=== block 1 ===
Figure 1. Wiring by layer (block 1).
Drawn at 3 px/um. Only two layers are drawn.
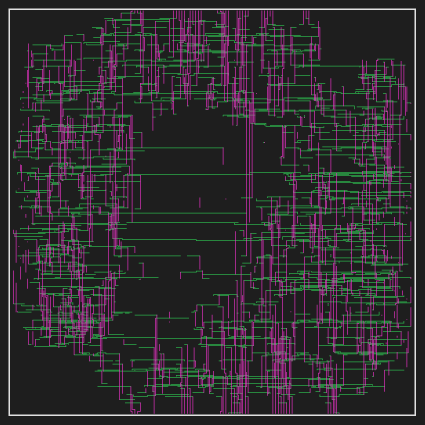
Figure 2. The metal 2 layer (block 1).
Drawn at 3 px/um. Cells faint in the background.
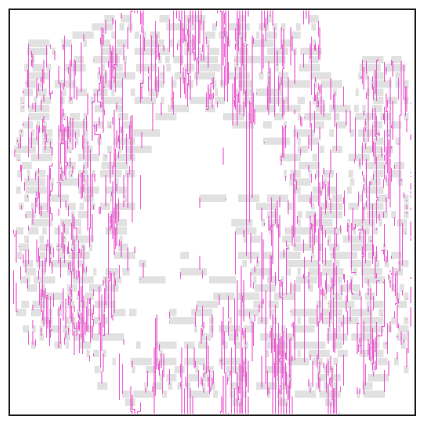
**src/rtl/demux_striping_lanes.sv**
```systemverilog
// Round-robin striping of accepted input words over NUM_LANES valid/ready output lanes,
// with a run-time lane-enable mask and a pointer realign control, all in the clk_2f domain.

module demux_lane_reg #(
    parameter int DATA_W = 32
) (
    input  logic              clk_2f,
    input  logic              reset,
    input  logic              load,
    input  logic [DATA_W-1:0] din,
    input  logic              ready,
    output logic [DATA_W-1:0] dout,
    output logic              vld
);
    // Load wins over pop; a pop alone drops valid but keeps the last word visible.
    always_ff @(posedge clk_2f) begin
        if (reset) begin
            dout <= '0;
            vld  <= 1'b0;
        end else if (load) begin
            dout <= din;
            vld  <= 1'b1;
        end else if (vld && ready) begin
            vld  <= 1'b0;
        end
    end
endmodule

module demux_striping_lanes #(
    parameter  int DATA_W    = 32,
    parameter  int NUM_LANES = 4,
    localparam int SEL_W     = $clog2(NUM_LANES)
) (
    input  logic                          clk_2f,
    input  logic                          reset,
    input  logic [DATA_W-1:0]             data_in,
    input  logic                          valid_in,
    output logic                          in_ready,
    input  logic [NUM_LANES-1:0]          lane_en,
    input  logic                          realign,
    output logic [NUM_LANES*DATA_W-1:0]   data_out,
    output logic [NUM_LANES-1:0]          valid_out,
    input  logic [NUM_LANES-1:0]          lane_ready,
    output logic [SEL_W-1:0]              lane_ptr,
    output logic                          err_no_lane
);
    logic [NUM_LANES-1:0][DATA_W-1:0] lane_q;
    logic [NUM_LANES-1:0]             load;
    logic [SEL_W-1:0]                 first_en;
    logic [SEL_W-1:0]                 next_en;
    logic [SEL_W-1:0]                 cand;
    logic [SEL_W-1:0]                 ptr_d;
    logic                             any_en;
    logic                             accept;
    logic                             skip;

    assign any_en      = |lane_en;
    assign err_no_lane = ~any_en;
    assign in_ready    = ~realign & lane_en[lane_ptr]
                       & (~valid_out[lane_ptr] | lane_ready[lane_ptr]);
    assign accept      = valid_in & in_ready;
    assign skip        = ~realign & any_en & ~lane_en[lane_ptr];

    always_comb begin
        first_en = '0;
        for (int i = NUM_LANES - 1; i >= 0; i--) begin
            if (lane_en[i]) first_en = SEL_W'(i);
        end
    end

    // Scan from the far end so the nearest enabled lane after lane_ptr wins;
    // k = NUM_LANES wraps onto lane_ptr itself, covering the single-enabled-lane case.
    always_comb begin
        next_en = lane_ptr;
        cand    = '0;
        for (int k = NUM_LANES; k >= 1; k--) begin
            cand = SEL_W'((int'(lane_ptr) + k) % NUM_LANES);
            if (lane_en[cand]) next_en = cand;
        end
    end

    always_comb begin
        ptr_d = lane_ptr;
        if (realign)
            ptr_d = first_en;
        else if (skip || accept)
            ptr_d = next_en;
    end

    always_ff @(posedge clk_2f) begin
        if (reset)
            lane_ptr <= '0;
        else
            lane_ptr <= ptr_d;
    end

    for (genvar g = 0; g < NUM_LANES; g++) begin : g_lane
        assign load[g] = accept & (lane_ptr == SEL_W'(g));

        demux_lane_reg #(.DATA_W(DATA_W)) u_lane (
            .clk_2f (clk_2f),
            .reset  (reset),
            .load   (load[g]),
            .din    (data_in),
            .ready  (lane_ready[g]),
            .dout   (lane_q[g]),
            .vld    (valid_out[g])
        );
    end

    assign data_out = lane_q;

endmodule

```
**config.mk**
```make
export PLATFORM = sky130hd
export DESIGN_NAME = demux_striping_lanes
export DESIGN_NICKNAME = d
export VERILOG_FILES = /design/src/rtl/demux_striping_lanes.sv
export SDC_FILE = /design/constraint.sdc
export NUM_CORES = 1
export LEC_CHECK = 0
export CAP_MARGIN = 0
export CELL_PAD_IN_SITES_DETAIL_PLACEMENT = 1
export CELL_PAD_IN_SITES_GLOBAL_PLACEMENT = 2
export CORE_UTILIZATION = 30
export DETAILED_ROUTE_END_ITERATION = 8
export PLACE_DENSITY = 0.87
export SLEW_MARGIN = 40
export SYNTH_ARGS = -nofsm -noshare
export SYNTH_HDL_FRONTEND = slang
export SYNTH_HIERARCHICAL = 1
export SYNTH_SLANG_ARGS = --single-unit
```
**constraint.sdc**
```tcl
create_clock -name clk_2f -period 5.5 [get_ports clk_2f]
set_clock_uncertainty 0.1 [all_clocks]
set_input_delay 1.375 -clock clk_2f [delete_from_list [all_inputs] [get_ports clk_2f]]
set_output_delay 1.375 -clock clk_2f [all_outputs]
set_load 0.1 [all_outputs]
```
==> run_results.csv <==
group,metric,value,unit
hold_path,worstHoldEndpoint,"g_lane[0].u_lane/dout[31]",
critical_path,cp_slowest_cell,"clkdlybuf4s50_1",
floorplanning,coreArea,0.0172,mm2
timing,worst_slack,1040,ps
grt,grt_usage,0.161,
critical_path,crit_path_max_fanout,4,
route,drc_errors,0,
finish,logic_gate_count,315,
finish,seq_area_frac,0.382,
timing,fmax,224,MHz
yosys,ys_seq_frac,0.507,
route,wl_per_cell,16.0,um
place,gp_congestion,0.787,
floorplanning,taps,225,
grt,grt_max_degree,75,
power_and_ir_drop,ir_worst_vdd,0.216,mV
route,ant_nets,0,
place,placed_cell_area,0.00641,mm2
clocking,path_clk_slew,60,ps
run_status,status,"complete, no violations",
critical_path,cp-startpoint,"lane_ready[2]",
finish,fin_cells,896,
grt,grt_pass1_wl,22.7,mm
grt,grt.busiest_layer,"met2",
route,top_layer_used,"met4",
run,drv_cap,0,
yosys,top_area_frac,0.507,
Notes on Figure 1 above:
legend:
  green:
    layer: met1
    wire_length: 6,600 um
  magenta:
    layer: met2
    wire_length: 6,500 um

Notes on Figure 2 above:
main direction: vertical
share of all routed wire: 45%
nets with wire on the layer: 648


=== block 2 ===
Figure 3. Ports around the boundary (block 2).
Drawn at 4 px/um. Pins as bars across the die edge, other pins in grey.
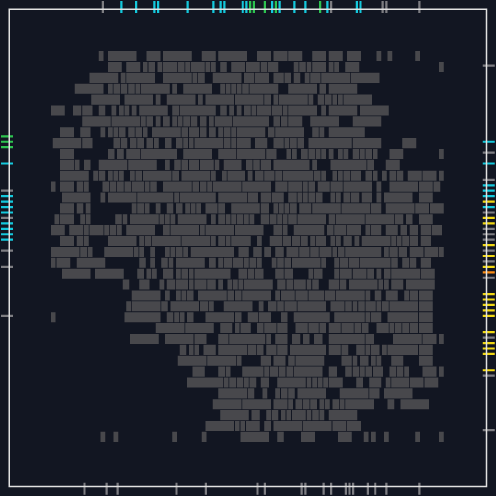
Figure 4. The metal 2 layer (block 2).
Drawn at 3 px/um. Cells faint in the background.
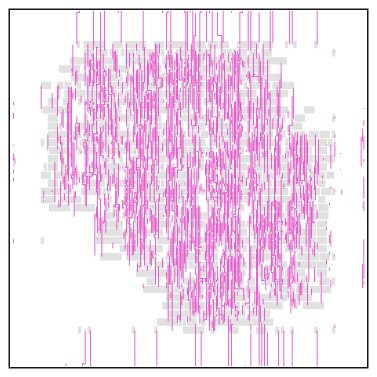
`src/rtl/ucsbece154_imem_pkg.sv`:
```
// Shared definitions for the text-memory boot loader and the text memory itself.
// Latency: n/a (constants and types only).
// Backpressure: n/a.
package ucsbece154_imem_pkg;

    // Byte address of text word 0; the text memory decodes against the same value.
    localparam logic [31:0] TEXT_START_DEFAULT = 32'h0001_0000;

    // Width of the length prefix carried at the head of the boot stream.
    localparam int LEN_W = 16;

    typedef enum logic [2:0] {
        ST_IDLE,
        ST_LEN_LO,
        ST_LEN_HI,
        ST_DATA,
        ST_WRITE,
        ST_DONE,
        ST_ERR
    } loader_state_t;

endpackage

```
`src/rtl/ucsbece154_imem_loader_if.sv`:
```
// Boot byte stream plus text-memory write port, bundled between loader and environment.
// Latency: n/a (wires only).
// Backpressure: rx_* is valid/ready; a byte moves when rx_valid_i && rx_ready_o at the edge.
// master: loader side (consumes rx stream, drives write port).
// slave : environment side (drives rx stream, observes write port).
interface ucsbece154_imem_loader_if;
    logic [7:0]  rx_data_i;
    logic        rx_valid_i;
    logic        rx_ready_o;
    logic        we_o;
    logic [31:0] wa_o;
    logic [31:0] wd_o;

    modport master (
        input  rx_data_i, rx_valid_i,
        output rx_ready_o, we_o, wa_o, wd_o
    );

    modport slave (
        output rx_data_i, rx_valid_i,
        input  rx_ready_o, we_o, wa_o, wd_o
    );
endinterface

```
`src/rtl/ucsbece154_word_assembler.sv`:
```
// Packs accepted stream bytes little-endian into 32-bit words.
// Latency: word_dat/word_full are combinational with the 4th byte's load strobe.
// Backpressure: none of its own; it only advances on load, so gaps keep the partial word.
// Ports: clk, reset (sync, active-high), clear (restart at lane 0), load (byte accepted),
//        byte_dat (incoming byte), word_dat (assembled word), word_full (4th byte this cycle).
module ucsbece154_word_assembler (
    input  logic        clk,
    input  logic        reset,
    input  logic        clear,
    input  logic        load,
    input  logic [7:0]  byte_dat,
    output logic [31:0] word_dat,
    output logic        word_full
);

    logic [23:0] lanes;
    logic [1:0]  byte_idx;

    // Lane 3 is never stored: the word completes on the cycle its top byte
    // arrives, so the top byte is taken straight from the input.
    assign word_full = load && (byte_idx == 2'd3);
    assign word_dat  = {byte_dat, lanes};

    always_ff @(posedge clk) begin
        if (reset || clear) begin
            lanes    <= '0;
            byte_idx <= '0;
        end else if (load) begin
            case (byte_idx)
                2'd0:    lanes[7:0]   <= byte_dat;
                2'd1:    lanes[15:8]  <= byte_dat;
                2'd2:    lanes[23:16] <= byte_dat;
                default: lanes        <= lanes;
            endcase
            byte_idx <= byte_idx + 2'd1;
        end
    end

endmodule

```
`src/rtl/ucsbece154_imem_loader.sv`:
```
// Boot-time loader: length-prefixed byte stream -> one text-memory write per 32-bit word.
// Latency: write issued 1 cycle after a word's 4th byte; peak 1 word per 5 cycles.
// Backpressure: rx_ready_o is decoded from state only; stalls on rx_valid_i gaps without loss.
// Ports: clk, reset (sync, active-high), start_i (arm in IDLE/DONE/ERR), bus (stream + write port),
//        busy_o/cpu_reset_o (load in progress), done_o/err_o (sticky), words_o (words written).
module ucsbece154_imem_loader
    import ucsbece154_imem_pkg::*;
#(
    parameter int          TEXT_SIZE  = 64,
    parameter logic [31:0] TEXT_START = TEXT_START_DEFAULT
) (
    input  logic                       clk,
    input  logic                       reset,
    input  logic                       start_i,
    ucsbece154_imem_loader_if.master   bus,
    output logic                       busy_o,
    output logic                       cpu_reset_o,
    output logic                       done_o,
    output logic                       err_o,
    output logic [15:0]                words_o
);

    localparam int IDX_W = $clog2(TEXT_SIZE + 1);

    loader_state_t     state;
    logic [7:0]        len_lo;
    logic [LEN_W-1:0]  len;
    logic [LEN_W-1:0]  len_full;
    logic [LEN_W-1:0]  word_cnt_nxt;
    logic [IDX_W-1:0]  word_idx;
    logic [31:0]       asm_word;
    logic              word_full;
    logic              xfer;
    logic              start_ok;

    // Everything visible outside is either a register or a pure state decode,
    // so rx_ready_o never depends on rx_valid_i.
    assign bus.rx_ready_o = (state == ST_LEN_LO) || (state == ST_LEN_HI) || (state == ST_DATA);
    assign bus.we_o       = (state == ST_WRITE);
    assign busy_o         = (state == ST_LEN_LO) || (state == ST_LEN_HI) ||
                            (state == ST_DATA)   || (state == ST_WRITE);
    assign cpu_reset_o    = busy_o;
    assign done_o         = (state == ST_DONE);
    assign err_o          = (state == ST_ERR);

    assign xfer         = bus.rx_valid_i && bus.rx_ready_o;
    assign start_ok     = start_i && ((state == ST_IDLE) || (state == ST_DONE) || (state == ST_ERR));
    assign len_full     = {bus.rx_data_i, len_lo};
    assign word_cnt_nxt = LEN_W'(word_idx) + LEN_W'(1);

    ucsbece154_word_assembler u_asm (
        .clk       (clk),
        .reset     (reset),
        .clear     (start_ok),
        .load      (xfer && (state == ST_DATA)),
        .byte_dat  (bus.rx_data_i),
        .word_dat  (asm_word),
        .word_full (word_full)
    );

    always_ff @(posedge clk) begin
        if (reset) begin
            state      <= ST_IDLE;
            len_lo     <= '0;
            len        <= '0;
            word_idx   <= '0;
            words_o    <= '0;
            bus.wa_o   <= '0;
            bus.wd_o   <= '0;
        end else begin
            case (state)
                ST_IDLE, ST_DONE, ST_ERR: begin
                    if (start_i) begin
                        state    <= ST_LEN_LO;
                        word_idx <= '0;
                        words_o  <= '0;
                    end
                end
                ST_LEN_LO: begin
                    if (xfer) begin
                        len_lo <= bus.rx_data_i;
                        state  <= ST_LEN_HI;
                    end
                end
                ST_LEN_HI: begin
                    if (xfer) begin
                        len <= len_full;
                        // Zero length takes priority over the range check.
                        if (len_full == '0)
                            state <= ST_DONE;
                        else if (len_full > LEN_W'(TEXT_SIZE))
                            state <= ST_ERR;
                        else
                            state <= ST_DATA;
                    end
                end
                ST_DATA: begin
                    if (word_full) begin
                        state    <= ST_WRITE;
                        bus.wa_o <= TEXT_START + (32'(word_idx) << 2);
                        bus.wd_o <= asm_word;
                    end
                end
                ST_WRITE: begin
                    word_idx <= word_idx + IDX_W'(1);
                    words_o  <= words_o + 16'd1;
                    state    <= (word_cnt_nxt == len) ? ST_DONE : ST_DATA;
                end
                default: state <= ST_IDLE;
            endcase
        end
    end

endmodule

```
`src/flat_wrapper.sv`:
```
// flat-port wrapper written by rule: the top's interface ports become plain ports
module ucsbece154_imem_loader_flat import ucsbece154_imem_pkg::*;
#(
    parameter int          TEXT_SIZE  = 64,
    parameter logic [31:0] TEXT_START = TEXT_START_DEFAULT
)
  (clk, reset, start_i, busy_o, cpu_reset_o, done_o, err_o, words_o, bus_rx_data_i, bus_rx_valid_i, bus_rx_ready_o, bus_we_o, bus_wa_o, bus_wd_o);
  ucsbece154_imem_loader_if bus_i ();
  input  logic clk;
  input  logic reset;
  input  logic start_i;
  output logic busy_o;
  output logic cpu_reset_o;
  output logic done_o;
  output logic err_o;
  output logic [15:0] words_o;
  input wire logic [$bits(bus_i.rx_data_i)-1:0] bus_rx_data_i;
  input wire logic [$bits(bus_i.rx_valid_i)-1:0] bus_rx_valid_i;
  output wire logic [$bits(bus_i.rx_ready_o)-1:0] bus_rx_ready_o;
  output wire logic [$bits(bus_i.we_o)-1:0] bus_we_o;
  output wire logic [$bits(bus_i.wa_o)-1:0] bus_wa_o;
  output wire logic [$bits(bus_i.wd_o)-1:0] bus_wd_o;
  assign bus_i.rx_data_i = bus_rx_data_i;
  assign bus_i.rx_valid_i = bus_rx_valid_i;
  assign bus_rx_ready_o = bus_i.rx_ready_o;
  assign bus_we_o = bus_i.we_o;
  assign bus_wa_o = bus_i.wa_o;
  assign bus_wd_o = bus_i.wd_o;
  ucsbece154_imem_loader #(.TEXT_SIZE(TEXT_SIZE), .TEXT_START(TEXT_START)) u_core (.clk(clk), .reset(reset), .start_i(start_i), .bus(bus_i), .busy_o(busy_o), .cpu_reset_o(cpu_reset_o), .done_o(done_o), .err_o(err_o), .words_o(words_o));
endmodule
```
`config.mk`:
```
export PLATFORM = sky130hd
export DESIGN_NAME = ucsbece154_imem_loader_flat
export DESIGN_NICKNAME = d
export VERILOG_FILES = /design/src/rtl/ucsbece154_imem_pkg.sv /design/src/rtl/ucsbece154_imem_loader_if.sv /design/src/rtl/ucsbece154_word_assembler.sv /design/src/rtl/ucsbece154_imem_loader.sv /design/src/flat_wrapper.sv
export SDC_FILE = /design/constraint.sdc
export NUM_CORES = 1
export LEC_CHECK = 0
export CAP_MARGIN = 0
export CORE_MARGIN = 10
export CORE_UTILIZATION = 52
export DETAILED_ROUTE_END_ITERATION = 10
export PLACE_DENSITY = 0.9
export SLEW_MARGIN = 20
export SYNTH_ARGS = -nofsm -noshare
export SYNTH_HDL_FRONTEND = slang
export SYNTH_SLANG_ARGS = --single-unit
```
`constraint.sdc`:
```
create_clock -name clk -period 2.05 [get_ports clk]
set_input_delay 0.205 -clock clk [delete_from_list [all_inputs] [get_ports clk]]
set_output_delay 0.205 -clock clk [all_outputs]
set_load 0.05 [all_outputs]
```
==> run_results.csv <==
group,metric,value,unit
run_status,status,"complete, no violations",
grt,grt_pass1_wl,23.9,mm
timing,hold_ws,420,ps
yosys,top_area_frac,0.456,
yosys,yosys.area.top_type,"dfxtp_1",
finish,nonClkBufAreaFrac,0.147,
critical_path,ff2ff_path_depth,6,
critical_path,cp-startpoint,"u_core.words_o[7]",
yosys,ys_top_cells_by_area,"dfxtp_1 (46%), nand2_1 (12%), a21oi_1 (11%)",
hold_path,min_from,"bus_rx_data_i[1]",
grt,grt_pass1_vias,4911,
yosys,mux_share,0,
finish,fin_cells,881,
route,met2_length,7.17,mm
grt,use_met2,0.355,
## Picture notes: Figure 3
legend:
  yellow:
    port: words_o
    pins: 16
    direction: output
    edge: right
  orange:
    port: start_i
    pins: 1
    direction: input
    edge: right
  cyan:
    port: bus_wd_o
    pins: 32
    direction: output
    edge: 17 top, 9 left, 6 right
  green:
    port: bus_rx_data_i
    pins: 8
    direction: input
    edge: 5 top, 3 left

## Picture notes: Figure 4
longest straight run: 35.4 um
main direction: vertical
nets with wire on the layer: 662
share of all routed wire: 50%
wire length on this layer: 7,170 um


=== block 3 ===
Figure 5. Placement view (block 3).
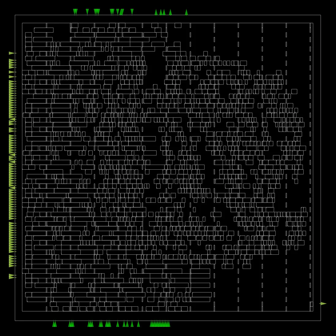
Figure 6. The metal 2 layer (block 3).
Drawn at 2 px/um. Cells faint in the background.
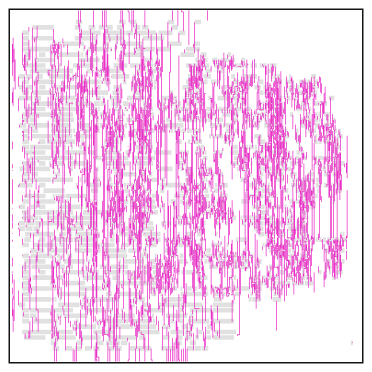
===== src/rtl/cpu_trace_emitter.sv =====
// Serialises one write-back record into an ASCII trace line, one character per accepted cycle.
// First character appears the cycle after accept; characters hold while char_ready is low.
module cpu_trace_emitter #(
   parameter int TIME_W = 14
) (
   input  logic              clk,
   input  logic              reset,
   input  logic              in_valid,
   output logic              in_ready,
   input  logic [1:0]        in_type,
   input  logic [TIME_W-1:0] in_time,
   input  logic [31:0]       in_pc,
   input  logic [4:0]        in_reg,
   input  logic [31:0]       in_addr,
   input  logic [31:0]       in_data,
   output logic [7:0]        char_out,
   output logic              char_valid,
   input  logic              char_ready,
   output logic              line_done
);

   typedef enum logic [3:0] {
      S_IDLE, S_CARET, S_TIME, S_AT, S_PC, S_COLON, S_SP1, S_SYM,
      S_REG, S_ADDR, S_SP2, S_LT, S_EQ, S_SP3, S_DATA, S_HASH
   } state_t;

   typedef struct packed {
      logic        is_mem;
      logic [13:0] stamp;
      logic [31:0] pc;
      logic [4:0]  rd;
      logic [31:0] addr;
      logic [31:0] data;
   } rec_t;

   state_t      state, state_nxt;
   logic [2:0]  idx, idx_nxt;
   rec_t        rec;
   logic [7:0]  char_nxt;
   logic [13:0] t_q;
   logic [4:0]  r_q;
   logic [2:0]  t_digits;
   logic        accept, type_ok, advance;

   assign in_ready = (state == S_IDLE);
   assign accept   = in_valid && in_ready;
   assign type_ok  = (in_type == 2'd1) || (in_type == 2'd2);
   assign advance  = char_valid && char_ready;

   function automatic logic [7:0] hex_char(input logic [3:0] n);
      return (n < 4'd10) ? (8'h30 + {4'h0, n}) : (8'h57 + {4'h0, n});
   endfunction

   always_ff @(posedge clk) begin
      if (accept && type_ok) begin
         rec.is_mem <= (in_type == 2'd2);
         rec.stamp  <= (in_time > TIME_W'(9999)) ? 14'd9999 : 14'(in_time);
         rec.pc     <= in_pc;
         rec.rd     <= in_reg;
         rec.addr   <= in_addr;
         rec.data   <= in_data;
      end
   end

   always_comb begin
      if (rec.stamp >= 14'd1000)     t_digits = 3'd4;
      else if (rec.stamp >= 14'd100) t_digits = 3'd3;
      else if (rec.stamp >= 14'd10)  t_digits = 3'd2;
      else                           t_digits = 3'd1;
   end

   always_comb begin
      state_nxt = state;
      idx_nxt   = idx;
      if (state == S_IDLE) begin
         if (accept && type_ok) state_nxt = S_CARET;
      end else if (advance) begin
         case (state)
            S_CARET: begin state_nxt = S_TIME; idx_nxt = t_digits; end
            S_TIME:  if (idx == 3'd1) state_nxt = S_AT; else idx_nxt = idx - 3'd1;
            S_AT:    begin state_nxt = S_PC; idx_nxt = 3'd7; end
            S_PC:    if (idx == 3'd0) state_nxt = S_COLON; else idx_nxt = idx - 3'd1;
            S_COLON: state_nxt = S_SP1;
            S_SP1:   state_nxt = S_SYM;
            S_SYM: begin
               if (rec.is_mem) begin
                  state_nxt = S_ADDR;
                  idx_nxt   = 3'd7;
               end else begin
                  state_nxt = S_REG;
                  idx_nxt   = (rec.rd >= 5'd10) ? 3'd2 : 3'd1;
               end
            end
            S_REG:   if (idx == 3'd1) state_nxt = S_SP2; else idx_nxt = idx - 3'd1;
            S_ADDR:  if (idx == 3'd0) state_nxt = S_SP2; else idx_nxt = idx - 3'd1;
            S_SP2:   state_nxt = S_LT;
            S_LT:    state_nxt = S_EQ;
            S_EQ:    state_nxt = S_SP3;
            S_SP3:   begin state_nxt = S_DATA; idx_nxt = 3'd7; end
            S_DATA:  if (idx == 3'd0) state_nxt = S_HASH; else idx_nxt = idx - 3'd1;
            S_HASH:  begin state_nxt = S_IDLE; idx_nxt = 3'd0; end
            default: state_nxt = S_IDLE;
         endcase
      end
   end

   // Digits are selected by the upcoming index because char_out is registered one state ahead.
   always_comb begin
      case (idx_nxt)
         3'd4:    t_q = rec.stamp / 14'd1000;
         3'd3:    t_q = (rec.stamp / 14'd100) % 14'd10;
         3'd2:    t_q = (rec.stamp / 14'd10) % 14'd10;
         default: t_q = rec.stamp % 14'd10;
      endcase
      r_q = (idx_nxt == 3'd2) ? (rec.rd / 5'd10) : (rec.rd % 5'd10);
   end

   always_comb begin
      char_nxt = 8'h00;
      case (state_nxt)
         S_CARET: char_nxt = "^";
         S_TIME:  char_nxt = 8'h30 + {4'h0, t_q[3:0]};
         S_AT:    char_nxt = "@";
         S_PC:    char_nxt = hex_char(rec.pc[{idx_nxt, 2'b00} +: 4]);
         S_COLON: char_nxt = ":";
         S_SP1, S_SP2, S_SP3: char_nxt = " ";
         S_SYM:   char_nxt = rec.is_mem ? "*" : "$";
         S_REG:   char_nxt = 8'h30 + {4'h0, r_q[3:0]};
         S_ADDR:  char_nxt = hex_char(rec.addr[{idx_nxt, 2'b00} +: 4]);
         S_LT:    char_nxt = "<";
         S_EQ:    char_nxt = "=";
         S_DATA:  char_nxt = hex_char(rec.data[{idx_nxt, 2'b00} +: 4]);
         S_HASH:  char_nxt = "#";
         default: char_nxt = 8'h00;
      endcase
   end

   always_ff @(posedge clk) begin
      if (reset) begin
         state      <= S_IDLE;
         idx        <= 3'd0;
         char_out   <= 8'h00;
         char_valid <= 1'b0;
         line_done  <= 1'b0;
      end else begin
         state      <= state_nxt;
         idx        <= idx_nxt;
         char_out   <= char_nxt;
         char_valid <= (state_nxt != S_IDLE);
         line_done  <= (state == S_HASH) && advance;
      end
   end

endmodule


===== config.mk =====
export PLATFORM = sky130hd
export DESIGN_NAME = cpu_trace_emitter
export DESIGN_NICKNAME = d
export VERILOG_FILES = /design/src/rtl/cpu_trace_emitter.sv
export SDC_FILE = /design/constraint.sdc
export NUM_CORES = 1
export LEC_CHECK = 0
export CORE_MARGIN = 4
export CORE_UTILIZATION = 41
export CTS_CLUSTER_DIAMETER = 60
export CTS_CLUSTER_SIZE = 12
export DETAILED_ROUTE_END_ITERATION = 7
export PLACE_DENSITY = 0.62
export SKIP_CTS_REPAIR_TIMING = 1
export SYNTH_ARGS = -nofsm -noshare
export SYNTH_HDL_FRONTEND = slang
export SYNTH_SLANG_ARGS = --single-unit

===== constraint.sdc =====
create_clock -name clk -period 39.3 [get_ports clk]
set_clock_uncertainty 0.1 [all_clocks]
set_input_delay 7.86 -clock clk [delete_from_list [all_inputs] [get_ports clk]]
set_output_delay 7.86 -clock clk [all_outputs]
set_load 0.05 [all_outputs]

==> run_results.csv <==
group,metric,value,unit
critical_path,crit_buf_inv,2,
route,met2_length,15.7,mm
place,dpl_worst_slack,8440,ps
finish,seqCellArea,0.00380,mm2
floorplanning,die_area,0.0310,mm2
grt,grt_pass1_wl,52.7,mm
place,portBuffers,130,
route,wl_met1,14.2,mm
yosys,yosys_warnings,0,
finish,largest_reg_flops,116,
floorplanning,taps,378,
clocking,cts_buffers,17,
yosys,yosys.area.top_type,"edfxtp_1",
yosys,mux_share,0.0279,
grt,grt_max_degree,64,
clocking,root_buffer,"clkbuf_16",
yosys,synth_cell_types,97,
power_and_ir_drop,powerDensity,53.9,mW/mm2
power_and_ir_drop,power.group.top,"combinational logic",
finish,area_growth,18.4,%
grt,gr-total-overflow,0,
power_and_ir_drop,seq_power,168,uW
critical_path,arrival,30980,ps
yosys,syn_nets,1598,
timing,hold_viol_final,0,
power_and_ir_drop,pg_comb,418,uW
run_status,status,"complete, no violations",
grt,antenna_found_initial,1,
timing,slew_headroom,0.114,
finish,n_clock_buffer,17,
power_and_ir_drop,p_comb_frac,0.567,
hold_path,worstHoldEndpoint,"line_done",
grt,grtUsageMet3,0.0441,
place,placed_cell_area,0.0131,mm2
yosys,ys_top_cells_by_area,"edfxtp_1 (30%), nand2_1 (6.7%), ha_1 (6.7%)",
power_and_ir_drop,finalPower,738,uW
grt,grt.busiest_layer,"met2",
yosys,yosys-stat-area,0.0116,mm2
critical_path,rr_endpoint,"char_out[0]",
yosys,ff_type,"edfxtp_1",
yosys,top_area_frac,0.301,
yosys,synth_area,0.0116,mm2
grt,globalRouteMet1Util,0.259,
critical_path,cp-startpoint,"char_ready",
About Figure 5:
fillers: 2,696
sequential share of cell area: 0.278

About Figure 6:
longest straight run: 78.9 um
nets with wire on the layer: 1,410
wire length on this layer: 15,700 um
vias: 11.0k
met2 Track Usage GR: 0.355
drt total wl: 32.5 mm


=== block 4 ===
[config.mk]
export PLATFORM = sky130hd
export DESIGN_NAME = estagio_ex_mem_flags
export DESIGN_NICKNAME = d
export VERILOG_FILES = /design/src/rtl/estagio_ex_mem_flags_pkg.sv /design/src/rtl/estagio_ex_mem_flags_avaliador_condicao.sv /design/src/rtl/estagio_ex_mem_flags.sv
export SDC_FILE = /design/constraint.sdc
export NUM_CORES = 1
export LEC_CHECK = 0
export CORE_UTILIZATION = 30
export CTS_BUF_LIST = sky130_fd_sc_hd__clkbuf_8
export DETAILED_ROUTE_END_ITERATION = 16
export MAX_ROUTING_LAYER = met4
export PLACE_DENSITY = 0.68
export SYNTH_ARGS = -nofsm -noshare
export SYNTH_HDL_FRONTEND = slang
export SYNTH_SLANG_ARGS = --single-unit
[constraint.sdc]
create_clock -name Clock -period 3 [get_ports Clock]
set_input_delay 0.6 -clock Clock [delete_from_list [all_inputs] [get_ports Clock]]
set_output_delay 0.6 -clock Clock [all_outputs]
set_load 0.05 [all_outputs]
[src/rtl/estagio_ex_mem_flags_pkg.sv]
// rtl/estagio_ex_mem_flags_pkg.sv - shared constants for the EX/MEM flags stage
// Purpose: ARM condition codes, NZCV bit positions and default data width,
// shared by the EX/MEM stage and the condition evaluator (also usable by the
// branch unit).
package estagio_ex_mem_flags_pkg;

  localparam int LARGURA_DADO_PADRAO = 32;

  // Bit positions inside the {N,Z,C,V} flags word
  localparam int FLAG_N = 3;
  localparam int FLAG_Z = 2;
  localparam int FLAG_C = 1;
  localparam int FLAG_V = 0;

  // ARM condition field encodings (instruction bits [31:28])
  typedef enum logic [3:0] {
    COND_EQ = 4'h0,
    COND_NE = 4'h1,
    COND_CS = 4'h2,
    COND_CC = 4'h3,
    COND_MI = 4'h4,
    COND_PL = 4'h5,
    COND_VS = 4'h6,
    COND_VC = 4'h7,
    COND_HI = 4'h8,
    COND_LS = 4'h9,
    COND_GE = 4'hA,
    COND_LT = 4'hB,
    COND_GT = 4'hC,
    COND_LE = 4'hD,
    COND_AL = 4'hE,
    COND_NV = 4'hF
  } cond_e;

endpackage

[src/rtl/estagio_ex_mem_flags_avaliador_condicao.sv]
// rtl/estagio_ex_mem_flags_avaliador_condicao.sv - ARM condition-field evaluator
// Purpose: purely combinational check of a 4-bit ARM condition against NZCV.
// Ports:
//   cond  in  4  condition field
//   flags in  4  {N,Z,C,V}
//   pass  out 1  condition satisfied
module avaliador_condicao
  import estagio_ex_mem_flags_pkg::*;
(
  input  logic [3:0] cond,
  input  logic [3:0] flags,
  output logic       pass
);

  logic n, z, c, v;

  assign n = flags[FLAG_N];
  assign z = flags[FLAG_Z];
  assign c = flags[FLAG_C];
  assign v = flags[FLAG_V];

  always_comb begin
    pass = 1'b0;
    case (cond_e'(cond))
      COND_EQ: pass = z;
      COND_NE: pass = ~z;
      COND_CS: pass = c;
      COND_CC: pass = ~c;
      COND_MI: pass = n;
      COND_PL: pass = ~n;
      COND_VS: pass = v;
      COND_VC: pass = ~v;
      COND_HI: pass = c & ~z;
      COND_LS: pass = ~c | z;
      COND_GE: pass = (n == v);
      COND_LT: pass = (n != v);
      COND_GT: pass = ~z & (n == v);
      COND_LE: pass = z | (n != v);
      COND_AL: pass = 1'b1;
      COND_NV: pass = 1'b0;
      default: pass = 1'b0;
    endcase
  end

endmodule

[src/rtl/estagio_ex_mem_flags.sv]
// rtl/estagio_ex_mem_flags.sv - EX/MEM boundary with NZCV flags and condition squash
// Purpose: evaluates the EX instruction's condition against the committed
// flags, commits or squashes the ALU result into the EX/MEM register, updates
// NZCV under the S bit and counts condition-squashed instructions.
// Ports:
//   Clock, Reset (async, active-high)
//   EX side : ValidoEX, Cond, SetFlags, FlagsNZSomente, SaidaULA, NovasFlags,
//             RegDestino, EscreveReg, Stall, Flush
//   outputs : ProntoEX, Executa (comb), Flags, ResultadoMEM, RegDestinoMEM,
//             EscreveRegMEM, ValidoMEM, ContadorAnulados
module estagio_ex_mem_flags
  import estagio_ex_mem_flags_pkg::*;
#(
  parameter int LARGURA_DADO = LARGURA_DADO_PADRAO,
  parameter int LARGURA_REG  = 4,
  parameter int LARGURA_CONT = 16
) (
  input  logic                    Clock,
  input  logic                    Reset,
  input  logic                    ValidoEX,
  input  logic [3:0]              Cond,
  input  logic                    SetFlags,
  input  logic                    FlagsNZSomente,
  input  logic [LARGURA_DADO-1:0] SaidaULA,
  input  logic [3:0]              NovasFlags,
  input  logic [LARGURA_REG-1:0]  RegDestino,
  input  logic                    EscreveReg,
  input  logic                    Stall,
  input  logic                    Flush,
  output logic                    ProntoEX,
  output logic                    Executa,
  output logic [3:0]              Flags,
  output logic [LARGURA_DADO-1:0] ResultadoMEM,
  output logic [LARGURA_REG-1:0]  RegDestinoMEM,
  output logic                    EscreveRegMEM,
  output logic                    ValidoMEM,
  output logic [LARGURA_CONT-1:0] ContadorAnulados
);

  localparam logic [LARGURA_CONT-1:0] CONT_UM  = {{(LARGURA_CONT-1){1'b0}}, 1'b1};
  localparam logic [LARGURA_CONT-1:0] CONT_MAX = {LARGURA_CONT{1'b1}};

  logic pass;
  logic avanca;

  avaliador_condicao u_avaliador (
    .cond  (Cond),
    .flags (Flags),
    .pass  (pass)
  );

  assign Executa  = ValidoEX & pass;
  assign ProntoEX = ~Stall | Flush;
  // Normal advance only; Flush has its own branch below
  assign avanca   = ~Stall & ~Flush;

  always_ff @(posedge Clock or posedge Reset) begin
    if (Reset) begin
      Flags            <= 4'b0000;
      ResultadoMEM     <= '0;
      RegDestinoMEM    <= '0;
      EscreveRegMEM    <= 1'b0;
      ValidoMEM        <= 1'b0;
      ContadorAnulados <= '0;
    end else if (Flush) begin
      ValidoMEM     <= 1'b0;
      EscreveRegMEM <= 1'b0;
    end else if (avanca) begin
      ValidoMEM     <= Executa;
      EscreveRegMEM <= Executa & EscreveReg;
      if (Executa) begin
        ResultadoMEM  <= SaidaULA;
        RegDestinoMEM <= RegDestino;
        if (SetFlags) begin
          // Logical ops only define N,Z; C,V keep their committed values
          if (FlagsNZSomente)
            Flags <= {NovasFlags[FLAG_N:FLAG_Z], Flags[FLAG_C:FLAG_V]};
          else
            Flags <= NovasFlags;
        end
      end
      if (ValidoEX && !Executa && ContadorAnulados != CONT_MAX)
        ContadorAnulados <= ContadorAnulados + CONT_UM;
    end
  end

endmodule
==> run_results.csv <==
group,metric,value,unit
run_status,status,"finished, violations left",
run_status,violations,"design-rule violations",
power_and_ir_drop,seqPwrFrac,0.294,
yosys,ff_type,"dfrtp_1",
critical_path,arrival,2240,ps
critical_path,worst_setup_path_start_kind,"primary input",
finish,seq_area_frac,0.342,
timing,hold_ws,483,ps
clocking,post_cts_buffers,0,
power_and_ir_drop,power_leakage,0.00184,uW
clocking,clock_latency,330,ps
power_and_ir_drop,switching_share,0.405,
route,drc_errors,22,
finish,diodes,0,
critical_path,rr_endpoint,"ResultadoMEM[12]",
clocking,cts-resized-gates,2,
clocking,htree_levels,3,
critical_path,worst_path_dominant_cell_family,"buffers and inverters",
place,portBuffers,111,
grt,gr-total-overflow,0,
floorplanning,ios,112,
yosys,top_cell,"dfrtp_1",
grt,antenna_found_initial,0,
power_and_ir_drop,power.group.top,"combinational logic",
grt,globalRouteMet1Util,0.184,
hold_path,min_from,"ValidoMEM",
critical_path,crit_path_max_fanout,6,
route,ant_nets,0,
Figure 7. Ports around the boundary (block 4).
Drawn at 4 px/um. Pins as bars across the die edge, other pins in grey.
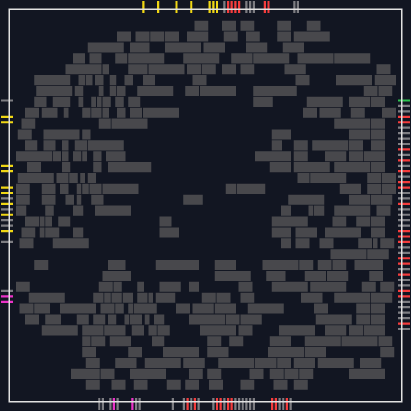
legend:
  green:
    port: EscreveReg
    pins: 1
    direction: input
    edge: right
  magenta:
    port: NovasFlags
    pins: 4
    direction: input
    edge: 2 bottom, 2 left
  red:
    port: SaidaULA
    pins: 32
    direction: input
    edge: 17 right, 9 bottom, 6 top
  yellow:
    port: ContadorAnulados
    pins: 16
    direction: output
    edge: 9 left, 7 top

Figure 8. The metal 2 layer (block 4).
Drawn at 4 px/um. Cells faint in the background.
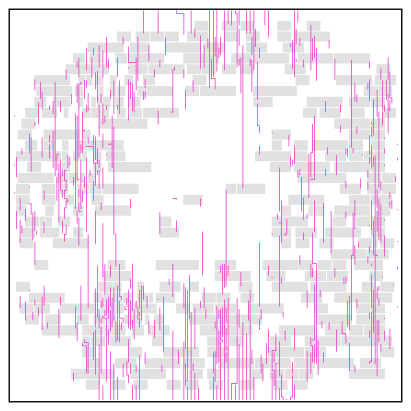
wire length on this layer: 2,740 um
nets with wire on the layer: 342
share of all routed wire: 45%
main direction: vertical


=== block 5 ===
[src/rtl/zjh_seg_pkg.sv]
// Shared types and constants for the multiplexed 8-digit 7-segment scan controller.
// Holds the FSM encoding, the BCD segment table and the leading-zero helper.
package zjh_seg_pkg;

  localparam int DIGITS = 8;

  typedef enum logic [1:0] {
    ST_IDLE = 2'd0,
    ST_DISP = 2'd1,
    ST_GAP  = 2'd2
  } state_t;

  // Segment order {g,f,e,d,c,b,a}; entry n is the pattern for digit value n.
  localparam logic [9:0][6:0] SEG_TABLE = {
    7'h6F, 7'h7F, 7'h07, 7'h7D, 7'h6D,
    7'h66, 7'h4F, 7'h5B, 7'h06, 7'h3F
  };

  // Digit sel is a leading zero when it and every nibble above it are zero.
  function automatic logic lz_blank(input logic [31:0] word, input logic [2:0] sel);
    return (sel != 3'd0) && ((word >> {sel, 2'b00}) == 32'd0);
  endfunction

endpackage

[src/rtl/zjh_bcd7seg.sv]
// Combinational BCD to 7-segment decode; non-decimal codes and blank give all segments off.
module zjh_bcd7seg
  import zjh_seg_pkg::*;
(
  input  logic [3:0] bcd,
  input  logic       blank,
  output logic [6:0] seg
);

  // NOTE: every always_comb output gets a default first so no path can infer a latch.
  always_comb begin
    seg = 7'h00;
    if (!blank && (bcd <= 4'd9)) begin
      seg = SEG_TABLE[bcd];
    end
  end

endmodule

[src/rtl/zjh_seg_scan_ctrl.sv]
// Eight-digit multiplexed display scanner with shadow-buffered load and anti-ghost gap.
// All outputs are registered; the shown word only changes at a frame boundary or while idle.
module zjh_seg_scan_ctrl
  import zjh_seg_pkg::*;
#(
  parameter int DIV     = 4,
  parameter int GAP_CYC = 1
) (
  input  logic        clk,
  input  logic        rst,
  input  logic        en,
  input  logic        lz_en,
  input  logic        load_valid,
  input  logic [31:0] load_data,
  output logic        load_ready,
  output logic [2:0]  dig_sel,
  output logic [7:0]  dig_n,
  output logic [6:0]  seg,
  output logic        frame_done
);

  localparam logic [15:0] DIV_LAST = 16'(DIV - 1);
  localparam logic [15:0] GAP_LAST = (GAP_CYC > 0) ? 16'(GAP_CYC - 1) : 16'd0;

  state_t      state, state_nxt;
  logic [2:0]  sel_nxt;
  logic [15:0] presc, presc_nxt;
  logic [15:0] gapc, gapc_nxt;
  logic        new_digit;
  logic [31:0] active, active_nxt, shadow;
  logic        shadow_full, take_shadow;
  logic [7:0]  dig_n_nxt;
  logic [6:0]  seg_nxt, dec_seg;
  logic        frame_done_nxt;
  logic [3:0]  nibble;
  logic        blank;

  assign load_ready  = !shadow_full;
  assign take_shadow = shadow_full && ((state == ST_IDLE) || frame_done);
  assign active_nxt  = take_shadow ? shadow : active;

  // Decode looks at the word and digit that will be live after this edge.
  assign nibble = active_nxt[{sel_nxt, 2'b00} +: 4];
  assign blank  = lz_en && lz_blank(active_nxt, sel_nxt);

  zjh_bcd7seg u_dec (
    .bcd  (nibble),
    .blank(blank),
    .seg  (dec_seg)
  );

  always_comb begin
    state_nxt = state;
    sel_nxt   = dig_sel;
    presc_nxt = presc;
    gapc_nxt  = gapc;
    new_digit = 1'b0;
    if (!en) begin
      state_nxt = ST_IDLE;
      sel_nxt   = 3'd0;
      presc_nxt = 16'd0;
      gapc_nxt  = 16'd0;
    end else begin
      case (state)
        ST_IDLE: begin
          state_nxt = ST_DISP;
          sel_nxt   = 3'd0;
          presc_nxt = 16'd0;
          gapc_nxt  = 16'd0;
          new_digit = 1'b1;
        end
        ST_DISP: begin
          if (presc == DIV_LAST) begin
            presc_nxt = 16'd0;
            if (GAP_CYC > 0) begin
              state_nxt = ST_GAP;
              gapc_nxt  = 16'd0;
            end else begin
              sel_nxt   = dig_sel + 3'd1;
              new_digit = 1'b1;
            end
          end else begin
            presc_nxt = presc + 16'd1;
          end
        end
        ST_GAP: begin
          if (gapc == GAP_LAST) begin
            state_nxt = ST_DISP;
            sel_nxt   = dig_sel + 3'd1;
            gapc_nxt  = 16'd0;
            new_digit = 1'b1;
          end else begin
            gapc_nxt = gapc + 16'd1;
          end
        end
        default: begin
          state_nxt = ST_IDLE;
          sel_nxt   = 3'd0;
          presc_nxt = 16'd0;
          gapc_nxt  = 16'd0;
        end
      endcase
    end
  end

  // Segments are captured once per digit, so lz_en is effectively sampled per digit.
  always_comb begin
    dig_n_nxt      = 8'hFF;
    seg_nxt        = 7'h00;
    frame_done_nxt = 1'b0;
    if (state_nxt == ST_DISP) begin
      dig_n_nxt = ~(8'd1 << sel_nxt);
      seg_nxt   = new_digit ? dec_seg : seg;
    end
    if (GAP_CYC > 0) begin
      frame_done_nxt = (state_nxt == ST_GAP) && (sel_nxt == 3'd7) && (gapc_nxt == GAP_LAST);
    end else begin
      frame_done_nxt = (state_nxt == ST_DISP) && (sel_nxt == 3'd7) && (presc_nxt == DIV_LAST);
    end
  end

  // NOTE: sequential state uses non-blocking assignments only; the word registers are
  // plain flops and are reset so a pending load never survives a reset.
  always_ff @(posedge clk or posedge rst) begin
    if (rst) begin
      state       <= ST_IDLE;
      dig_sel     <= 3'd0;
      presc       <= 16'd0;
      gapc        <= 16'd0;
      dig_n       <= 8'hFF;
      seg         <= 7'h00;
      frame_done  <= 1'b0;
      active      <= 32'd0;
      shadow      <= 32'd0;
      shadow_full <= 1'b0;
    end else begin
      state      <= state_nxt;
      dig_sel    <= sel_nxt;
      presc      <= presc_nxt;
      gapc       <= gapc_nxt;
      dig_n      <= dig_n_nxt;
      seg        <= seg_nxt;
      frame_done <= frame_done_nxt;
      active     <= active_nxt;
      if (load_valid && load_ready) begin
        shadow      <= load_data;
        shadow_full <= 1'b1;
      end else if (take_shadow) begin
        shadow_full <= 1'b0;
      end
    end
  end

endmodule

[config.mk]
export PLATFORM = sky130hd
export DESIGN_NAME = zjh_seg_scan_ctrl
export DESIGN_NICKNAME = d
export VERILOG_FILES = /design/src/rtl/zjh_seg_pkg.sv /design/src/rtl/zjh_bcd7seg.sv /design/src/rtl/zjh_seg_scan_ctrl.sv
export SDC_FILE = /design/constraint.sdc
export NUM_CORES = 1
export LEC_CHECK = 0
export ABC_AREA = 1
export CORE_MARGIN = 2
export CORE_UTILIZATION = 30
export DETAILED_ROUTE_END_ITERATION = 16
export HOLD_SLACK_MARGIN = 0.12
export PLACE_DENSITY = 0.52
export SETUP_SLACK_MARGIN = 0.05
export SLEW_MARGIN = 40
export SYNTH_ARGS = -nofsm -noshare
export SYNTH_HDL_FRONTEND = slang
export SYNTH_SLANG_ARGS = --single-unit
[constraint.sdc]
create_clock -name clk -period 3.8 [get_ports clk]
set_clock_uncertainty 0.15 [all_clocks]
set_input_delay 0.57 -clock clk [delete_from_list [all_inputs] [get_ports clk]]
set_output_delay 0.57 -clock clk [all_outputs]
set_load 0.03 [all_outputs]
Figure 9. Wiring by layer (block 5).
Drawn at 2 px/um. Only two layers are drawn.
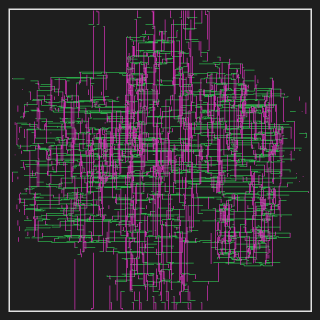
legend:
  green:
    layer: met1
    wire_length: 7,190 um
  magenta:
    layer: met2
    wire_length: 7,580 um

==> run_results.csv <==
group,metric,value,unit
run_status,status,"complete, no violations",
timing,fmax,299,MHz
finish,reg_top3,"active x32, shadow x32",
finish,seq_area_frac,0.377,
floorplanning,ios,57,
critical_path,crit_buf_inv,5,
power_and_ir_drop,pwr-share-clk,0.294,
finish,lay_top_cells,"nand2_1 (200), dfrtp_1 (110), inv_1 (107)",
yosys,synth_cell_types,43,
clocking,path_clk_slew,60,ps
yosys,ys_seq_frac,0.462,
hold_path,min_from,"seg[1]",
finish,comb_share,0.370,
critical_path,max_stage_delay,390,ps
power_and_ir_drop,pg_comb,1700,uW
power_and_ir_drop,powerDensity,626,mW/mm2
finish,inv_count,114,
finish,comb_area,0.00290,mm2
yosys,netlist_instances,802,
timing,grt_setup_unrepaired,"no",
clocking,cts-resized-gates,0,
critical_path,reg2reg_slack,460,ps
timing,slew_headroom,0.646,
timing,worst_slack,456,ps
route,ant_nets,0,
finish,fin_nets,918,
critical_path,crit_path_end_kind,"flip-flop",
critical_path,worst_setup_path_start_kind,"flip-flop",
grt,antenna_found_initial,0,
Figure 10. Ports around the boundary (block 5).
Drawn at 3 px/um. Pins as bars across the die edge, other pins in grey.
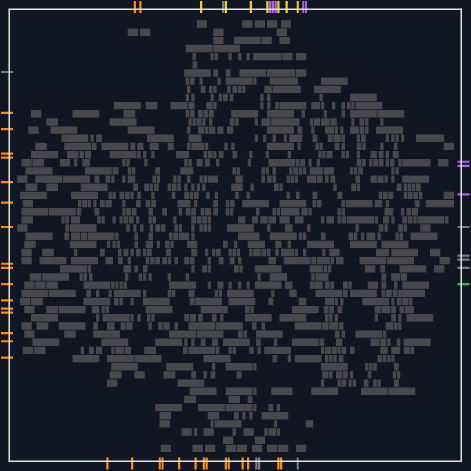
legend:
  purple:
    port: dig_n
    pins: 8
    direction: output
    edge: 5 top, 3 right
  orange:
    port: load_data
    pins: 32
    direction: input
    edge: 16 left, 14 bottom, 2 top
  yellow:
    port: seg
    pins: 7
    direction: output
    edge: top
  green:
    port: en
    pins: 1
    direction: input
    edge: right
all pins by edge: 17 left, 17 bottom, 15 top, 8 right
chip height: 150 um
PortBufs: 56
Die W: 150 um


=== block 6 ===
Figure 11. Ports around the boundary (block 6).
Drawn at 4 px/um. Pins as bars across the die edge, other pins in grey.
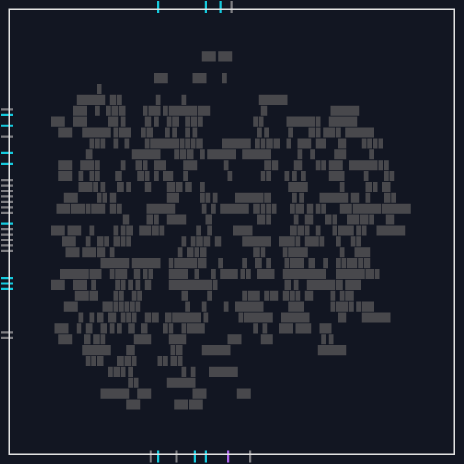
Figure 12. The metal 2 layer (block 6).
Drawn at 3 px/um. Cells faint in the background.
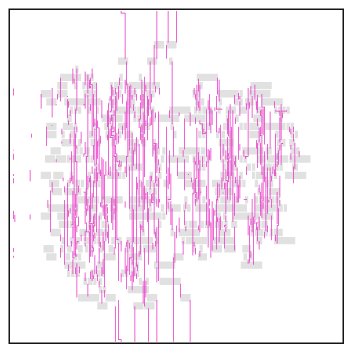
## config.mk

```make
export PLATFORM = sky130hd
export DESIGN_NAME = countdown_timer
export DESIGN_NICKNAME = d
export VERILOG_FILES = /design/src/rtl/stopwatch_pkg.sv /design/src/rtl/countdown_timer_tick_gen.sv /design/src/rtl/countdown_timer.sv
export SDC_FILE = /design/constraint.sdc
export NUM_CORES = 1
export LEC_CHECK = 0
export ABC_AREA = 1
export CAP_MARGIN = 5
export CORE_MARGIN = 10
export CORE_UTILIZATION = 30
export DETAILED_ROUTE_END_ITERATION = 8
export PLACE_DENSITY = 0.51
export REMOVE_ABC_BUFFERS = 1
export SLEW_MARGIN = 20
export SYNTH_ARGS = -nofsm -noshare
export SYNTH_HDL_FRONTEND = slang
export SYNTH_SLANG_ARGS = --single-unit
```

## constraint.sdc

```tcl
create_clock -name clk -period 3.2 [get_ports clk]
set_clock_uncertainty 0.2 [all_clocks]
set_input_delay 0.64 -clock clk [delete_from_list [all_inputs] [get_ports clk]]
set_output_delay 0.64 -clock clk [all_outputs]
set_load 0.01 [all_outputs]
```

## src/rtl/stopwatch_pkg.sv

```systemverilog
// stopwatch_pkg: shared state encoding, count limits and prescaler math for the stopwatch family
package stopwatch_pkg;
   typedef enum logic [1:0] {IDLE = 2'b00, RUN = 2'b01, PAUSE = 2'b10, DONE = 2'b11} state_t;
   localparam int MAX_COUNT = 9999;
   localparam int W = $clog2(MAX_COUNT + 1);
   function automatic int calc_div(input int clk_hz, input int tick_hz);
      return clk_hz / tick_hz;
   endfunction
endpackage

```

## src/rtl/countdown_timer_tick_gen.sv

```systemverilog
// tick_gen: prescaler that emits a one-cycle tick every DIV enabled cycles, holding phase while disabled
module tick_gen #(
   parameter int DIV = 10
) (
   input  logic clk,
   input  logic reset,
   input  logic i_en,
   input  logic i_clr,
   output logic o_tick
);
   localparam int CW = $clog2(DIV);
   logic [CW-1:0] r_cnt;
   assign o_tick = i_en && (r_cnt == CW'(DIV - 1));
   always_ff @(posedge clk)
      if (reset || i_clr) r_cnt <= '0;
      else if (i_en) r_cnt <= o_tick ? '0 : r_cnt + 1'b1;
endmodule

```

## src/rtl/countdown_timer.sv

```systemverilog
// countdown_timer: loads a clamped preset, decrements once per tick while running, flags expiry at zero
module countdown_timer
   import stopwatch_pkg::*;
#(
   parameter int CLK_HZ    = 100_000_000,
   parameter int TICK_HZ   = 100,
   parameter int MAX_COUNT = stopwatch_pkg::MAX_COUNT,
   parameter int W         = $clog2(MAX_COUNT + 1)
) (
   input  logic         clk,
   input  logic         reset,
   input  logic         i_run,
   input  logic         i_load,
   input  logic [W-1:0] i_preset,
   output logic [W-1:0] o_count,
   output logic         o_running,
   output logic         o_done,
   output logic         o_expired
);
   localparam int DIV = calc_div(CLK_HZ, TICK_HZ);
   state_t       r_state, w_next;
   logic [W-1:0] r_count, w_count, w_clamped;
   logic         r_done, w_done, r_load_d, w_load_rise, w_tick;
   assign w_load_rise = i_load && !r_load_d;
   assign w_clamped   = (i_preset > W'(MAX_COUNT)) ? W'(MAX_COUNT) : i_preset;
   // prescaler restarts from zero whenever the timer leaves the running/paused pair
   tick_gen #(.DIV(DIV)) u_tick (
      .clk   (clk),
      .reset (reset),
      .i_en  (r_state == RUN),
      .i_clr ((r_state == IDLE) || (r_state == PAUSE && w_load_rise)),
      .o_tick(w_tick)
   );
   always_comb begin
      w_next  = r_state;
      w_count = r_count;
      w_done  = 1'b0;
      case (r_state)
         IDLE:
            if (w_load_rise) w_count = w_clamped;
            else if (i_run && r_count != '0) w_next = RUN;
         RUN: begin
            if (w_tick) w_count = r_count - 1'b1;
            if (w_tick && r_count == W'(1)) begin
               w_done = 1'b1;
               w_next = DONE;
            end else if (!i_run) w_next = PAUSE;
         end
         PAUSE:
            if (w_load_rise) begin
               w_count = w_clamped;
               w_next  = IDLE;
            end else if (i_run) w_next = RUN;
         DONE: begin
            w_count = '0;
            if (!i_run) w_next = IDLE;
         end
         default: w_next = IDLE;
      endcase
   end
   always_ff @(posedge clk)
      if (reset) begin
         r_state  <= IDLE;
         r_count  <= '0;
         r_done   <= 1'b0;
         r_load_d <= 1'b0;
      end else begin
         r_state  <= w_next;
         r_count  <= w_count;
         r_done   <= w_done;
         r_load_d <= i_load;
      end
   assign o_count   = r_count;
   assign o_running = (r_state == RUN);
   assign o_expired = (r_state == DONE);
   assign o_done    = r_done;
endmodule
```

==> run_results.csv <==
group,metric,value,unit
route,drc_errors,0,
yosys,mux_share,0,
critical_path,worst_path_dominant_cell_family,"buffers and inverters",
place,dpl.cell_count,517,
clocking,clock_path_buffers,2,
critical_path,timing.rr.start,"r_state[0]",
yosys,edf_count,0,
finish,n_clock_buffer,5,
finish,design_area,0.00303,mm2
power_and_ir_drop,clk-power,506,uW
finish,clock_area_frac,0.0454,
yosys,yosys_warnings,0,
yosys,top_cell,"nand2_1",
critical_path,worst_setup_path_start_kind,"flip-flop",
route,met2_length,3.20,mm
grt,grt_pass1_wl,11.5,mm
power_and_ir_drop,p_comb_frac,0.346,
critical_path,arrival,1630,ps
clocking,htree_levels,2,
critical_path,cp_slowest_cell,"dfxtp_1",
hold_path,hp-class,"flip-flop to flip-flop",
place,placed_cell_area,0.00289,mm2
power_and_ir_drop,power_leakage,0.00122,uW
run_status,status,"complete, no violations",
place,portBuffers,34,
finish,seq_area_frac,0.251,
hold_path,worstHoldEndpoint,"u_tick.r_cnt[1]",
finish,fin_util,0.373,
floorplanning,die_h,111,um
## Picture notes: Figure 11
legend:
  purple:
    port: i_load
    pins: 1
    direction: input
    edge: bottom
  cyan:
    port: o_count
    pins: 14
    direction: output
    edge: 8 left, 3 bottom, 3 top

## Picture notes: Figure 12
nets with wire on the layer: 335
main direction: vertical
share of all routed wire: 48%
longest straight run: 42.8 um
wire length on this layer: 3,200 um


=== block 7 ===
Figure 13. Wiring by layer (block 7).
Drawn at 4 px/um. Only two layers are drawn.
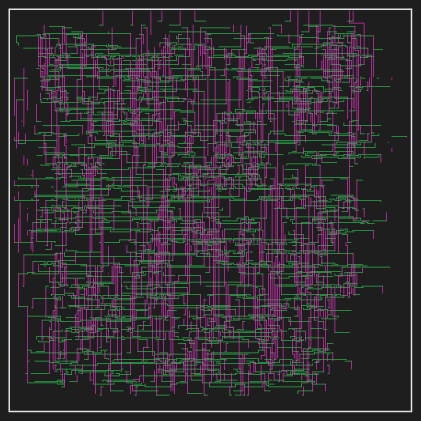
Figure 14. Ports around the boundary (block 7).
Drawn at 4 px/um. Pins as bars across the die edge, other pins in grey.
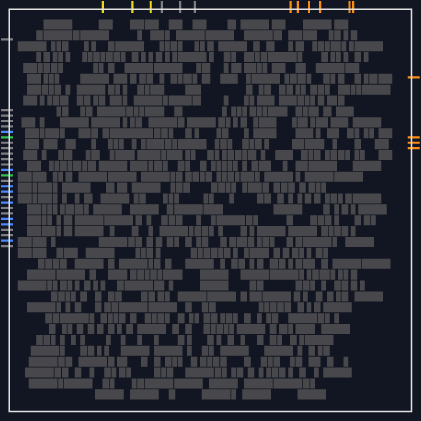
Figure 15. A small window of the routed layout (block 7).
Window x 30 to 70, y 30 to 70 um. Cells in grey, sequential cells in the stronger grey; small squares are vias.
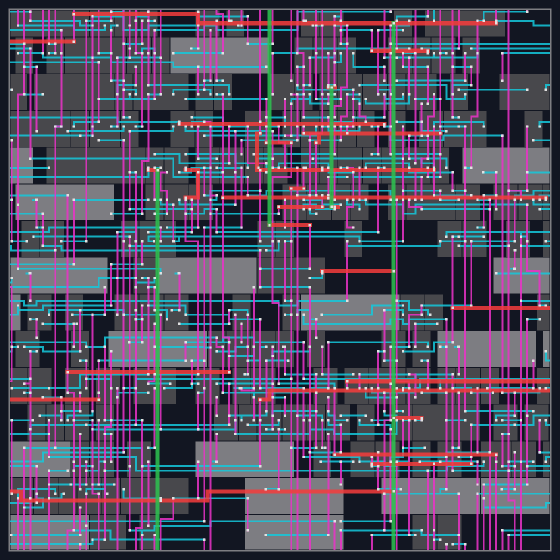
==> src/rtl/fir_pkg.sv <==
// fir_pkg: shared constants, default shift table and FSM state type for fir_seq_ctrl
package fir_pkg;
  localparam int NTAPS = 5;
  localparam int DW = 8;
  localparam int OW = 10;
  localparam int AW = 11;
  localparam logic [NTAPS-1:0][2:0] DEF_SHIFT = {3'd1, 3'd2, 3'd3, 3'd4, 3'd5};
  typedef enum logic [1:0] {IDLE, ACC, OUT} state_t;
endpackage

==> src/rtl/fir_tap_line.sv <==
// fir_tap_line: one channel's sample history; taps[0] is the newest entry
// ports: clk, rst (sync clear), shift_en, din (sample shifted in), taps (history)
module fir_tap_line #(
  parameter int DW = 8,
  parameter int DEPTH = 4
) (
  input  logic clk,
  input  logic rst,
  input  logic shift_en,
  input  logic [DW-1:0] din,
  output logic [DEPTH-1:0][DW-1:0] taps
);
  always_ff @(posedge clk)
    if (rst) taps <= '0;
    else if (shift_en) taps <= {taps[DEPTH-2:0], din};
endmodule

==> src/rtl/fir_seq_ctrl.sv <==
// fir_seq_ctrl: two-channel sequential FIR with per-tap shift coefficients and round-robin arbitration
// ports: in_valid/x0/x1/in_ready sample input, cfg_we/cfg_tap/cfg_shift coefficient write,
//        out_valid/out_ready/out_ch/dataout result output, busy when not idle
module fir_seq_ctrl
  import fir_pkg::*;
#(
  parameter int NTAPS = fir_pkg::NTAPS,
  parameter int DW = fir_pkg::DW,
  parameter int OW = fir_pkg::OW
) (
  input  logic clk,
  input  logic rst,
  input  logic [1:0] in_valid,
  input  logic [DW-1:0] x0,
  input  logic [DW-1:0] x1,
  output logic [1:0] in_ready,
  input  logic cfg_we,
  input  logic [2:0] cfg_tap,
  input  logic [2:0] cfg_shift,
  output logic out_valid,
  input  logic out_ready,
  output logic out_ch,
  output logic [OW-1:0] dataout,
  output logic busy
);
  localparam int KW = $clog2(NTAPS);
  localparam int HW = $clog2(NTAPS-1);
  state_t state, next;
  logic [KW-1:0] k;
  logic [AW-1:0] acc;
  logic [DW-1:0] smp, tap_val;
  logic ch, last_grant, grant, accept, shift_en;
  logic [NTAPS-1:0][2:0] shifts;
  logic [NTAPS-2:0][DW-1:0] h0, h1, hsel;
  assign grant = &in_valid ? ~last_grant : in_valid[1];
  assign accept = state == IDLE && |in_valid;
  assign shift_en = state == ACC && k == KW'(NTAPS-1);
  assign hsel = ch ? h1 : h0;
  assign tap_val = k == '0 ? smp : hsel[HW'(k - 1'b1)];
  assign out_valid = state == OUT;
  assign busy = state != IDLE;
  assign out_ch = ch;
  assign dataout = |acc[AW-1:OW] ? '1 : acc[OW-1:0];
  always_comb begin
    in_ready = accept ? (grant ? 2'b10 : 2'b01) : 2'b00;
    next = state == IDLE ? (accept ? ACC : IDLE) :
           state == ACC ? (shift_en ? OUT : ACC) :
           (out_ready ? IDLE : OUT);
  end
  always_ff @(posedge clk) state <= rst ? IDLE : next;
  always_ff @(posedge clk)
    if (rst) begin
      k <= '0;
      acc <= '0;
      smp <= '0;
      ch <= 1'b0;
      last_grant <= 1'b1;
      shifts <= DEF_SHIFT;
    end else begin
      if (state == IDLE && cfg_we && int'(cfg_tap) < NTAPS) shifts[cfg_tap] <= cfg_shift;
      if (accept) begin
        smp <= grant ? x1 : x0;
        ch <= grant;
        last_grant <= grant;
        acc <= '0;
        k <= '0;
      end else if (state == ACC) begin
        acc <= acc + AW'(tap_val >> shifts[k]);
        k <= k + 1'b1;
      end
    end
  fir_tap_line #(.DW(DW), .DEPTH(NTAPS-1)) u_tl0 (
    .clk(clk), .rst(rst), .shift_en(shift_en & ~ch), .din(smp), .taps(h0)
  );
  fir_tap_line #(.DW(DW), .DEPTH(NTAPS-1)) u_tl1 (
    .clk(clk), .rst(rst), .shift_en(shift_en & ch), .din(smp), .taps(h1)
  );
endmodule
==> config.mk <==
export PLATFORM = sky130hd
export DESIGN_NAME = fir_seq_ctrl
export DESIGN_NICKNAME = d
export VERILOG_FILES = /design/src/rtl/fir_pkg.sv /design/src/rtl/fir_tap_line.sv /design/src/rtl/fir_seq_ctrl.sv
export SDC_FILE = /design/constraint.sdc
export NUM_CORES = 1
export LEC_CHECK = 0
export ABC_AREA = 1
export CAP_MARGIN = 20
export CORE_MARGIN = 1.5
export CORE_UTILIZATION = 57
export DETAILED_ROUTE_END_ITERATION = 8
export PLACE_DENSITY = 0.78
export SLEW_MARGIN = 10
export SYNTH_ARGS = -nofsm -noshare
export SYNTH_HDL_FRONTEND = slang
export SYNTH_SLANG_ARGS = --single-unit
==> constraint.sdc <==
create_clock -name clk -period 4.9 [get_ports clk]
set_clock_uncertainty 0.2 [all_clocks]
set_input_delay 1.225 -clock clk [delete_from_list [all_inputs] [get_ports clk]]
set_output_delay 1.225 -clock clk [all_outputs]
set_load 0.02 [all_outputs]
==> run_results.csv <==
group,metric,value,unit
run_status,status,"complete, no violations",
clocking,cts_buffers,9,
route,wl_per_cell,13.5,um
hold_path,min_from,"shifts[11]",
critical_path,ff2ff_path_depth,20,
critical_path,worstPathCellList,"clkdlybuf4s50_1, inv_1, a21oi_2, inv_1, nor2_2, clkdlybuf4s50_1",
route,ant_nets,0,
grt,globalRouteMet1Util,0.350,
finish,comb_share,0.445,
route,met2_length,5.76,mm
yosys,mux_share,0,
finish,fin_nets,851,
critical_path,worst_path_dominant_cell_family,"buffers and inverters",
yosys,ys_top_cells_by_area,"dfxtp_1 (39%), nand2_1 (13%), nand3_1 (9.0%)",
grt,antenna_found_initial,0,
power_and_ir_drop,switching_share,0.312,
grt,grt_pass1_vias,4632,
run,drv_cap,0,
place,gp_congestion,0.900,
critical_path,rr_endpoint,"acc[8]",
clocking,clock_path_buffers,2,
finish,nFillCells,815,
clocking,root_buffer,"clkbuf_8",
finish,design_area,0.00601,mm2
power_and_ir_drop,seqPwrFrac,0.498,
finish,buffers,48,
finish,inv_count,105,
power_and_ir_drop,pwr-share-clk,0.325,
critical_path,max_stage_delay,680,ps
route,wl_met1,5.91,mm
floorplanning,ios,43,
finish,fin_util,0.653,
power_and_ir_drop,powerDensity,300,mW/mm2
critical_path,cp.required,3470,ps
Notes on Figure 13 above:
legend:
  green:
    layer: met1
    wire_length: 5,910 um
  magenta:
    layer: met2
    wire_length: 5,760 um

Notes on Figure 14 above:
legend:
  yellow:
    port: cfg_shift
    pins: 3
    direction: input
    edge: top
  green:
    port: in_ready
    pins: 2
    direction: output
    edge: left
  blue:
    port: x1
    pins: 8
    direction: input
    edge: left
  orange:
    port: dataout
    pins: 10
    direction: output
    edge: 6 top, 4 right
PortBufs: 42
Die W: 100 um
chip height: 100 um

Notes on Figure 15 above:
legend:
  red:
    layer: met3
  magenta:
    layer: met2
  cyan:
    layer: met1
  green:
    layer: met4
netlist names of flops here include: u_tl0.taps (7), u_tl1.taps (7)
sequential cells in the window: 16
most frequent: nand2_1 (48), nand3_1 (35), a21oi_1 (19)
cells with their middle in the window: 177


=== block 8 ===
--- config.mk ---
export PLATFORM = sky130hd
export DESIGN_NAME = instr_fetch
export DESIGN_NICKNAME = d
export VERILOG_FILES = /design/src/rtl/core_pkg.sv /design/src/rtl/fetch_queue.sv /design/src/rtl/instr_fetch.sv
export SDC_FILE = /design/constraint.sdc
export NUM_CORES = 1
export LEC_CHECK = 0
export CAP_MARGIN = 5
export CELL_PAD_IN_SITES_DETAIL_PLACEMENT = 2
export CELL_PAD_IN_SITES_GLOBAL_PLACEMENT = 2
export CORE_UTILIZATION = 35
export DETAILED_ROUTE_END_ITERATION = 8
export PLACE_DENSITY = 0.89
export REMOVE_ABC_BUFFERS = 1
export SLEW_MARGIN = 30
export SYNTH_ARGS = -nofsm -noshare
export SYNTH_HDL_FRONTEND = slang
export SYNTH_SLANG_ARGS = --single-unit
export TNS_END_PERCENT = 10
--- constraint.sdc ---
create_clock -name clk -period 8.4 [get_ports clk]
set_input_delay 0.84 -clock clk [delete_from_list [all_inputs] [get_ports clk]]
set_output_delay 0.84 -clock clk [all_outputs]
set_load 0.1 [all_outputs]
--- src/rtl/core_pkg.sv ---
// Shared types and constants for the RV32 front end.
package core_pkg;

  localparam int XLEN = 32;
  localparam logic [XLEN-1:0] NOP_INSTR = 32'h0000_0013;

  typedef enum logic [1:0] {
    BOOT,
    FETCH,
    DRAIN
  } fetch_state_e;

  typedef struct packed {
    logic [XLEN-1:0] pc;
    logic [XLEN-1:0] instr;
  } fetch_entry_t;

  function automatic logic [XLEN-1:0] word_align(input logic [XLEN-1:0] addr);
    return addr & ~XLEN'(3);
  endfunction

endpackage

--- src/rtl/fetch_queue.sv ---
// Fetch buffer: DEPTH-entry FIFO of {pc, instr} with synchronous flush.
// Latency: a push becomes the head on the following cycle; the head is read combinationally.
// Backpressure: none internally; the producer must only push when a slot is free or a pop happens the same cycle.
module fetch_queue
  import core_pkg::*;
#(
  parameter int DEPTH = 2
) (
  input  logic                   clk,
  input  logic                   rst,
  input  logic                   push,
  input  logic                   pop,
  input  logic                   flush,
  input  fetch_entry_t           din,
  output fetch_entry_t           head,
  output logic [$clog2(DEPTH):0] count,
  output logic                   full,
  output logic                   empty
);

  localparam int PW = $clog2(DEPTH);
  localparam int CW = PW + 1;

  fetch_entry_t   mem [DEPTH];
  logic [PW-1:0]  rd_ptr;
  logic [PW-1:0]  wr_ptr;
  logic           do_push;
  logic           do_pop;

  assign empty   = (count == '0);
  assign full    = (count == CW'(DEPTH));
  assign do_pop  = pop && !empty;
  assign do_push = push && (!full || do_pop);
  assign head    = mem[rd_ptr];

  always_ff @(posedge clk or posedge rst) begin
    if (rst) begin
      rd_ptr <= '0;
      wr_ptr <= '0;
      count  <= '0;
    end else if (flush) begin
      rd_ptr <= '0;
      wr_ptr <= '0;
      count  <= '0;
    end else begin
      if (do_push) wr_ptr <= wr_ptr + PW'(1);
      if (do_pop)  rd_ptr <= rd_ptr + PW'(1);
      count <= count + CW'(do_push) - CW'(do_pop);
    end
  end

  // Storage needs no reset: count gates every read that matters.
  always_ff @(posedge clk) begin
    if (do_push && !flush) mem[wr_ptr] <= din;
  end

endmodule

--- src/rtl/instr_fetch.sv ---
// IF stage: owns the PC, issues in-order word fetches and buffers returned words for decode.
// Latency: request accepted in cycle N, response in N+k, instruction visible to decode in N+k+1.
// Backpressure: halt holds the head; requests stop once in-flight plus buffered words reach QUEUE_DEPTH.
module instr_fetch
  import core_pkg::*;
#(
  parameter logic [XLEN-1:0] RESET_PC    = 32'h0000_0000,
  parameter int              QUEUE_DEPTH = 2
) (
  input  logic            clk,
  input  logic            rst,
  input  logic            halt,
  input  logic            redirect_valid,
  input  logic [XLEN-1:0] redirect_pc,
  output logic            imem_req_valid,
  input  logic            imem_req_ready,
  output logic [XLEN-1:0] imem_req_addr,
  input  logic            imem_rsp_valid,
  input  logic [XLEN-1:0] imem_rsp_data,
  output logic            instr_valid,
  output logic [XLEN-1:0] instruction_out,
  output logic [XLEN-1:0] pc_out
);

  localparam int CW = $clog2(QUEUE_DEPTH) + 1;

  fetch_state_e    state;
  logic [XLEN-1:0] fetch_pc;
  logic [XLEN-1:0] rsp_pc;
  logic [XLEN-1:0] target_pc;
  logic [CW-1:0]   inflight;
  logic [CW-1:0]   inflight_nxt;
  logic [CW-1:0]   drop_cnt;
  logic [CW-1:0]   drop_nxt;
  logic [CW-1:0]   q_count;
  logic            q_full;
  logic            q_empty;
  logic            q_push;
  logic            q_pop;
  logic            req_fire;
  logic            drop_rsp;
  fetch_entry_t    q_head;
  fetch_entry_t    q_din;

  assign target_pc = word_align(redirect_pc);

  // Credit check counts buffered words too, so every response always has a slot.
  assign imem_req_valid = (state == FETCH) && !redirect_valid &&
                          ((int'(inflight) + int'(q_count)) < QUEUE_DEPTH);
  assign imem_req_addr  = fetch_pc;
  assign req_fire       = imem_req_valid && imem_req_ready;

  assign inflight_nxt = inflight + CW'(req_fire) - CW'(imem_rsp_valid);
  assign drop_rsp     = imem_rsp_valid && (drop_cnt != '0);
  assign drop_nxt     = drop_cnt - CW'(drop_rsp);

  assign q_push = imem_rsp_valid && !drop_rsp && !redirect_valid;
  assign q_din  = '{pc: rsp_pc, instr: imem_rsp_data};

  assign instr_valid     = !q_empty && (state != BOOT);
  assign q_pop           = instr_valid && !halt;
  assign instruction_out = instr_valid ? q_head.instr : NOP_INSTR;
  assign pc_out          = instr_valid ? q_head.pc : '0;

  fetch_queue #(
    .DEPTH(QUEUE_DEPTH)
  ) u_queue (
    .clk   (clk),
    .rst   (rst),
    .push  (q_push),
    .pop   (q_pop),
    .flush (redirect_valid),
    .din   (q_din),
    .head  (q_head),
    .count (q_count),
    .full  (q_full),
    .empty (q_empty)
  );

  always_ff @(posedge clk or posedge rst) begin
    if (rst) begin
      state    <= BOOT;
      fetch_pc <= RESET_PC;
      rsp_pc   <= RESET_PC;
      inflight <= '0;
      drop_cnt <= '0;
    end else begin
      inflight <= inflight_nxt;
      if (redirect_valid) begin
        // Everything still outstanding after this cycle belongs to the wrong path.
        fetch_pc <= target_pc;
        rsp_pc   <= target_pc;
        drop_cnt <= inflight_nxt;
        case (state)
          FETCH:   state <= (inflight_nxt != '0) ? DRAIN : FETCH;
          DRAIN:   state <= DRAIN;
          default: state <= FETCH;
        endcase
      end else begin
        if (req_fire) fetch_pc <= fetch_pc + XLEN'(4);
        if (q_push)   rsp_pc   <= rsp_pc + XLEN'(4);
        drop_cnt <= drop_nxt;
        case (state)
          BOOT:    state <= FETCH;
          DRAIN:   if (drop_nxt == '0) state <= FETCH;
          default: state <= state;
        endcase
      end
    end
  end

  rsp_has_slot_a: assert property (@(posedge clk) disable iff (rst)
    q_push |-> (!q_full || q_pop));

endmodule

==> run_results.csv <==
group,metric,value,unit
run_status,status,"complete, no violations",
grt,globalRouteMet1Util,0.258,
place,dpl_worst_slack,4500,ps
grt,gr-total-overflow,0,
grt,use_met2,0.349,
finish,drive_gt1_frac,0.0992,
finish,final_common_cell,"clkdlybuf4s50_1",
place,dpl.cell_count,1139,
finish,diodes,0,
critical_path,critPathKind,"primary input to primary output",
finish,seqCellArea,0.00548,mm2
floorplanning,ios,168,
grt,antenna_found_initial,0,
floorplanning,taps,324,
yosys,top_area_frac,0.427,
hold_path,min_from,"rsp_pc[30]",
finish,area_growth,28.6,%
yosys,edf_count,124,
finish,fin_nets,915,
place,gp_congestion,0.789,
clocking,htree_levels,4,
finish,fin_cells,1171,
timing,hold_viol_final,0,
clocking,cts_buffers,17,
route,drtIter0Drc,311,
route,wl_met1,11.0,mm
Figure 16. Wiring by layer (block 8).
Drawn at 2 px/um. Only two layers are drawn.
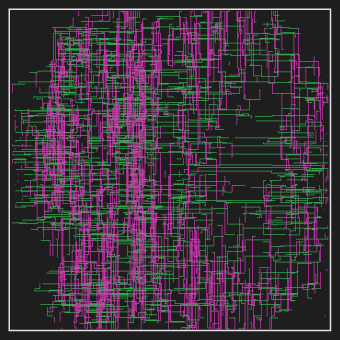
legend:
  green:
    layer: met1
    wire_length: 11,000 um
  magenta:
    layer: met2
    wire_length: 12,600 um

Figure 17. The metal 2 layer (block 8).
Drawn at 2 px/um. Cells faint in the background.
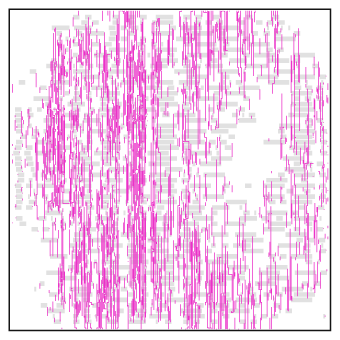
main direction: vertical
share of all routed wire: 51%
nets with wire on the layer: 852
wire length on this layer: 12,600 um
longest straight run: 55.1 um


=== block 9 ===
`config.mk`:
```
export PLATFORM = sky130hd
export DESIGN_NAME = clock_run_controller
export DESIGN_NICKNAME = d
export VERILOG_FILES = /design/src/rtl/clock_run_ctrl_pkg.sv /design/src/rtl/clock_run_controller.sv
export SDC_FILE = /design/constraint.sdc
export NUM_CORES = 1
export LEC_CHECK = 0
export CORE_MARGIN = 2
export CORE_UTILIZATION = 29
export CTS_BUF_LIST = sky130_fd_sc_hd__clkbuf_8
export CTS_CLUSTER_DIAMETER = 120
export DETAILED_ROUTE_END_ITERATION = 16
export PLACE_DENSITY = 0.48
export SLEW_MARGIN = 15
export SYNTH_ARGS = -nofsm -noshare
export SYNTH_HDL_FRONTEND = slang
export SYNTH_SLANG_ARGS = --single-unit
```
`constraint.sdc`:
```
create_clock -name CLOCK -period 5.8 [get_ports CLOCK]
set_clock_uncertainty 0.2 [all_clocks]
set_input_delay 1.16 -clock CLOCK [delete_from_list [all_inputs] [get_ports CLOCK]]
set_output_delay 1.16 -clock CLOCK [all_outputs]
set_load 0.02 [all_outputs]
```
`src/rtl/clock_run_ctrl_pkg.sv`:
```
// Shared types for the run/step clock-enable sequencer.
// Holds the state encoding and the enum used by clock_run_controller.
package clock_run_ctrl_pkg;

    localparam int ST_W = 3;

    localparam logic [ST_W-1:0] ENC_IDLE  = 3'd0;
    localparam logic [ST_W-1:0] ENC_RUN   = 3'd1;
    localparam logic [ST_W-1:0] ENC_STEP  = 3'd2;
    localparam logic [ST_W-1:0] ENC_PAUSE = 3'd3;
    localparam logic [ST_W-1:0] ENC_DONE  = 3'd4;

    // S_ prefix keeps the enumerators from colliding with the START/STEP/STOP ports.
    typedef enum logic [ST_W-1:0] {
        S_IDLE  = ENC_IDLE,
        S_RUN   = ENC_RUN,
        S_STEP  = ENC_STEP,
        S_PAUSE = ENC_PAUSE,
        S_DONE  = ENC_DONE
    } run_state_t;

endpackage

```
`src/rtl/clock_run_controller.sv`:
```
// Run/step sequencer producing a single datapath clock-enable.
// Ports:
//   CLOCK            rising-edge clock
//   RESET            synchronous active-high reset, overrides everything
//   CLEAR            synchronous soft clear back to IDLE, counter and flags zeroed
//   START/STOP/STEP  run, pause and burst requests (level sampled)
//   STEP_N           burst length sampled with STEP, 0 means 1
//   HALT             datapath halt, honoured only while EN is high
//   EN, BUSY         high in RUN and STEP
//   HALTED, TIMEOUT  sticky status flags
//   CYCLES           saturating count of enabled edges
//
// state   | meaning
// --------+------------------------------------------------
// S_IDLE  | after reset/clear, waiting for START or STEP
// S_RUN   | continuous run, EN high
// S_STEP  | burst of remain enabled cycles, EN high
// S_PAUSE | stopped, resumable with START or STEP
// S_DONE  | halt or budget reached, left only by RESET/CLEAR
module clock_run_controller
    import clock_run_ctrl_pkg::*;
#(
    parameter int unsigned CYCLE_W    = 32,
    parameter int unsigned STEP_W     = 8,
    parameter int unsigned MAX_CYCLES = 0
) (
    input  logic               CLOCK,
    input  logic               RESET,
    input  logic               CLEAR,
    input  logic               START,
    input  logic               STOP,
    input  logic               STEP,
    input  logic [STEP_W-1:0]  STEP_N,
    input  logic               HALT,
    output logic               EN,
    output logic               BUSY,
    output logic               HALTED,
    output logic               TIMEOUT,
    output logic [CYCLE_W-1:0] CYCLES
);

    localparam logic [CYCLE_W-1:0] BUDGET = CYCLE_W'(MAX_CYCLES);

    run_state_t        state;
    run_state_t        state_next;
    logic [STEP_W-1:0] remain;
    logic [CYCLE_W-1:0] cycles_inc;
    logic              halt_hit;
    logic              timeout_hit;
    logic              load_step;

    // Value CYCLES takes on this edge if enabled; timeout compares against it
    // so the edge that reaches the budget is itself the last enabled edge.
    assign cycles_inc  = (CYCLES == '1) ? CYCLES : CYCLES + CYCLE_W'(1);
    assign halt_hit    = EN && HALT;
    assign timeout_hit = EN && (MAX_CYCLES != 0) && (cycles_inc == BUDGET);

    always_ff @(posedge CLOCK) begin
        if (RESET || CLEAR) begin
            state   <= S_IDLE;
            CYCLES  <= '0;
            remain  <= '0;
            HALTED  <= 1'b0;
            TIMEOUT <= 1'b0;
        end else begin
            state <= state_next;
            if (EN)
                CYCLES <= cycles_inc;
            if (halt_hit)
                HALTED <= 1'b1;
            if (timeout_hit)
                TIMEOUT <= 1'b1;
            if (load_step)
                remain <= (STEP_N == '0) ? STEP_W'(1) : STEP_N;
            else if (state == S_STEP)
                remain <= remain - STEP_W'(1);
        end
    end

    always_comb begin
        state_next = state;
        load_step  = 1'b0;
        unique case (state)
            S_IDLE, S_PAUSE: begin
                if (START) begin
                    state_next = S_RUN;
                end else if (STEP) begin
                    state_next = S_STEP;
                    load_step  = 1'b1;
                end
            end
            S_RUN: begin
                if (halt_hit || timeout_hit)
                    state_next = S_DONE;
                else if (STOP)
                    state_next = S_PAUSE;
            end
            S_STEP: begin
                if (halt_hit || timeout_hit)
                    state_next = S_DONE;
                else if (STOP)
                    state_next = S_PAUSE;
                else if (START)
                    state_next = S_RUN;
                else if (remain == STEP_W'(1))
                    state_next = S_PAUSE;
            end
            S_DONE: state_next = S_DONE;
            default: state_next = S_IDLE;
        endcase
    end

    always_comb begin
        EN   = (state == S_RUN) || (state == S_STEP);
        BUSY = EN;
    end

endmodule

```
==> run_results.csv <==
group,metric,value,unit
run_status,status,"complete, no violations",
critical_path,worst_setup_path_start_kind,"flip-flop",
route,top_layer_used,"met4",
clocking,root_buffer,"clkbuf_8",
critical_path,cp_num_cells,4,
critical_path,cp_slowest_cell,"clkdlybuf4s50_1",
route,drtIter0Drc,72,
finish,reg_top3,"CYCLES x32, remain x8, state x3",
clocking,hold_buffers,0,
finish,logic_gate_count,227,
timing,hold_viol_final,0,
power_and_ir_drop,power.group.top,"registers",
yosys,ys_sh_aoi,0.225,
timing,slew_headroom,0.414,
yosys,ys.flops,44,
finish,inv_count,8,
timing,setup_viol_count_final,0,
floorplanning,coreArea,0.00781,mm2
yosys,top_cell,"dfxtp_1",
grt,grt.busiest_layer,"met2",
grt,grt_pass1_vias,2112,
critical_path,crit_path_max_fanout,11,
power_and_ir_drop,seqPwrFrac,0.552,
timing,hold_ws,285,ps
yosys,ys_top_cells_by_area,"dfxtp_1 (37%), a21oi_1 (6.8%), or4_1 (4.8%)",
route,drc_errors,0,
power_and_ir_drop,internal_power,416,uW
finish,buffers,50,
route,ant_nets,0,
route,vias_per_cell,5.45,
finish,nFillCells,850,
critical_path,ff2ff_path_depth,6,
place,dpl.cell_count,431,
critical_path,max_stage_delay,660,ps
Figure 18. A small window of the routed layout (block 9).
Window x 27 to 67, y 27 to 67 um. Cells in grey, sequential cells in the stronger grey; small squares are vias.
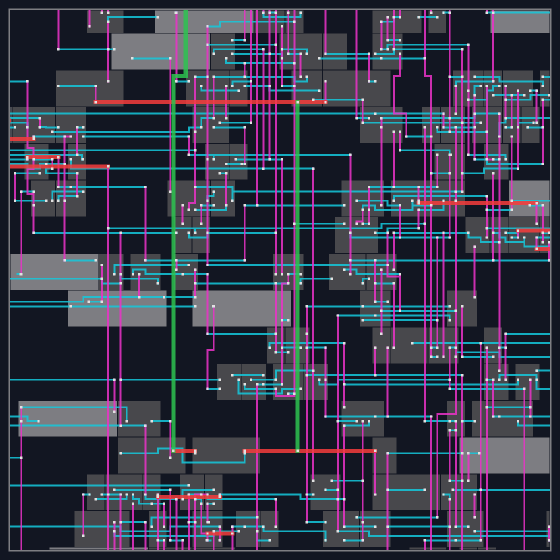
legend:
  green:
    layer: met4
  magenta:
    layer: met2
  red:
    layer: met3
  cyan:
    layer: met1
netlist names of flops here include: CYCLES (7), remain (1)
most frequent: nand2_1 (13), dfxtp_1 (8), nand3_1 (7)
cells with their middle in the window: 95
sequential cells in the window: 8

Figure 19. Placement view (block 9).
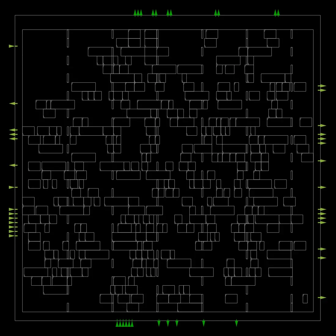
Core Rows: 32
Final Util: 0.384

Figure 20. Ports around the boundary (block 9).
Drawn at 4 px/um. Pins as bars across the die edge, other pins in grey.
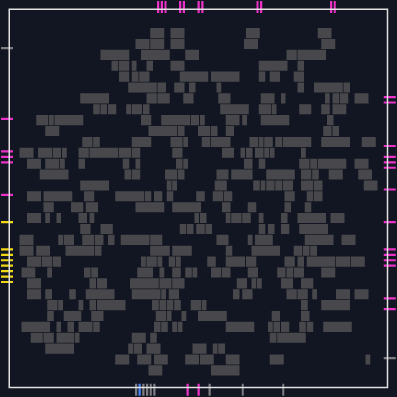
legend:
  magenta:
    port: CYCLES
    pins: 32
    direction: output
    edge: 14 right, 11 top, 5 left, 2 bottom
  yellow:
    port: STEP_N
    pins: 8
    direction: input
    edge: left
  blue:
    port: RESET
    pins: 1
    direction: input
    edge: bottom
all pins by edge: 15 right, 14 left, 11 bottom, 11 top


=== block 10 ===
**config.mk**
```make
export PLATFORM = sky130hd
export DESIGN_NAME = instr_fetch_unit
export DESIGN_NICKNAME = d
export VERILOG_FILES = /design/src/rtl/fetch_pkg.sv /design/src/rtl/fetch_fifo.sv /design/src/rtl/instr_fetch_unit.sv
export SDC_FILE = /design/constraint.sdc
export NUM_CORES = 1
export LEC_CHECK = 0
export ABC_AREA = 0
export CAP_MARGIN = 5
export CORE_MARGIN = 2
export CORE_UTILIZATION = 55
export DETAILED_ROUTE_END_ITERATION = 8
export PLACE_DENSITY_LB_ADDON = 0.3
export SYNTH_ARGS = -nofsm -noshare
export SYNTH_HDL_FRONTEND = slang
export SYNTH_SLANG_ARGS = --single-unit
```
**constraint.sdc**
```tcl
create_clock -name clk -period 4.2 [get_ports clk]
set_input_delay 0.84 -clock clk [delete_from_list [all_inputs] [get_ports clk]]
set_output_delay 0.84 -clock clk [all_outputs]
set_load 0.02 [all_outputs]
```
**src/rtl/fetch_pkg.sv**
```systemverilog
// Shared types and constants for the instruction-fetch front end.
package fetch_pkg;

    localparam int FETCH_PC_W    = 16;
    localparam int FETCH_INSTR_W = 16;

    localparam logic [FETCH_INSTR_W-1:0] HALT_OPCODE = 16'hFFFF;

    typedef enum logic {
        FETCH  = 1'b0,
        HALTED = 1'b1
    } fetch_state_t;

    typedef struct packed {
        logic [FETCH_PC_W-1:0]    pc;
        logic [FETCH_INSTR_W-1:0] instr;
    } fetch_entry_t;

endpackage

```
**src/rtl/fetch_fifo.sv**
```systemverilog
// Synchronous FIFO with flush; the head entry is read straight from storage at the read pointer.
module fetch_fifo #(
    parameter int DEPTH  = 4,
    parameter int DATA_W = 32
) (
    input  logic                       clk,
    input  logic                       reset,
    input  logic                       push,
    input  logic                       pop,
    input  logic                       flush,
    input  logic [DATA_W-1:0]          push_data,
    output logic [$clog2(DEPTH):0]     count,
    output logic [DATA_W-1:0]          head_data
);

    localparam int PTR_W = $clog2(DEPTH);

    logic [DATA_W-1:0] mem [DEPTH];
    logic [PTR_W-1:0]  wr_ptr;
    logic [PTR_W-1:0]  rd_ptr;

    // DEPTH is a power of two, so the pointers wrap on their own.
    always_ff @(posedge clk) begin
        if (!reset) begin
            wr_ptr <= '0;
            rd_ptr <= '0;
            count  <= '0;
        end else if (flush) begin
            wr_ptr <= '0;
            rd_ptr <= '0;
            count  <= '0;
        end else begin
            if (push) wr_ptr <= wr_ptr + PTR_W'(1);
            if (pop)  rd_ptr <= rd_ptr + PTR_W'(1);
            case ({push, pop})
                2'b10:   count <= count + 1'b1;
                2'b01:   count <= count - 1'b1;
                default: count <= count;
            endcase
        end
    end

    always_ff @(posedge clk) begin
        if (push) mem[wr_ptr] <= push_data;
    end

    assign head_data = mem[rd_ptr];

endmodule

```
**src/rtl/instr_fetch_unit.sv**
```systemverilog
// Fetch front end: PC register, fetch/halt FSM and a buffer of {pc, instr} pairs.
// Optional saturating perf counters are built when FETCH_PERF_EN is defined.
//
//   state  | meaning
//   FETCH  | push one instruction per cycle while buffer has room
//   HALTED | HALT opcode pushed; idle until a redirect
module instr_fetch_unit
    import fetch_pkg::*;
#(
    parameter int              PC_W       = 16,
    parameter int              INSTR_W    = 16,
    parameter int              ADDR_W     = 4,
    parameter int              FIFO_DEPTH = 4,
    parameter logic [PC_W-1:0] RESET_PC   = 16'h0
) (
    input  logic               clk,
    input  logic               reset,
    input  logic               redirect_valid,
    input  logic [PC_W-1:0]    redirect_pc,
    output logic [ADDR_W-1:0]  imem_addr,
    input  logic [INSTR_W-1:0] imem_instr,
    output logic               out_valid,
    input  logic               out_ready,
    output logic [INSTR_W-1:0] out_instr,
    output logic [PC_W-1:0]    out_pc,
    output logic [3:0]         out_alu_sel,
    output logic               halted,
    output logic [31:0]        perf_fetched,
    output logic [31:0]        perf_stalls
);

    localparam int CNT_W = $clog2(FIFO_DEPTH) + 1;

    fetch_state_t             state_q, state_d;
    logic [PC_W-1:0]          pc_q, pc_d;
    logic [CNT_W-1:0]         fifo_count;
    logic [PC_W+INSTR_W-1:0]  head_data;
    logic                     fifo_full;
    logic                     push;
    logic                     pop;

    assign imem_addr = pc_q[ADDR_W-1:0];
    assign fifo_full = (fifo_count == CNT_W'(FIFO_DEPTH));
    assign out_valid = (fifo_count != '0);
    assign pop       = out_valid & out_ready;
    // A pop frees a slot in the same cycle, so a full buffer still streams.
    assign push      = (state_q == FETCH) & ~redirect_valid & (~fifo_full | pop);

    always_ff @(posedge clk) begin
        if (!reset) begin
            state_q <= FETCH;
            pc_q    <= RESET_PC;
        end else begin
            state_q <= state_d;
            pc_q    <= pc_d;
        end
    end

    always_comb begin
        state_d = state_q;
        pc_d    = pc_q;
        if (redirect_valid) begin
            state_d = FETCH;
            pc_d    = redirect_pc;
        end else if (push) begin
            pc_d = pc_q + PC_W'(1);
            if (imem_instr == INSTR_W'(HALT_OPCODE)) state_d = HALTED;
        end
    end

    fetch_fifo #(
        .DEPTH  (FIFO_DEPTH),
        .DATA_W (PC_W + INSTR_W)
    ) u_fifo (
        .clk       (clk),
        .reset     (reset),
        .push      (push),
        .pop       (pop),
        .flush     (redirect_valid),
        .push_data ({pc_q, imem_instr}),
        .count     (fifo_count),
        .head_data (head_data)
    );

    assign out_pc      = head_data[PC_W+INSTR_W-1:INSTR_W];
    assign out_instr   = head_data[INSTR_W-1:0];
    assign out_alu_sel = out_instr[3:0];
    assign halted      = (state_q == HALTED);

`ifdef FETCH_PERF_EN
    logic [31:0] fetched_q;
    logic [31:0] stalls_q;
    logic        stall;

    assign stall = (state_q == FETCH) & ~redirect_valid & ~push;

    always_ff @(posedge clk) begin
        if (!reset) begin
            fetched_q <= '0;
            stalls_q  <= '0;
        end else begin
            if (push  && fetched_q != '1) fetched_q <= fetched_q + 32'd1;
            if (stall && stalls_q  != '1) stalls_q  <= stalls_q + 32'd1;
        end
    end

    assign perf_fetched = fetched_q;
    assign perf_stalls  = stalls_q;
`else
    assign perf_fetched = 32'd0;
    assign perf_stalls  = 32'd0;
`endif

endmodule

```
==> run_results.csv <==
group,metric,value,unit
critical_path,max_stage_delay,780,ps
finish,largest_cell_class,"flip-flops and latches",
place,dp_hpwl,7.39,mm
critical_path,cp.required,3360,ps
finish,inv_count,10,
clocking,tritoncts,"yes",
yosys,synth_cell_types,47,
power_and_ir_drop,ir_worst_vdd,0.253,mV
timing,hold_viol_final,0,
finish,diodes,0,
critical_path,reg2reg_slack,1790,ps
run_status,status,"complete, no violations",
yosys,edf_count,128,
finish,fin_util,0.664,
yosys,ys.flops,154,
yosys,synth-xor-area-share,0.0172,
finish,n_clock_buffer,20,
place,placed_cell_area,0.00728,mm2
critical_path,cp_num_cells,3,
run,drv_cap,0,
power_and_ir_drop,power.group.top,"registers",
finish,reg_top3,"u_fifo.mem x128, pc_q x16, u_fifo.count x3",
route,wl_per_cell,18.1,um
clocking,clock_path_buffers,2,
critical_path,cp-endpoint,"out_pc[14]",
yosys,async_flop_share,0,
critical_path,cp_slowest_cell,"dfxtp_2",
run,log.warning_count,29,
timing,hold_ws,522,ps
timing,slew_headroom,0.525,
yosys,ys_top_cells_by_area,"edfxtp_1 (58%), mux4_2 (11%), buf_4 (8.2%)",
finish,drive_gt1_frac,0.167,
critical_path,arrival,2590,ps
Figure 21. Wiring by layer (block 10).
Drawn at 3 px/um. Only two layers are drawn.
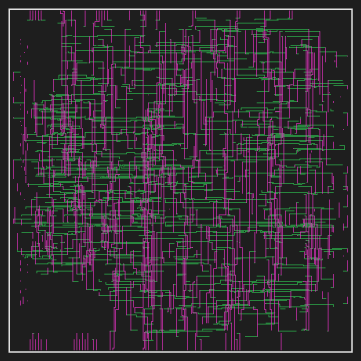
legend:
  green:
    layer: met1
    wire_length: 5,030 um
  magenta:
    layer: met2
    wire_length: 5,720 um

Figure 22. The metal 2 layer (block 10).
Drawn at 3 px/um. Cells faint in the background.
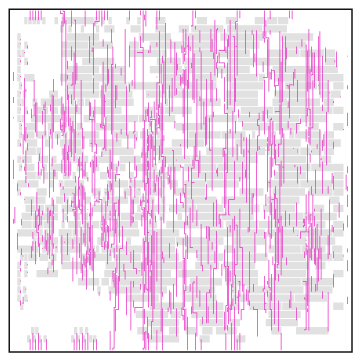
nets with wire on the layer: 475
main direction: vertical
drt total wl: 11.8 mm
vias: 3,486
met2 Track Usage GR: 0.309

Figure 23. Ports around the boundary (block 10).
Drawn at 4 px/um. Pins as bars across the die edge, other pins in grey.
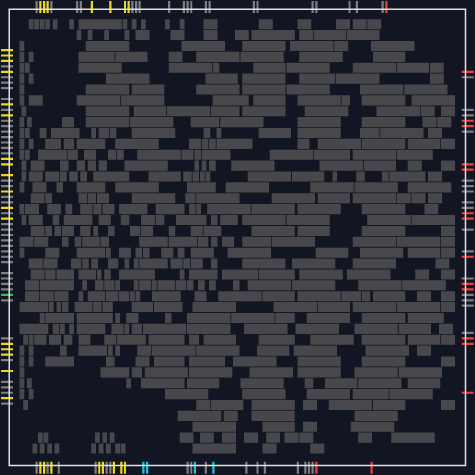
legend:
  red:
    port: out_instr
    pins: 16
    direction: output
    edge: 13 right, 2 bottom, 1 top
  cyan:
    port: imem_addr
    pins: 4
    direction: output
    edge: bottom
  yellow:
    port: perf_stalls
    pins: 32
    direction: output
    edge: 17 left, 8 bottom, 7 top
  green:
    port: out_valid
    pins: 1
    direction: output
    edge: left


=== block 11 ===
Figure 24. The metal 2 layer (block 11).
Drawn at 4 px/um. Cells faint in the background.
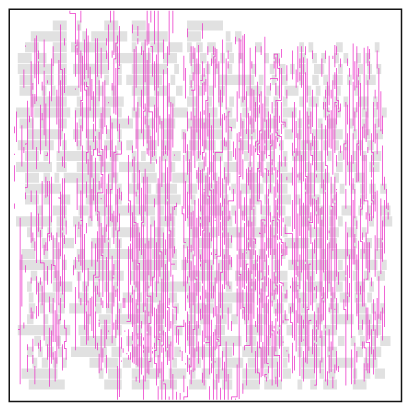
$ cat src/rtl/rr_arbiter_16.sv
// Round-robin arbiter for 16 requesters: registered grant index, one-hot grant, hold timeout.
// Optional macro RR_ARB_LOCK_EN adds a LOCK input that pins the current grant.

module rr_arbiter_16 #(
    parameter int CW       = 8,
    parameter int HOLD_MAX = 255
) (
    input  logic        CLK,
    input  logic        RST_N,
    input  logic        EN,
    input  logic [15:0] REQ,
`ifdef RR_ARB_LOCK_EN
    input  logic        LOCK,
`endif
    output logic [15:0] GNT,
    output logic [3:0]  GNT_IDX,
    output logic        GNT_VLD,
    output logic        EXPIRED
);

    typedef enum logic {
        IDLE  = 1'b0,
        GRANT = 1'b1
    } state_t;

    localparam logic [CW-1:0] CNT_SAT    = '1;
    localparam logic [CW-1:0] CNT_LAST   = CW'(HOLD_MAX - 1);
    localparam bit            TIMEOUT_EN = (HOLD_MAX != 0);

    state_t        state, state_nxt;
    logic [3:0]    ptr, ptr_nxt;
    logic [3:0]    owner, owner_nxt;
    logic [CW-1:0] hold_cnt, hold_cnt_nxt;
    logic [15:0]   gnt_vec, gnt_vec_nxt;
    logic          timed_out, timed_out_nxt;
    logic [3:0]    win_idx;
    logic          win_vld;
    logic          locked;
    logic          timeout_hit;

`ifdef RR_ARB_LOCK_EN
    assign locked = LOCK;
`else
    assign locked = 1'b0;
`endif

    // Circular priority search starting at ptr; 4-bit addition wraps mod 16.
    always_comb begin
        win_vld = 1'b0;
        win_idx = ptr;
        for (int off = 0; off < 16; off++) begin
            if (!win_vld && REQ[ptr + 4'(off)]) begin
                win_vld = 1'b1;
                win_idx = ptr + 4'(off);
            end
        end
    end

    assign timeout_hit = TIMEOUT_EN && (hold_cnt == CNT_LAST);

    always_comb begin
        // NOTE: every signal gets a default here so no path leaves it unassigned (no latches).
        state_nxt     = state;
        ptr_nxt       = ptr;
        owner_nxt     = owner;
        hold_cnt_nxt  = hold_cnt;
        timed_out_nxt = 1'b0;
        case (state)
            IDLE: begin
                if (EN && win_vld) begin
                    state_nxt    = GRANT;
                    owner_nxt    = win_idx;
                    hold_cnt_nxt = '0;
                end
            end
            GRANT: begin
                if (locked) begin
                    // Grant pinned: counter frozen, no release and no timeout.
                    hold_cnt_nxt = hold_cnt;
                end else if (!REQ[owner]) begin
                    state_nxt = IDLE;
                    ptr_nxt   = owner + 4'd1;
                end else if (timeout_hit) begin
                    state_nxt     = IDLE;
                    ptr_nxt       = owner + 4'd1;
                    timed_out_nxt = 1'b1;
                end else if (hold_cnt != CNT_SAT) begin
                    hold_cnt_nxt = hold_cnt + 1'b1;
                end
            end
            default: state_nxt = IDLE;
        endcase
        gnt_vec_nxt = (state_nxt == GRANT) ? (16'b1 << owner_nxt) : 16'b0;
    end

    always_ff @(posedge CLK or negedge RST_N) begin
        if (!RST_N) begin
            state     <= IDLE;
            ptr       <= '0;
            owner     <= '0;
            hold_cnt  <= '0;
            gnt_vec   <= '0;
            timed_out <= 1'b0;
        end else begin
            // NOTE: non-blocking assignments so every register samples pre-edge values.
            state     <= state_nxt;
            ptr       <= ptr_nxt;
            owner     <= owner_nxt;
            hold_cnt  <= hold_cnt_nxt;
            gnt_vec   <= gnt_vec_nxt;
            timed_out <= timed_out_nxt;
        end
    end

    assign GNT     = gnt_vec;
    assign GNT_IDX = owner;
    assign GNT_VLD = (state == GRANT);
    assign EXPIRED = timed_out;

endmodule

$ cat config.mk
export PLATFORM = sky130hd
export DESIGN_NAME = rr_arbiter_16
export DESIGN_NICKNAME = d
export VERILOG_FILES = /design/src/rtl/rr_arbiter_16.sv
export SDC_FILE = /design/constraint.sdc
export NUM_CORES = 1
export LEC_CHECK = 0
export ABC_AREA = 1
export CELL_PAD_IN_SITES_DETAIL_PLACEMENT = 1
export CELL_PAD_IN_SITES_GLOBAL_PLACEMENT = 1
export CORE_MARGIN = 1
export CORE_UTILIZATION = 36
export DETAILED_ROUTE_END_ITERATION = 10
export PLACE_DENSITY_LB_ADDON = 0.1
export SLEW_MARGIN = 10
export SYNTH_ARGS = -nofsm -noshare
export SYNTH_HDL_FRONTEND = slang
export SYNTH_SLANG_ARGS = --single-unit
$ cat constraint.sdc
create_clock -name CLK -period 3.6 [get_ports CLK]
set_input_delay 0.72 -clock CLK [delete_from_list [all_inputs] [get_ports CLK]]
set_output_delay 0.72 -clock CLK [all_outputs]
set_load 0.02 [all_outputs]
==> run_results.csv <==
group,metric,value,unit
finish,n_clock_buffer,5,
route,wl_met3,513,um
finish,seq_area_frac,0.166,
yosys,ys_seq_frac,0.258,
clocking,root_buffer,"clkbuf_8",
yosys,ys_sh_simple,0.461,
clocking,hold_buffers,0,
grt,grt_pass1_wl,20.6,mm
finish,largest_cell_class,"logic gates",
timing,min_period,3580,ps
critical_path,timing.rr.start,"ptr[0]",
finish,comb_share,0.502,
timing,hold_viol_final,0,
timing,setup_viol_count_final,0,
grt,grt.busiest_layer,"met2",
run_status,status,"complete, no violations",
timing,hold_ws,500,ps
clocking,tritoncts,"yes",
finish,fin_nets,697,
timing,slew_headroom,0.706,
finish,clock_area_frac,0.0154,
finish,largest_reg_flops,16,
Notes on Figure 24 above:
wire length on this layer: 8,020 um
longest straight run: 45.6 um


=== block 12 ===
Figure 25. Wiring by layer (block 12).
Drawn at 1 px/um. Only two layers are drawn.
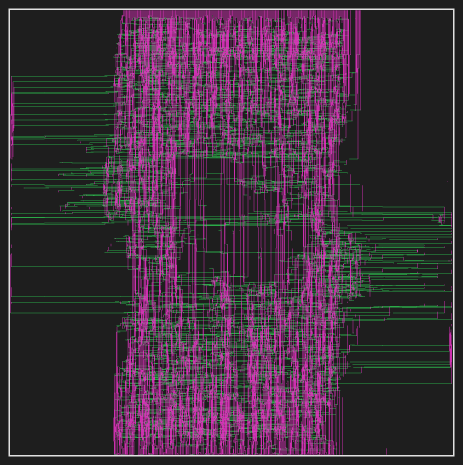
Figure 26. A small window of the routed layout (block 12).
Window x 202 to 242, y 202 to 242 um. Cells in grey, sequential cells in the stronger grey; small squares are vias.
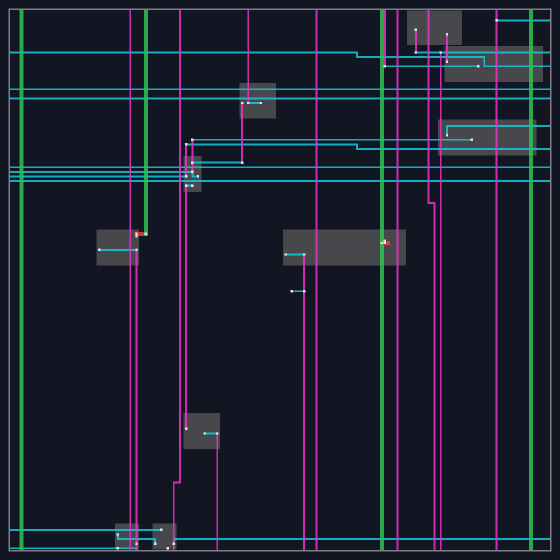
File: src/rtl/axi_lite_pkg.sv
// AXI-Lite register file shared types: response codes and
// the byte-lane address offset helper.
package axi_lite_pkg;

  typedef enum logic [1:0] {
    OKAY   = 2'b00,
    SLVERR = 2'b10
  } resp_t;

  function automatic int addr_lsb(input int data_width);
    return $clog2(data_width / 8);
  endfunction

endpackage

File: src/rtl/axi_lite_strb_merge.sv
// Byte-enable merge: each lane takes new_data when its strb bit
// is set, else keeps old_data. Ports: old_data, new_data, strb, merged.
module axi_lite_strb_merge #(
  parameter int DATA_WIDTH = 32
) (
  input  logic [DATA_WIDTH-1:0]   old_data,
  input  logic [DATA_WIDTH-1:0]   new_data,
  input  logic [DATA_WIDTH/8-1:0] strb,
  output logic [DATA_WIDTH-1:0]   merged
);

  always_comb begin
    merged = old_data;
    for (int b = 0; b < DATA_WIDTH / 8; b++) begin
      if (strb[b]) merged[b*8 +: 8] = new_data[b*8 +: 8];
    end
  end

endmodule

File: src/rtl/axi_lite_regfile_slave.sv
// AXI-Lite slave over NUM_REGS registers (RO_MASK picks ro_in-backed ones).
// Ports: AW/W/B/AR/R channels, reg_q contents, ro_in, wr_pulse strobes.
module axi_lite_regfile_slave
  import axi_lite_pkg::*;
#(
  parameter int ADDR_WIDTH = 8,
  parameter int DATA_WIDTH = 32,
  parameter int NUM_REGS   = 16,
  parameter logic [NUM_REGS-1:0] RO_MASK = '0
) (
  input  logic                           clk,
  input  logic                           resetn,
  input  logic [ADDR_WIDTH-1:0]          AWADDR,
  input  logic                           AWVALID,
  output logic                           AWREADY,
  input  logic [DATA_WIDTH-1:0]          WDATA,
  input  logic [DATA_WIDTH/8-1:0]        WSTRB,
  input  logic                           WVALID,
  output logic                           WREADY,
  output logic [1:0]                     BRESP,
  output logic                           BVALID,
  input  logic                           BREADY,
  input  logic [ADDR_WIDTH-1:0]          ARADDR,
  input  logic                           ARVALID,
  output logic                           ARREADY,
  output logic [DATA_WIDTH-1:0]          RDATA,
  output logic [1:0]                     RRESP,
  output logic                           RVALID,
  input  logic                           RREADY,
  output logic [NUM_REGS*DATA_WIDTH-1:0] reg_q,
  input  logic [NUM_REGS*DATA_WIDTH-1:0] ro_in,
  output logic [NUM_REGS-1:0]            wr_pulse
);

  localparam int ADDR_LSB = addr_lsb(DATA_WIDTH);
  localparam int IDX_W    = ADDR_WIDTH - ADDR_LSB;
  localparam int SW       = DATA_WIDTH / 8;

  typedef logic [IDX_W-1:0] idx_t;

  logic                  aw_held;
  logic                  w_held;
  idx_t                  aw_idx;
  logic [DATA_WIDTH-1:0] w_data;
  logic [SW-1:0]         w_strb;
  logic                  bvalid;
  resp_t                 bresp;
  logic                  rvalid;
  logic [DATA_WIDTH-1:0] rdata;
  resp_t                 rresp;
  logic                  commit;
  logic [NUM_REGS-1:0]   wr_hit;
  idx_t                  ar_idx;
  logic [DATA_WIDTH-1:0] rd_data;
  resp_t                 rd_resp;
  logic                  unused_addr_lsbs;

  assign unused_addr_lsbs = ^{AWADDR[ADDR_LSB-1:0],
                              ARADDR[ADDR_LSB-1:0]};

  assign AWREADY = !aw_held;
  assign WREADY  = !w_held;
  assign ARREADY = !rvalid;
  assign BVALID  = bvalid;
  assign BRESP   = bresp;
  assign RVALID  = rvalid;
  assign RDATA   = rdata;
  assign RRESP   = rresp;

  // Commit waits for the previous B response to drain.
  assign commit = aw_held && w_held && !bvalid;
  assign ar_idx = ARADDR[ADDR_WIDTH-1:ADDR_LSB];

  for (genvar i = 0; i < NUM_REGS; i++) begin : g_reg
    logic [DATA_WIDTH-1:0] q;
    logic [DATA_WIDTH-1:0] merged;

    assign wr_hit[i] = commit && (aw_idx == idx_t'(i))
                       && !RO_MASK[i];

    axi_lite_strb_merge #(
      .DATA_WIDTH(DATA_WIDTH)
    ) u_merge (
      .old_data(q),
      .new_data(w_data),
      .strb    (w_strb),
      .merged  (merged)
    );

    always_ff @(posedge clk or negedge resetn) begin
      if (!resetn)        q <= '0;
      else if (wr_hit[i]) q <= merged;
    end

    assign reg_q[i*DATA_WIDTH +: DATA_WIDTH] = q;
  end

  // Reads see reg_q before any same-edge commit lands.
  always_comb begin
    rd_data = '0;
    rd_resp = SLVERR;
    for (int i = 0; i < NUM_REGS; i++) begin
      if (ar_idx == idx_t'(i)) begin
        rd_resp = OKAY;
        rd_data = RO_MASK[i] ? ro_in[i*DATA_WIDTH +: DATA_WIDTH]
                             : reg_q[i*DATA_WIDTH +: DATA_WIDTH];
      end
    end
  end

  always_ff @(posedge clk or negedge resetn) begin
    if (!resetn) begin
      aw_held  <= 1'b0;
      w_held   <= 1'b0;
      aw_idx   <= '0;
      w_data   <= '0;
      w_strb   <= '0;
      bvalid   <= 1'b0;
      bresp    <= OKAY;
      wr_pulse <= '0;
    end else begin
      wr_pulse <= wr_hit;
      if (AWVALID && !aw_held) begin
        aw_held <= 1'b1;
        aw_idx  <= AWADDR[ADDR_WIDTH-1:ADDR_LSB];
      end
      if (WVALID && !w_held) begin
        w_held <= 1'b1;
        w_data <= WDATA;
        w_strb <= WSTRB;
      end
      if (commit) begin
        aw_held <= 1'b0;
        w_held  <= 1'b0;
        bvalid  <= 1'b1;
        bresp   <= (|wr_hit) ? OKAY : SLVERR;
      end else if (bvalid && BREADY) begin
        bvalid <= 1'b0;
        bresp  <= OKAY;
      end
    end
  end

  always_ff @(posedge clk or negedge resetn) begin
    if (!resetn) begin
      rvalid <= 1'b0;
      rdata  <= '0;
      rresp  <= OKAY;
    end else if (!rvalid && ARVALID) begin
      rvalid <= 1'b1;
      rdata  <= rd_data;
      rresp  <= rd_resp;
    end else if (rvalid && RREADY) begin
      rvalid <= 1'b0;
      rdata  <= '0;
      rresp  <= OKAY;
    end
  end

endmodule
File: config.mk
export PLATFORM = sky130hd
export DESIGN_NAME = axi_lite_regfile_slave
export DESIGN_NICKNAME = d
export VERILOG_FILES = /design/src/rtl/axi_lite_pkg.sv /design/src/rtl/axi_lite_strb_merge.sv /design/src/rtl/axi_lite_regfile_slave.sv
export SDC_FILE = /design/constraint.sdc
export NUM_CORES = 1
export LEC_CHECK = 0
export ABC_AREA = 1
export CAP_MARGIN = 20
export CORE_AREA = 5 5 438 440
export DETAILED_ROUTE_END_ITERATION = 16
export DIE_AREA = 0 0 443 445
export PLACE_DENSITY = 0.43
export SLEW_MARGIN = 20
export SYNTH_ARGS = -nofsm -noshare
export SYNTH_HDL_FRONTEND = slang
export SYNTH_SLANG_ARGS = --single-unit
File: constraint.sdc
create_clock -name clk -period 2 [get_ports clk]
set_input_delay 0.3 -clock clk [delete_from_list [all_inputs] [get_ports clk]]
set_output_delay 0.3 -clock clk [all_outputs]
set_load 0.005 [all_outputs]
==> run_results.csv <==
group,metric,value,unit
run_status,status,"complete, no violations",
yosys,ys_sh_aoi,0.155,
timing,fin_crit_sh,0.980,
grt,use_met2,0.277,
route,met2_length,80.9,mm
route,vias_per_cell,3.91,
power_and_ir_drop,p_switching,20300,uW
finish,buffers,913,
finish,clock_area_frac,0.0606,
critical_path,crit_buf_inv,1,
power_and_ir_drop,ir_worst_vdd,0.572,mV
timing,hold_viol_final,0,
yosys,yosys_warnings,0,
floorplanning,die_x,443,um
finish,regMostFlops,"g.q",
clocking,root_buffer,"clkbuf_16",
finish,area_growth,54.7,%
grt,gr-total-overflow,0,
critical_path,arrival,1660,ps
place,dp_hpwl,133,mm
critical_path,cp-startpoint,"g_reg[10].q[23]",
power_and_ir_drop,clk-power,14100,uW
clocking,cts-resized-gates,269,
finish,logic_gate_count,2185,
route,wl_met1,58.5,mm
floorplanning,fp_util,0.142,
yosys,ys.flops,608,
critical_path,crit_path_max_fanout,3,
route,drc_errors,0,
route,first_pass_iters,6,
finish,final_common_cell,"nand2_1",
floorplanning,die_area,0.197,mm2
timing,slew_headroom,0.443,
yosys,yosys-stat-area,0.0266,mm2
finish,ff_count,608,
floorplanning,ios,1140,
finish,n_clock_buffer,103,
finish,nonClkBufAreaFrac,0.228,
grt,grtUsageMet3,0.0474,
route,wl_met3,11.2,mm
yosys,synth_cell_types,35,
About Figure 25:
legend:
  green:
    layer: met1
    wire_length: 58.5 mm
  magenta:
    layer: met2
    wire_length: 80.9 mm
Routed WL per cell: 24.8 um
drt total wl: 162 mm
vias: 25.5k
gr usage total: 0.158

About Figure 26:
legend:
  green:
    layer: met4
  red:
    layer: met3
  cyan:
    layer: met1
  magenta:
    layer: met2
cells with their middle in the window: 10
sequential cells in the window: 0
most frequent: buf_12 (2), buf_4 (2)


=== block 13 ===
### config.mk
export PLATFORM = sky130hd
export DESIGN_NAME = truth_table_scanner
export DESIGN_NICKNAME = d
export VERILOG_FILES = /design/src/rtl/truth_table_scanner.sv
export SDC_FILE = /design/constraint.sdc
export NUM_CORES = 1
export LEC_CHECK = 0
export CAP_MARGIN = 20
export CORE_ASPECT_RATIO = 1.4
export CORE_MARGIN = 2
export CORE_UTILIZATION = 35
export CTS_CLUSTER_DIAMETER = 100
export DETAILED_ROUTE_END_ITERATION = 8
export PLACE_DENSITY_LB_ADDON = 0.3
export SLEW_MARGIN = 20
export SYNTH_ARGS = -nofsm -noshare
export SYNTH_HDL_FRONTEND = slang
export SYNTH_SLANG_ARGS = --single-unit
export TNS_END_PERCENT = 30
### constraint.sdc
create_clock -name clk -period 2.06 [get_ports clk]
set_clock_uncertainty 0.2 [all_clocks]
set_input_delay 0.412 -clock clk [delete_from_list [all_inputs] [get_ports clk]]
set_output_delay 0.412 -clock clk [all_outputs]
set_load 0.02 [all_outputs]
### src/rtl/truth_table_scanner.sv
// truth_table_scanner: sweeps every input combination of a small combinational
// function block in ascending order, waits SETTLE cycles per combination,
// samples y_in and assembles the full truth table into table_out.
// Optional feature macro: SCAN_COMPARE_EN. When it is defined, the completed
// table is compared against EXPECTED and the result is held on mismatch.
// When it is undefined, mismatch is tied low.
module truth_table_scanner #(
    parameter int unsigned N_INPUTS = 4,
    parameter int unsigned SETTLE = 2,
    parameter logic [(1 << N_INPUTS)-1:0] EXPECTED = 16'h15A8
) (
    input  logic                       clk,
    input  logic                       reset_n,
    input  logic                       start,
    input  logic                       abort,
    input  logic                       y_in,
    output logic [N_INPUTS-1:0]        abcd,
    output logic                       busy,
    output logic                       done,
    output logic [(1 << N_INPUTS)-1:0] table_out,
    output logic                       mismatch
);

    localparam int unsigned W = 1 << N_INPUTS;
    localparam logic [3:0] SettleLast = 4'(SETTLE - 1);
    localparam logic [3:0] CntOne = 4'd1;
    localparam logic [N_INPUTS-1:0] LastIdx = '1;
    localparam logic [N_INPUTS-1:0] IdxOne = 1;

    typedef enum logic [1:0] {StIdle, StDrive, StSample, StDone} state_e;

    state_e              state_q, state_d;
    logic [N_INPUTS-1:0] index_q, index_d;
    logic [3:0]          cnt_q, cnt_d;
    logic [W-1:0]        shadow_q, shadow_d;
    logic [W-1:0]        table_q, table_d;
    logic [N_INPUTS-1:0] abcd_q, abcd_d;
    logic                busy_q, busy_d;
    logic                done_q, done_d;

    // Next-state logic; outputs are derived from the next state so every output is registered.
    always_comb begin
        state_d  = state_q;
        index_d  = index_q;
        cnt_d    = cnt_q;
        shadow_d = shadow_q;
        table_d  = table_q;
        unique case (state_q)
            StIdle: begin
                if (start) begin
                    state_d  = StDrive;
                    index_d  = '0;
                    cnt_d    = '0;
                    shadow_d = '0;
                end
            end
            StDrive: begin
                if (abort) begin
                    state_d = StIdle;
                end else begin
                    cnt_d = cnt_q + CntOne;
                    if (cnt_q == SettleLast) begin
                        state_d = StSample;
                    end
                end
            end
            StSample: begin
                // Abort wins over the capture on the same edge.
                if (abort) begin
                    state_d = StIdle;
                end else begin
                    shadow_d[index_q] = y_in;
                    if (index_q == LastIdx) begin
                        state_d = StDone;
                        // Publish the table on DONE entry so it is visible alongside done.
                        table_d = shadow_d;
                    end else begin
                        index_d = index_q + IdxOne;
                        cnt_d   = '0;
                        state_d = StDrive;
                    end
                end
            end
            StDone: begin
                state_d = StIdle;
            end
            default: begin
                state_d = StIdle;
            end
        endcase

        busy_d = (state_d == StDrive) || (state_d == StSample);
        done_d = (state_d == StDone);
        abcd_d = busy_d ? index_d : '0;
    end

    // State and output registers.
    always_ff @(posedge clk or negedge reset_n) begin
        if (!reset_n) begin
            state_q  <= StIdle;
            index_q  <= '0;
            cnt_q    <= '0;
            shadow_q <= '0;
            table_q  <= '0;
            abcd_q   <= '0;
            busy_q   <= 1'b0;
            done_q   <= 1'b0;
        end else begin
            state_q  <= state_d;
            index_q  <= index_d;
            cnt_q    <= cnt_d;
            shadow_q <= shadow_d;
            table_q  <= table_d;
            abcd_q   <= abcd_d;
            busy_q   <= busy_d;
            done_q   <= done_d;
        end
    end

    assign abcd      = abcd_q;
    assign busy      = busy_q;
    assign done      = done_q;
    assign table_out = table_q;

`ifdef SCAN_COMPARE_EN
    logic mismatch_q, mismatch_d;

    // Compare result is refreshed only on DONE entry and held otherwise.
    always_comb begin
        mismatch_d = mismatch_q;
        if (state_d == StDone) begin
            mismatch_d = (shadow_d != EXPECTED);
        end
    end

    // Compare result register.
    always_ff @(posedge clk or negedge reset_n) begin
        if (!reset_n) begin
            mismatch_q <= 1'b0;
        end else begin
            mismatch_q <= mismatch_d;
        end
    end

    assign mismatch = mismatch_q;
`else
    logic unused_expected;
    assign unused_expected = ^EXPECTED;
    assign mismatch = 1'b0;
`endif

endmodule

Figure 27. Placement view (block 13).
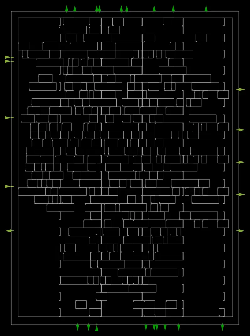
fillers: 718
sequential share of cell area: 0.366
Final Util: 0.442

Figure 28. The metal 2 layer (block 13).
Drawn at 4 px/um. Cells faint in the background.
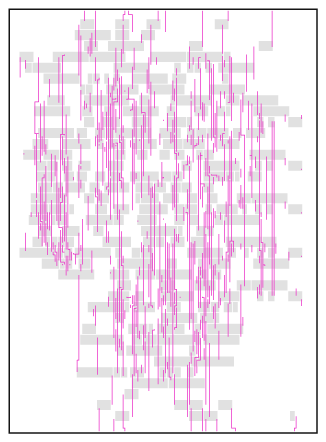
main direction: vertical
wire length on this layer: 3,000 um
nets with wire on the layer: 254

==> run_results.csv <==
group,metric,value,unit
power_and_ir_drop,clk-power,570,uW
power_and_ir_drop,p_switching,778,uW
power_and_ir_drop,power_leakage,0.00149,uW
yosys,common_cells,"dfrtp_1 (47), a21oi_1 (35), inv_1 (20)",
timing,slew_violations,0,
critical_path,cp-endpoint,"abcd[2]",
finish,inv_count,20,
critical_path,ff2ff_path_depth,7,
finish,fin_nets,295,
critical_path,max_stage_delay,450,ps
run_status,status,"complete, no violations",
critical_path,cp_num_cells,7,
critical_path,rr_endpoint,"abcd[2]",
grt,grtUsageMet3,0.0240,
critical_path,arrival,1950,ps
power_and_ir_drop,pg_comb,800,uW
clocking,clock_latency,300,ps
clocking,htree_levels,2,
finish,drive_gt1_frac,0.237,
clocking,root_buffer,"clkbuf_8",
run,drv_cap,0,
yosys,netlist_instances,239,
hold_path,hp-class,"flip-flop to flip-flop",
Figure 29. A small window of the routed layout (block 13).
Window x 18 to 58, y 33 to 73 um. Cells in grey, sequential cells in the stronger grey; small squares are vias.
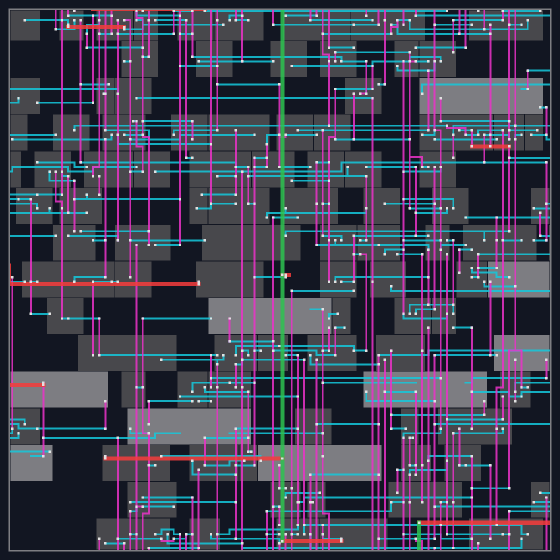
legend:
  red:
    layer: met3
  magenta:
    layer: met2
  green:
    layer: met4
  cyan:
    layer: met1
netlist names of flops here include: shadow_q (6), cnt_q (1)
cells with their middle in the window: 93
sequential cells in the window: 7
most frequent: buf_4 (17), a221oi_2 (8), nand3b_1 (8)


=== block 14 ===
**config.mk**
```make
export PLATFORM = sky130hd
export DESIGN_NAME = ppm_encoder
export DESIGN_NICKNAME = d
export VERILOG_FILES = /design/src/rtl/ppm_encoder.sv
export SDC_FILE = /design/constraint.sdc
export NUM_CORES = 1
export LEC_CHECK = 0
export ABC_AREA = 1
export CAP_MARGIN = 30
export CELL_PAD_IN_SITES_DETAIL_PLACEMENT = 1
export CELL_PAD_IN_SITES_GLOBAL_PLACEMENT = 1
export CORE_UTILIZATION = 50
export CTS_CLUSTER_SIZE = 40
export DETAILED_ROUTE_END_ITERATION = 12
export GPL_ROUTABILITY_DRIVEN = 0
export PLACE_DENSITY = 0.94
export SLEW_MARGIN = 0
export SYNTH_ARGS = -nofsm -noshare
export SYNTH_HDL_FRONTEND = slang
export SYNTH_SLANG_ARGS = --single-unit
```
**constraint.sdc**
```tcl
create_clock -name clk -period 8.3 [get_ports clk]
set_input_delay 1.66 -clock clk [delete_from_list [all_inputs] [get_ports clk]]
set_output_delay 1.66 -clock clk [all_outputs]
set_load 0.05 [all_outputs]
```
**src/rtl/ppm_encoder.sv**
```systemverilog
// 8-channel RC PPM encoder with per-frame shadowed channel widths.
// Define PPM_INVERT_EN to invert the ppm_output polarity.
module ppm_encoder #(
    parameter int TICKS_PER_US = 12,
    parameter int FRAME_US     = 22500,
    parameter int SEP_US       = 300,
    parameter int MIN_US       = 1000,
    parameter int MAX_US       = 2000
) (
    input  logic        clk,
    input  logic        reset,
    input  logic        ch_wr,
    input  logic [2:0]  ch_addr,
    input  logic [11:0] ch_data,
    output logic        ppm_output,
    output logic        frame_start
);

    localparam int PW = (TICKS_PER_US > 1) ? $clog2(TICKS_PER_US) : 1;
`ifdef PPM_INVERT_EN
    localparam logic IDLE = 1'b1;
`else
    localparam logic IDLE = 1'b0;
`endif
    localparam logic [11:0] DEF_THR = 12'(MIN_US);
    localparam logic [11:0] DEF_MID = 12'((MIN_US + MAX_US) / 2);

    typedef enum logic [1:0] {
        CH_SEP,
        CH_GAP,
        SYNC_SEP,
        SYNC
    } state_t;

    state_t         state_q, state_d;
    logic [2:0]     ch_q, ch_d;
    logic [PW-1:0]  pre_q, pre_d;
    logic [14:0]    cnt_q, cnt_d;
    logic           init_q, init_d;
    logic           ppm_q, ppm_d;
    logic           fs_q, fs_d;
    logic [11:0]    hold_q [8];
    logic [11:0]    hold_d [8];
    logic [11:0]    shad_q [8];
    logic [11:0]    shad_d [8];
    logic [14:0]    sum;
    logic [14:0]    dur;
    logic           tick;
    logic           done;
    logic           load;

    function automatic logic [11:0] clamp(input logic [11:0] d);
        if (d < 12'(MIN_US)) return 12'(MIN_US);
        if (d > 12'(MAX_US)) return 12'(MAX_US);
        return d;
    endfunction

    always_comb begin
        sum = '0;
        for (int k = 0; k < 8; k++) sum = sum + 15'(shad_q[k]);
        unique case (state_q)
            CH_GAP:  dur = 15'(shad_q[ch_q]) - 15'(SEP_US);
            SYNC:    dur = 15'(FRAME_US) - sum - 15'(SEP_US);
            default: dur = 15'(SEP_US);
        endcase
        tick = (pre_q == PW'(TICKS_PER_US - 1));
        done = tick && (cnt_q == dur - 15'd1);
    end

    always_comb begin
        state_d = state_q;
        ch_d    = ch_q;
        pre_d   = tick ? '0 : pre_q + PW'(1);
        cnt_d   = done ? '0 : (tick ? cnt_q + 15'd1 : cnt_q);
        init_d  = 1'b0;
        fs_d    = 1'b0;
        load    = 1'b0;
        hold_d  = hold_q;
        shad_d  = shad_q;
        if (ch_wr) hold_d[ch_addr] = clamp(ch_data);
        // first edge out of reset enters channel 0's separator directly
        if (init_q) begin
            load  = 1'b1;
            pre_d = '0;
            cnt_d = '0;
        end else if (done) begin
            unique case (state_q)
                CH_SEP: state_d = CH_GAP;
                CH_GAP: begin
                    if (ch_q == 3'd7) begin
                        state_d = SYNC_SEP;
                    end else begin
                        ch_d    = ch_q + 3'd1;
                        state_d = CH_SEP;
                    end
                end
                SYNC_SEP: state_d = SYNC;
                default: begin
                    ch_d    = 3'd0;
                    state_d = CH_SEP;
                    load    = 1'b1;
                end
            endcase
        end
        if (load) begin
            shad_d = hold_q;
            fs_d   = 1'b1;
        end
        ppm_d = (state_d == CH_SEP || state_d == SYNC_SEP) ? ~IDLE : IDLE;
    end

    always_ff @(posedge clk) begin
        if (reset) begin
            state_q <= CH_SEP;
            ch_q    <= '0;
            pre_q   <= '0;
            cnt_q   <= '0;
            init_q  <= 1'b1;
            ppm_q   <= IDLE;
            fs_q    <= 1'b0;
            for (int k = 0; k < 8; k++) begin
                hold_q[k] <= (k == 2) ? DEF_THR : DEF_MID;
                shad_q[k] <= (k == 2) ? DEF_THR : DEF_MID;
            end
        end else begin
            state_q <= state_d;
            ch_q    <= ch_d;
            pre_q   <= pre_d;
            cnt_q   <= cnt_d;
            init_q  <= init_d;
            ppm_q   <= ppm_d;
            fs_q    <= fs_d;
            hold_q  <= hold_d;
            shad_q  <= shad_d;
        end
    end

    assign ppm_output  = ppm_q;
    assign frame_start = fs_q;

endmodule

```
Figure 30. Wiring by layer (block 14).
Drawn at 2 px/um. Only two layers are drawn.
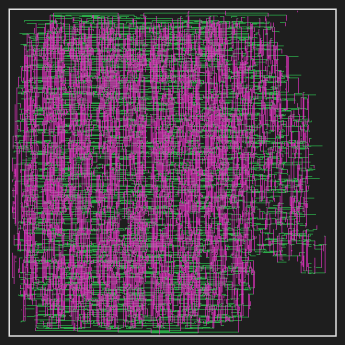
legend:
  green:
    layer: met1
    wire_length: 18,700 um
  magenta:
    layer: met2
    wire_length: 23.2 mm
vias: 12.9k
drt total wl: 48.1 mm

Figure 31. Placement view (block 14).
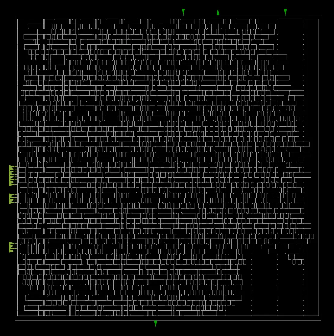
Core Rows: 58
# Taps: 330
sequential share of cell area: 0.311
Final Non-Filler Cells: 2,142

==> run_results.csv <==
group,metric,value,unit
yosys,top_cell,"nand2_1",
power_and_ir_drop,pwr-share-clk,0.354,
finish,design_area,0.0141,mm2
finish,comb_area,0.00705,mm2
yosys,ys.flops,219,
route,wl_per_cell,22.4,um
hold_path,worstHoldEndpoint,"pre_q[0]",
critical_path,cp-startpoint,"shad_q[62]",
run_status,status,"complete, no violations",
hold_path,hp-class,"flip-flop to flip-flop",
hold_path,min_from,"pre_q[0]",
timing,min_period,6370,ps
critical_path,ff2ff_path_depth,23,
grt,antenna_found_initial,0,
place,portBuffers,19,
critical_path,crit_path_end_kind,"flip-flop",
grt,grtUsageMet3,0.0591,


==> notes/layouts.md <==
Pictures saved along the way, in no particular order.

A small window of the routed layout.
picture 1
Window x 68 to 108, y 68 to 108 um. Cells in grey, sequential cells in the stronger grey; small squares are vias.
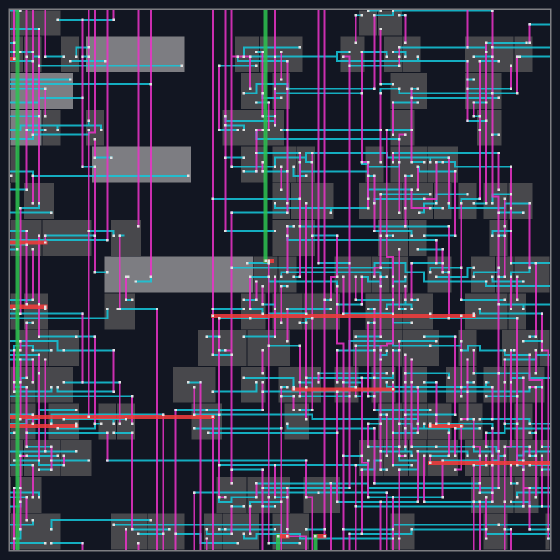
picture 2
Window x 37 to 77, y 37 to 77 um. Cells in grey, sequential cells in the stronger grey; small squares are vias.
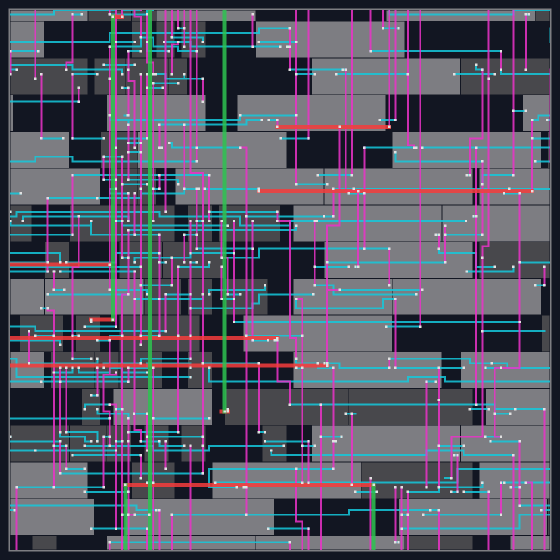
picture 3
Window x 29 to 69, y 29 to 69 um. Cells in grey, sequential cells in the stronger grey; small squares are vias.
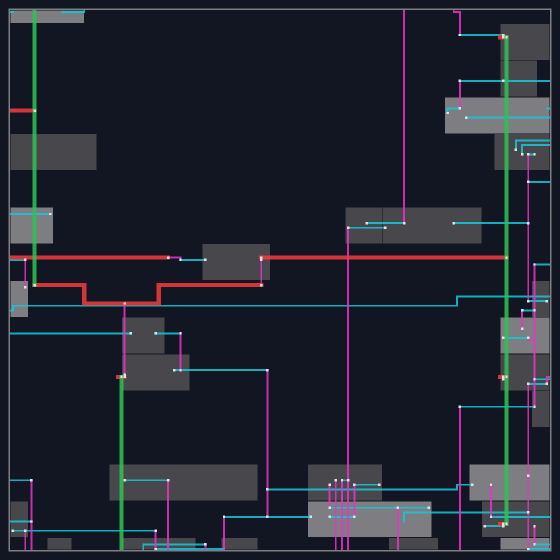
picture 4
Window x 35 to 75, y 35 to 75 um. Cells in grey, sequential cells in the stronger grey; small squares are vias.
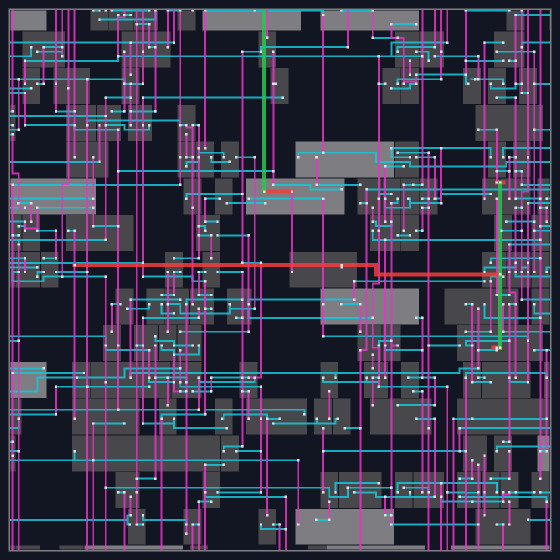
picture 5
Window x 39 to 79, y 39 to 79 um. Cells in grey, sequential cells in the stronger grey; small squares are vias.
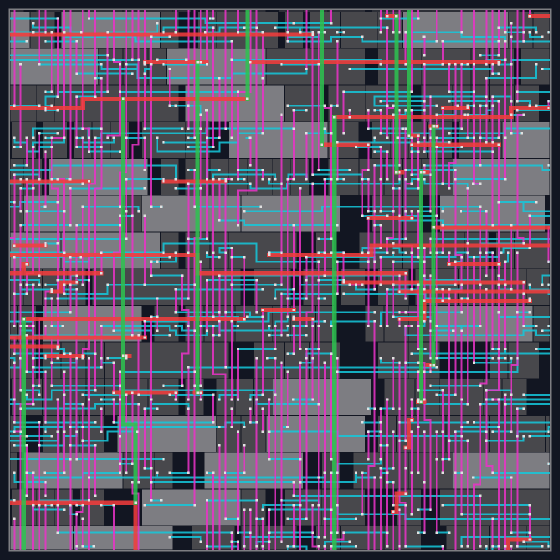
picture 6
Window x 60 to 100, y 60 to 100 um. Cells in grey, sequential cells in the stronger grey; small squares are vias.
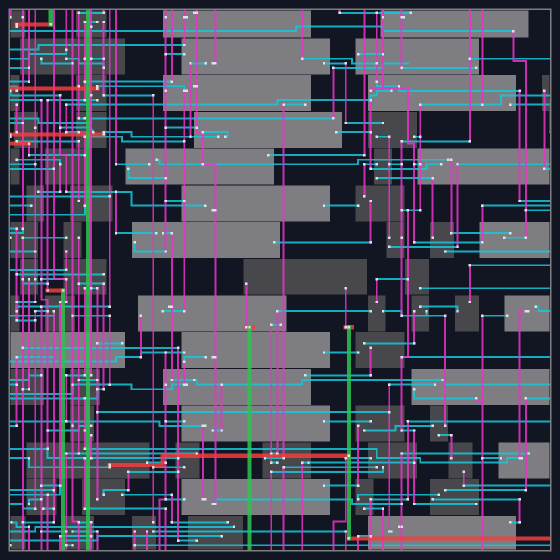
Picture 5 is block 2.
Picture 6 is block 8.
Picture 2 is block 10.
Picture 1 is block 3.
Picture 4 is block 6.
Picture 3 is block 4.


==> gallery <==
Ports around the boundary.
panel A
Drawn at 4 px/um. Pins as bars across the die edge, other pins in grey.
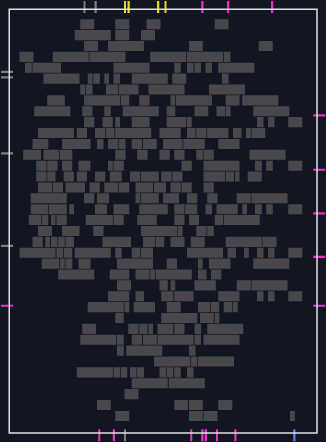
panel B
Drawn at 3 px/um. Pins as bars across the die edge, other pins in grey.
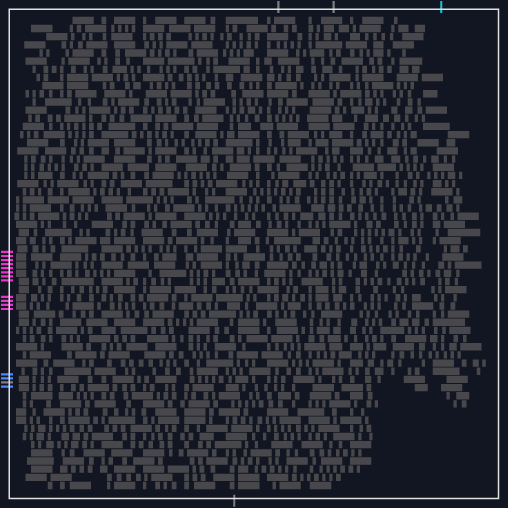
panel C
Drawn at 4 px/um. Pins as bars across the die edge, other pins in grey.
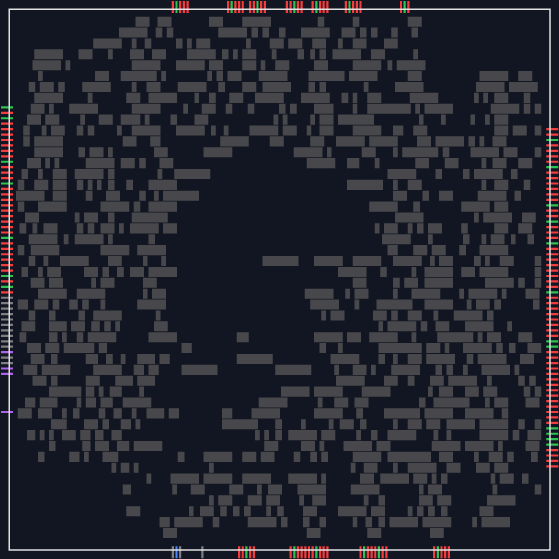
panel D
Drawn at 1 px/um. Pins as bars across the die edge, other pins in grey.
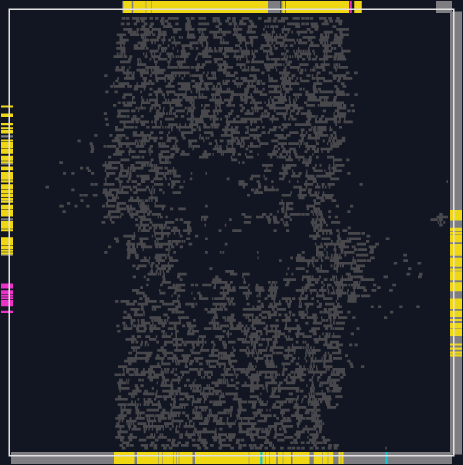
panel E
Drawn at 3 px/um. Pins as bars across the die edge, other pins in grey.
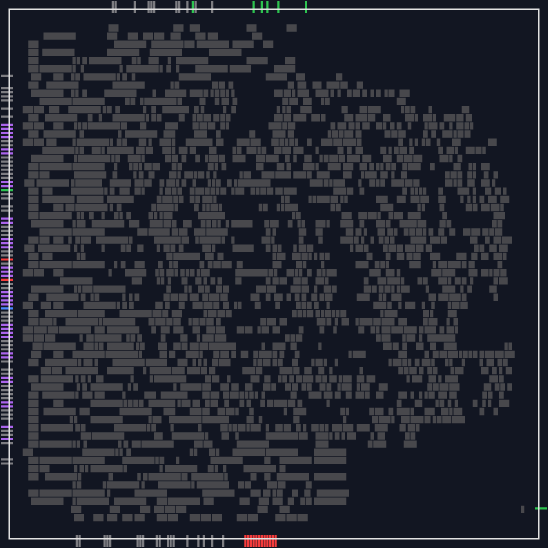
panel F
Drawn at 4 px/um. Pins as bars across the die edge, other pins in grey.
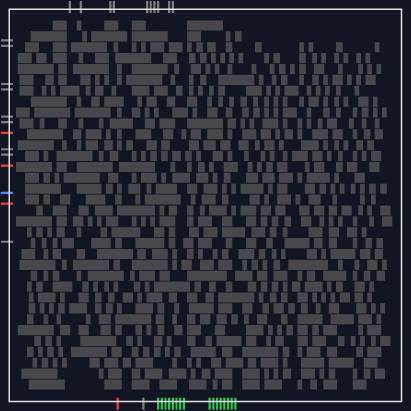
The one with the smallest die is panel A.
The one with the most pins is panel D.
block 11 -> panel F
block 13 -> panel A
block 3 -> panel E
block 12 -> panel D
block 1 -> panel C
block 14 -> panel B

Key to panel F:
legend:
  blue:
    port: EN
    pins: 1
    direction: input
    edge: left
  red:
    port: GNT_IDX
    pins: 4
    direction: output
    edge: 3 left, 1 bottom
  green:
    port: REQ
    pins: 16
    direction: input
    edge: bottom
all pins by edge: 18 bottom, 13 left, 10 top

No activity file was given, so power comes from the tool's default toggle rates.
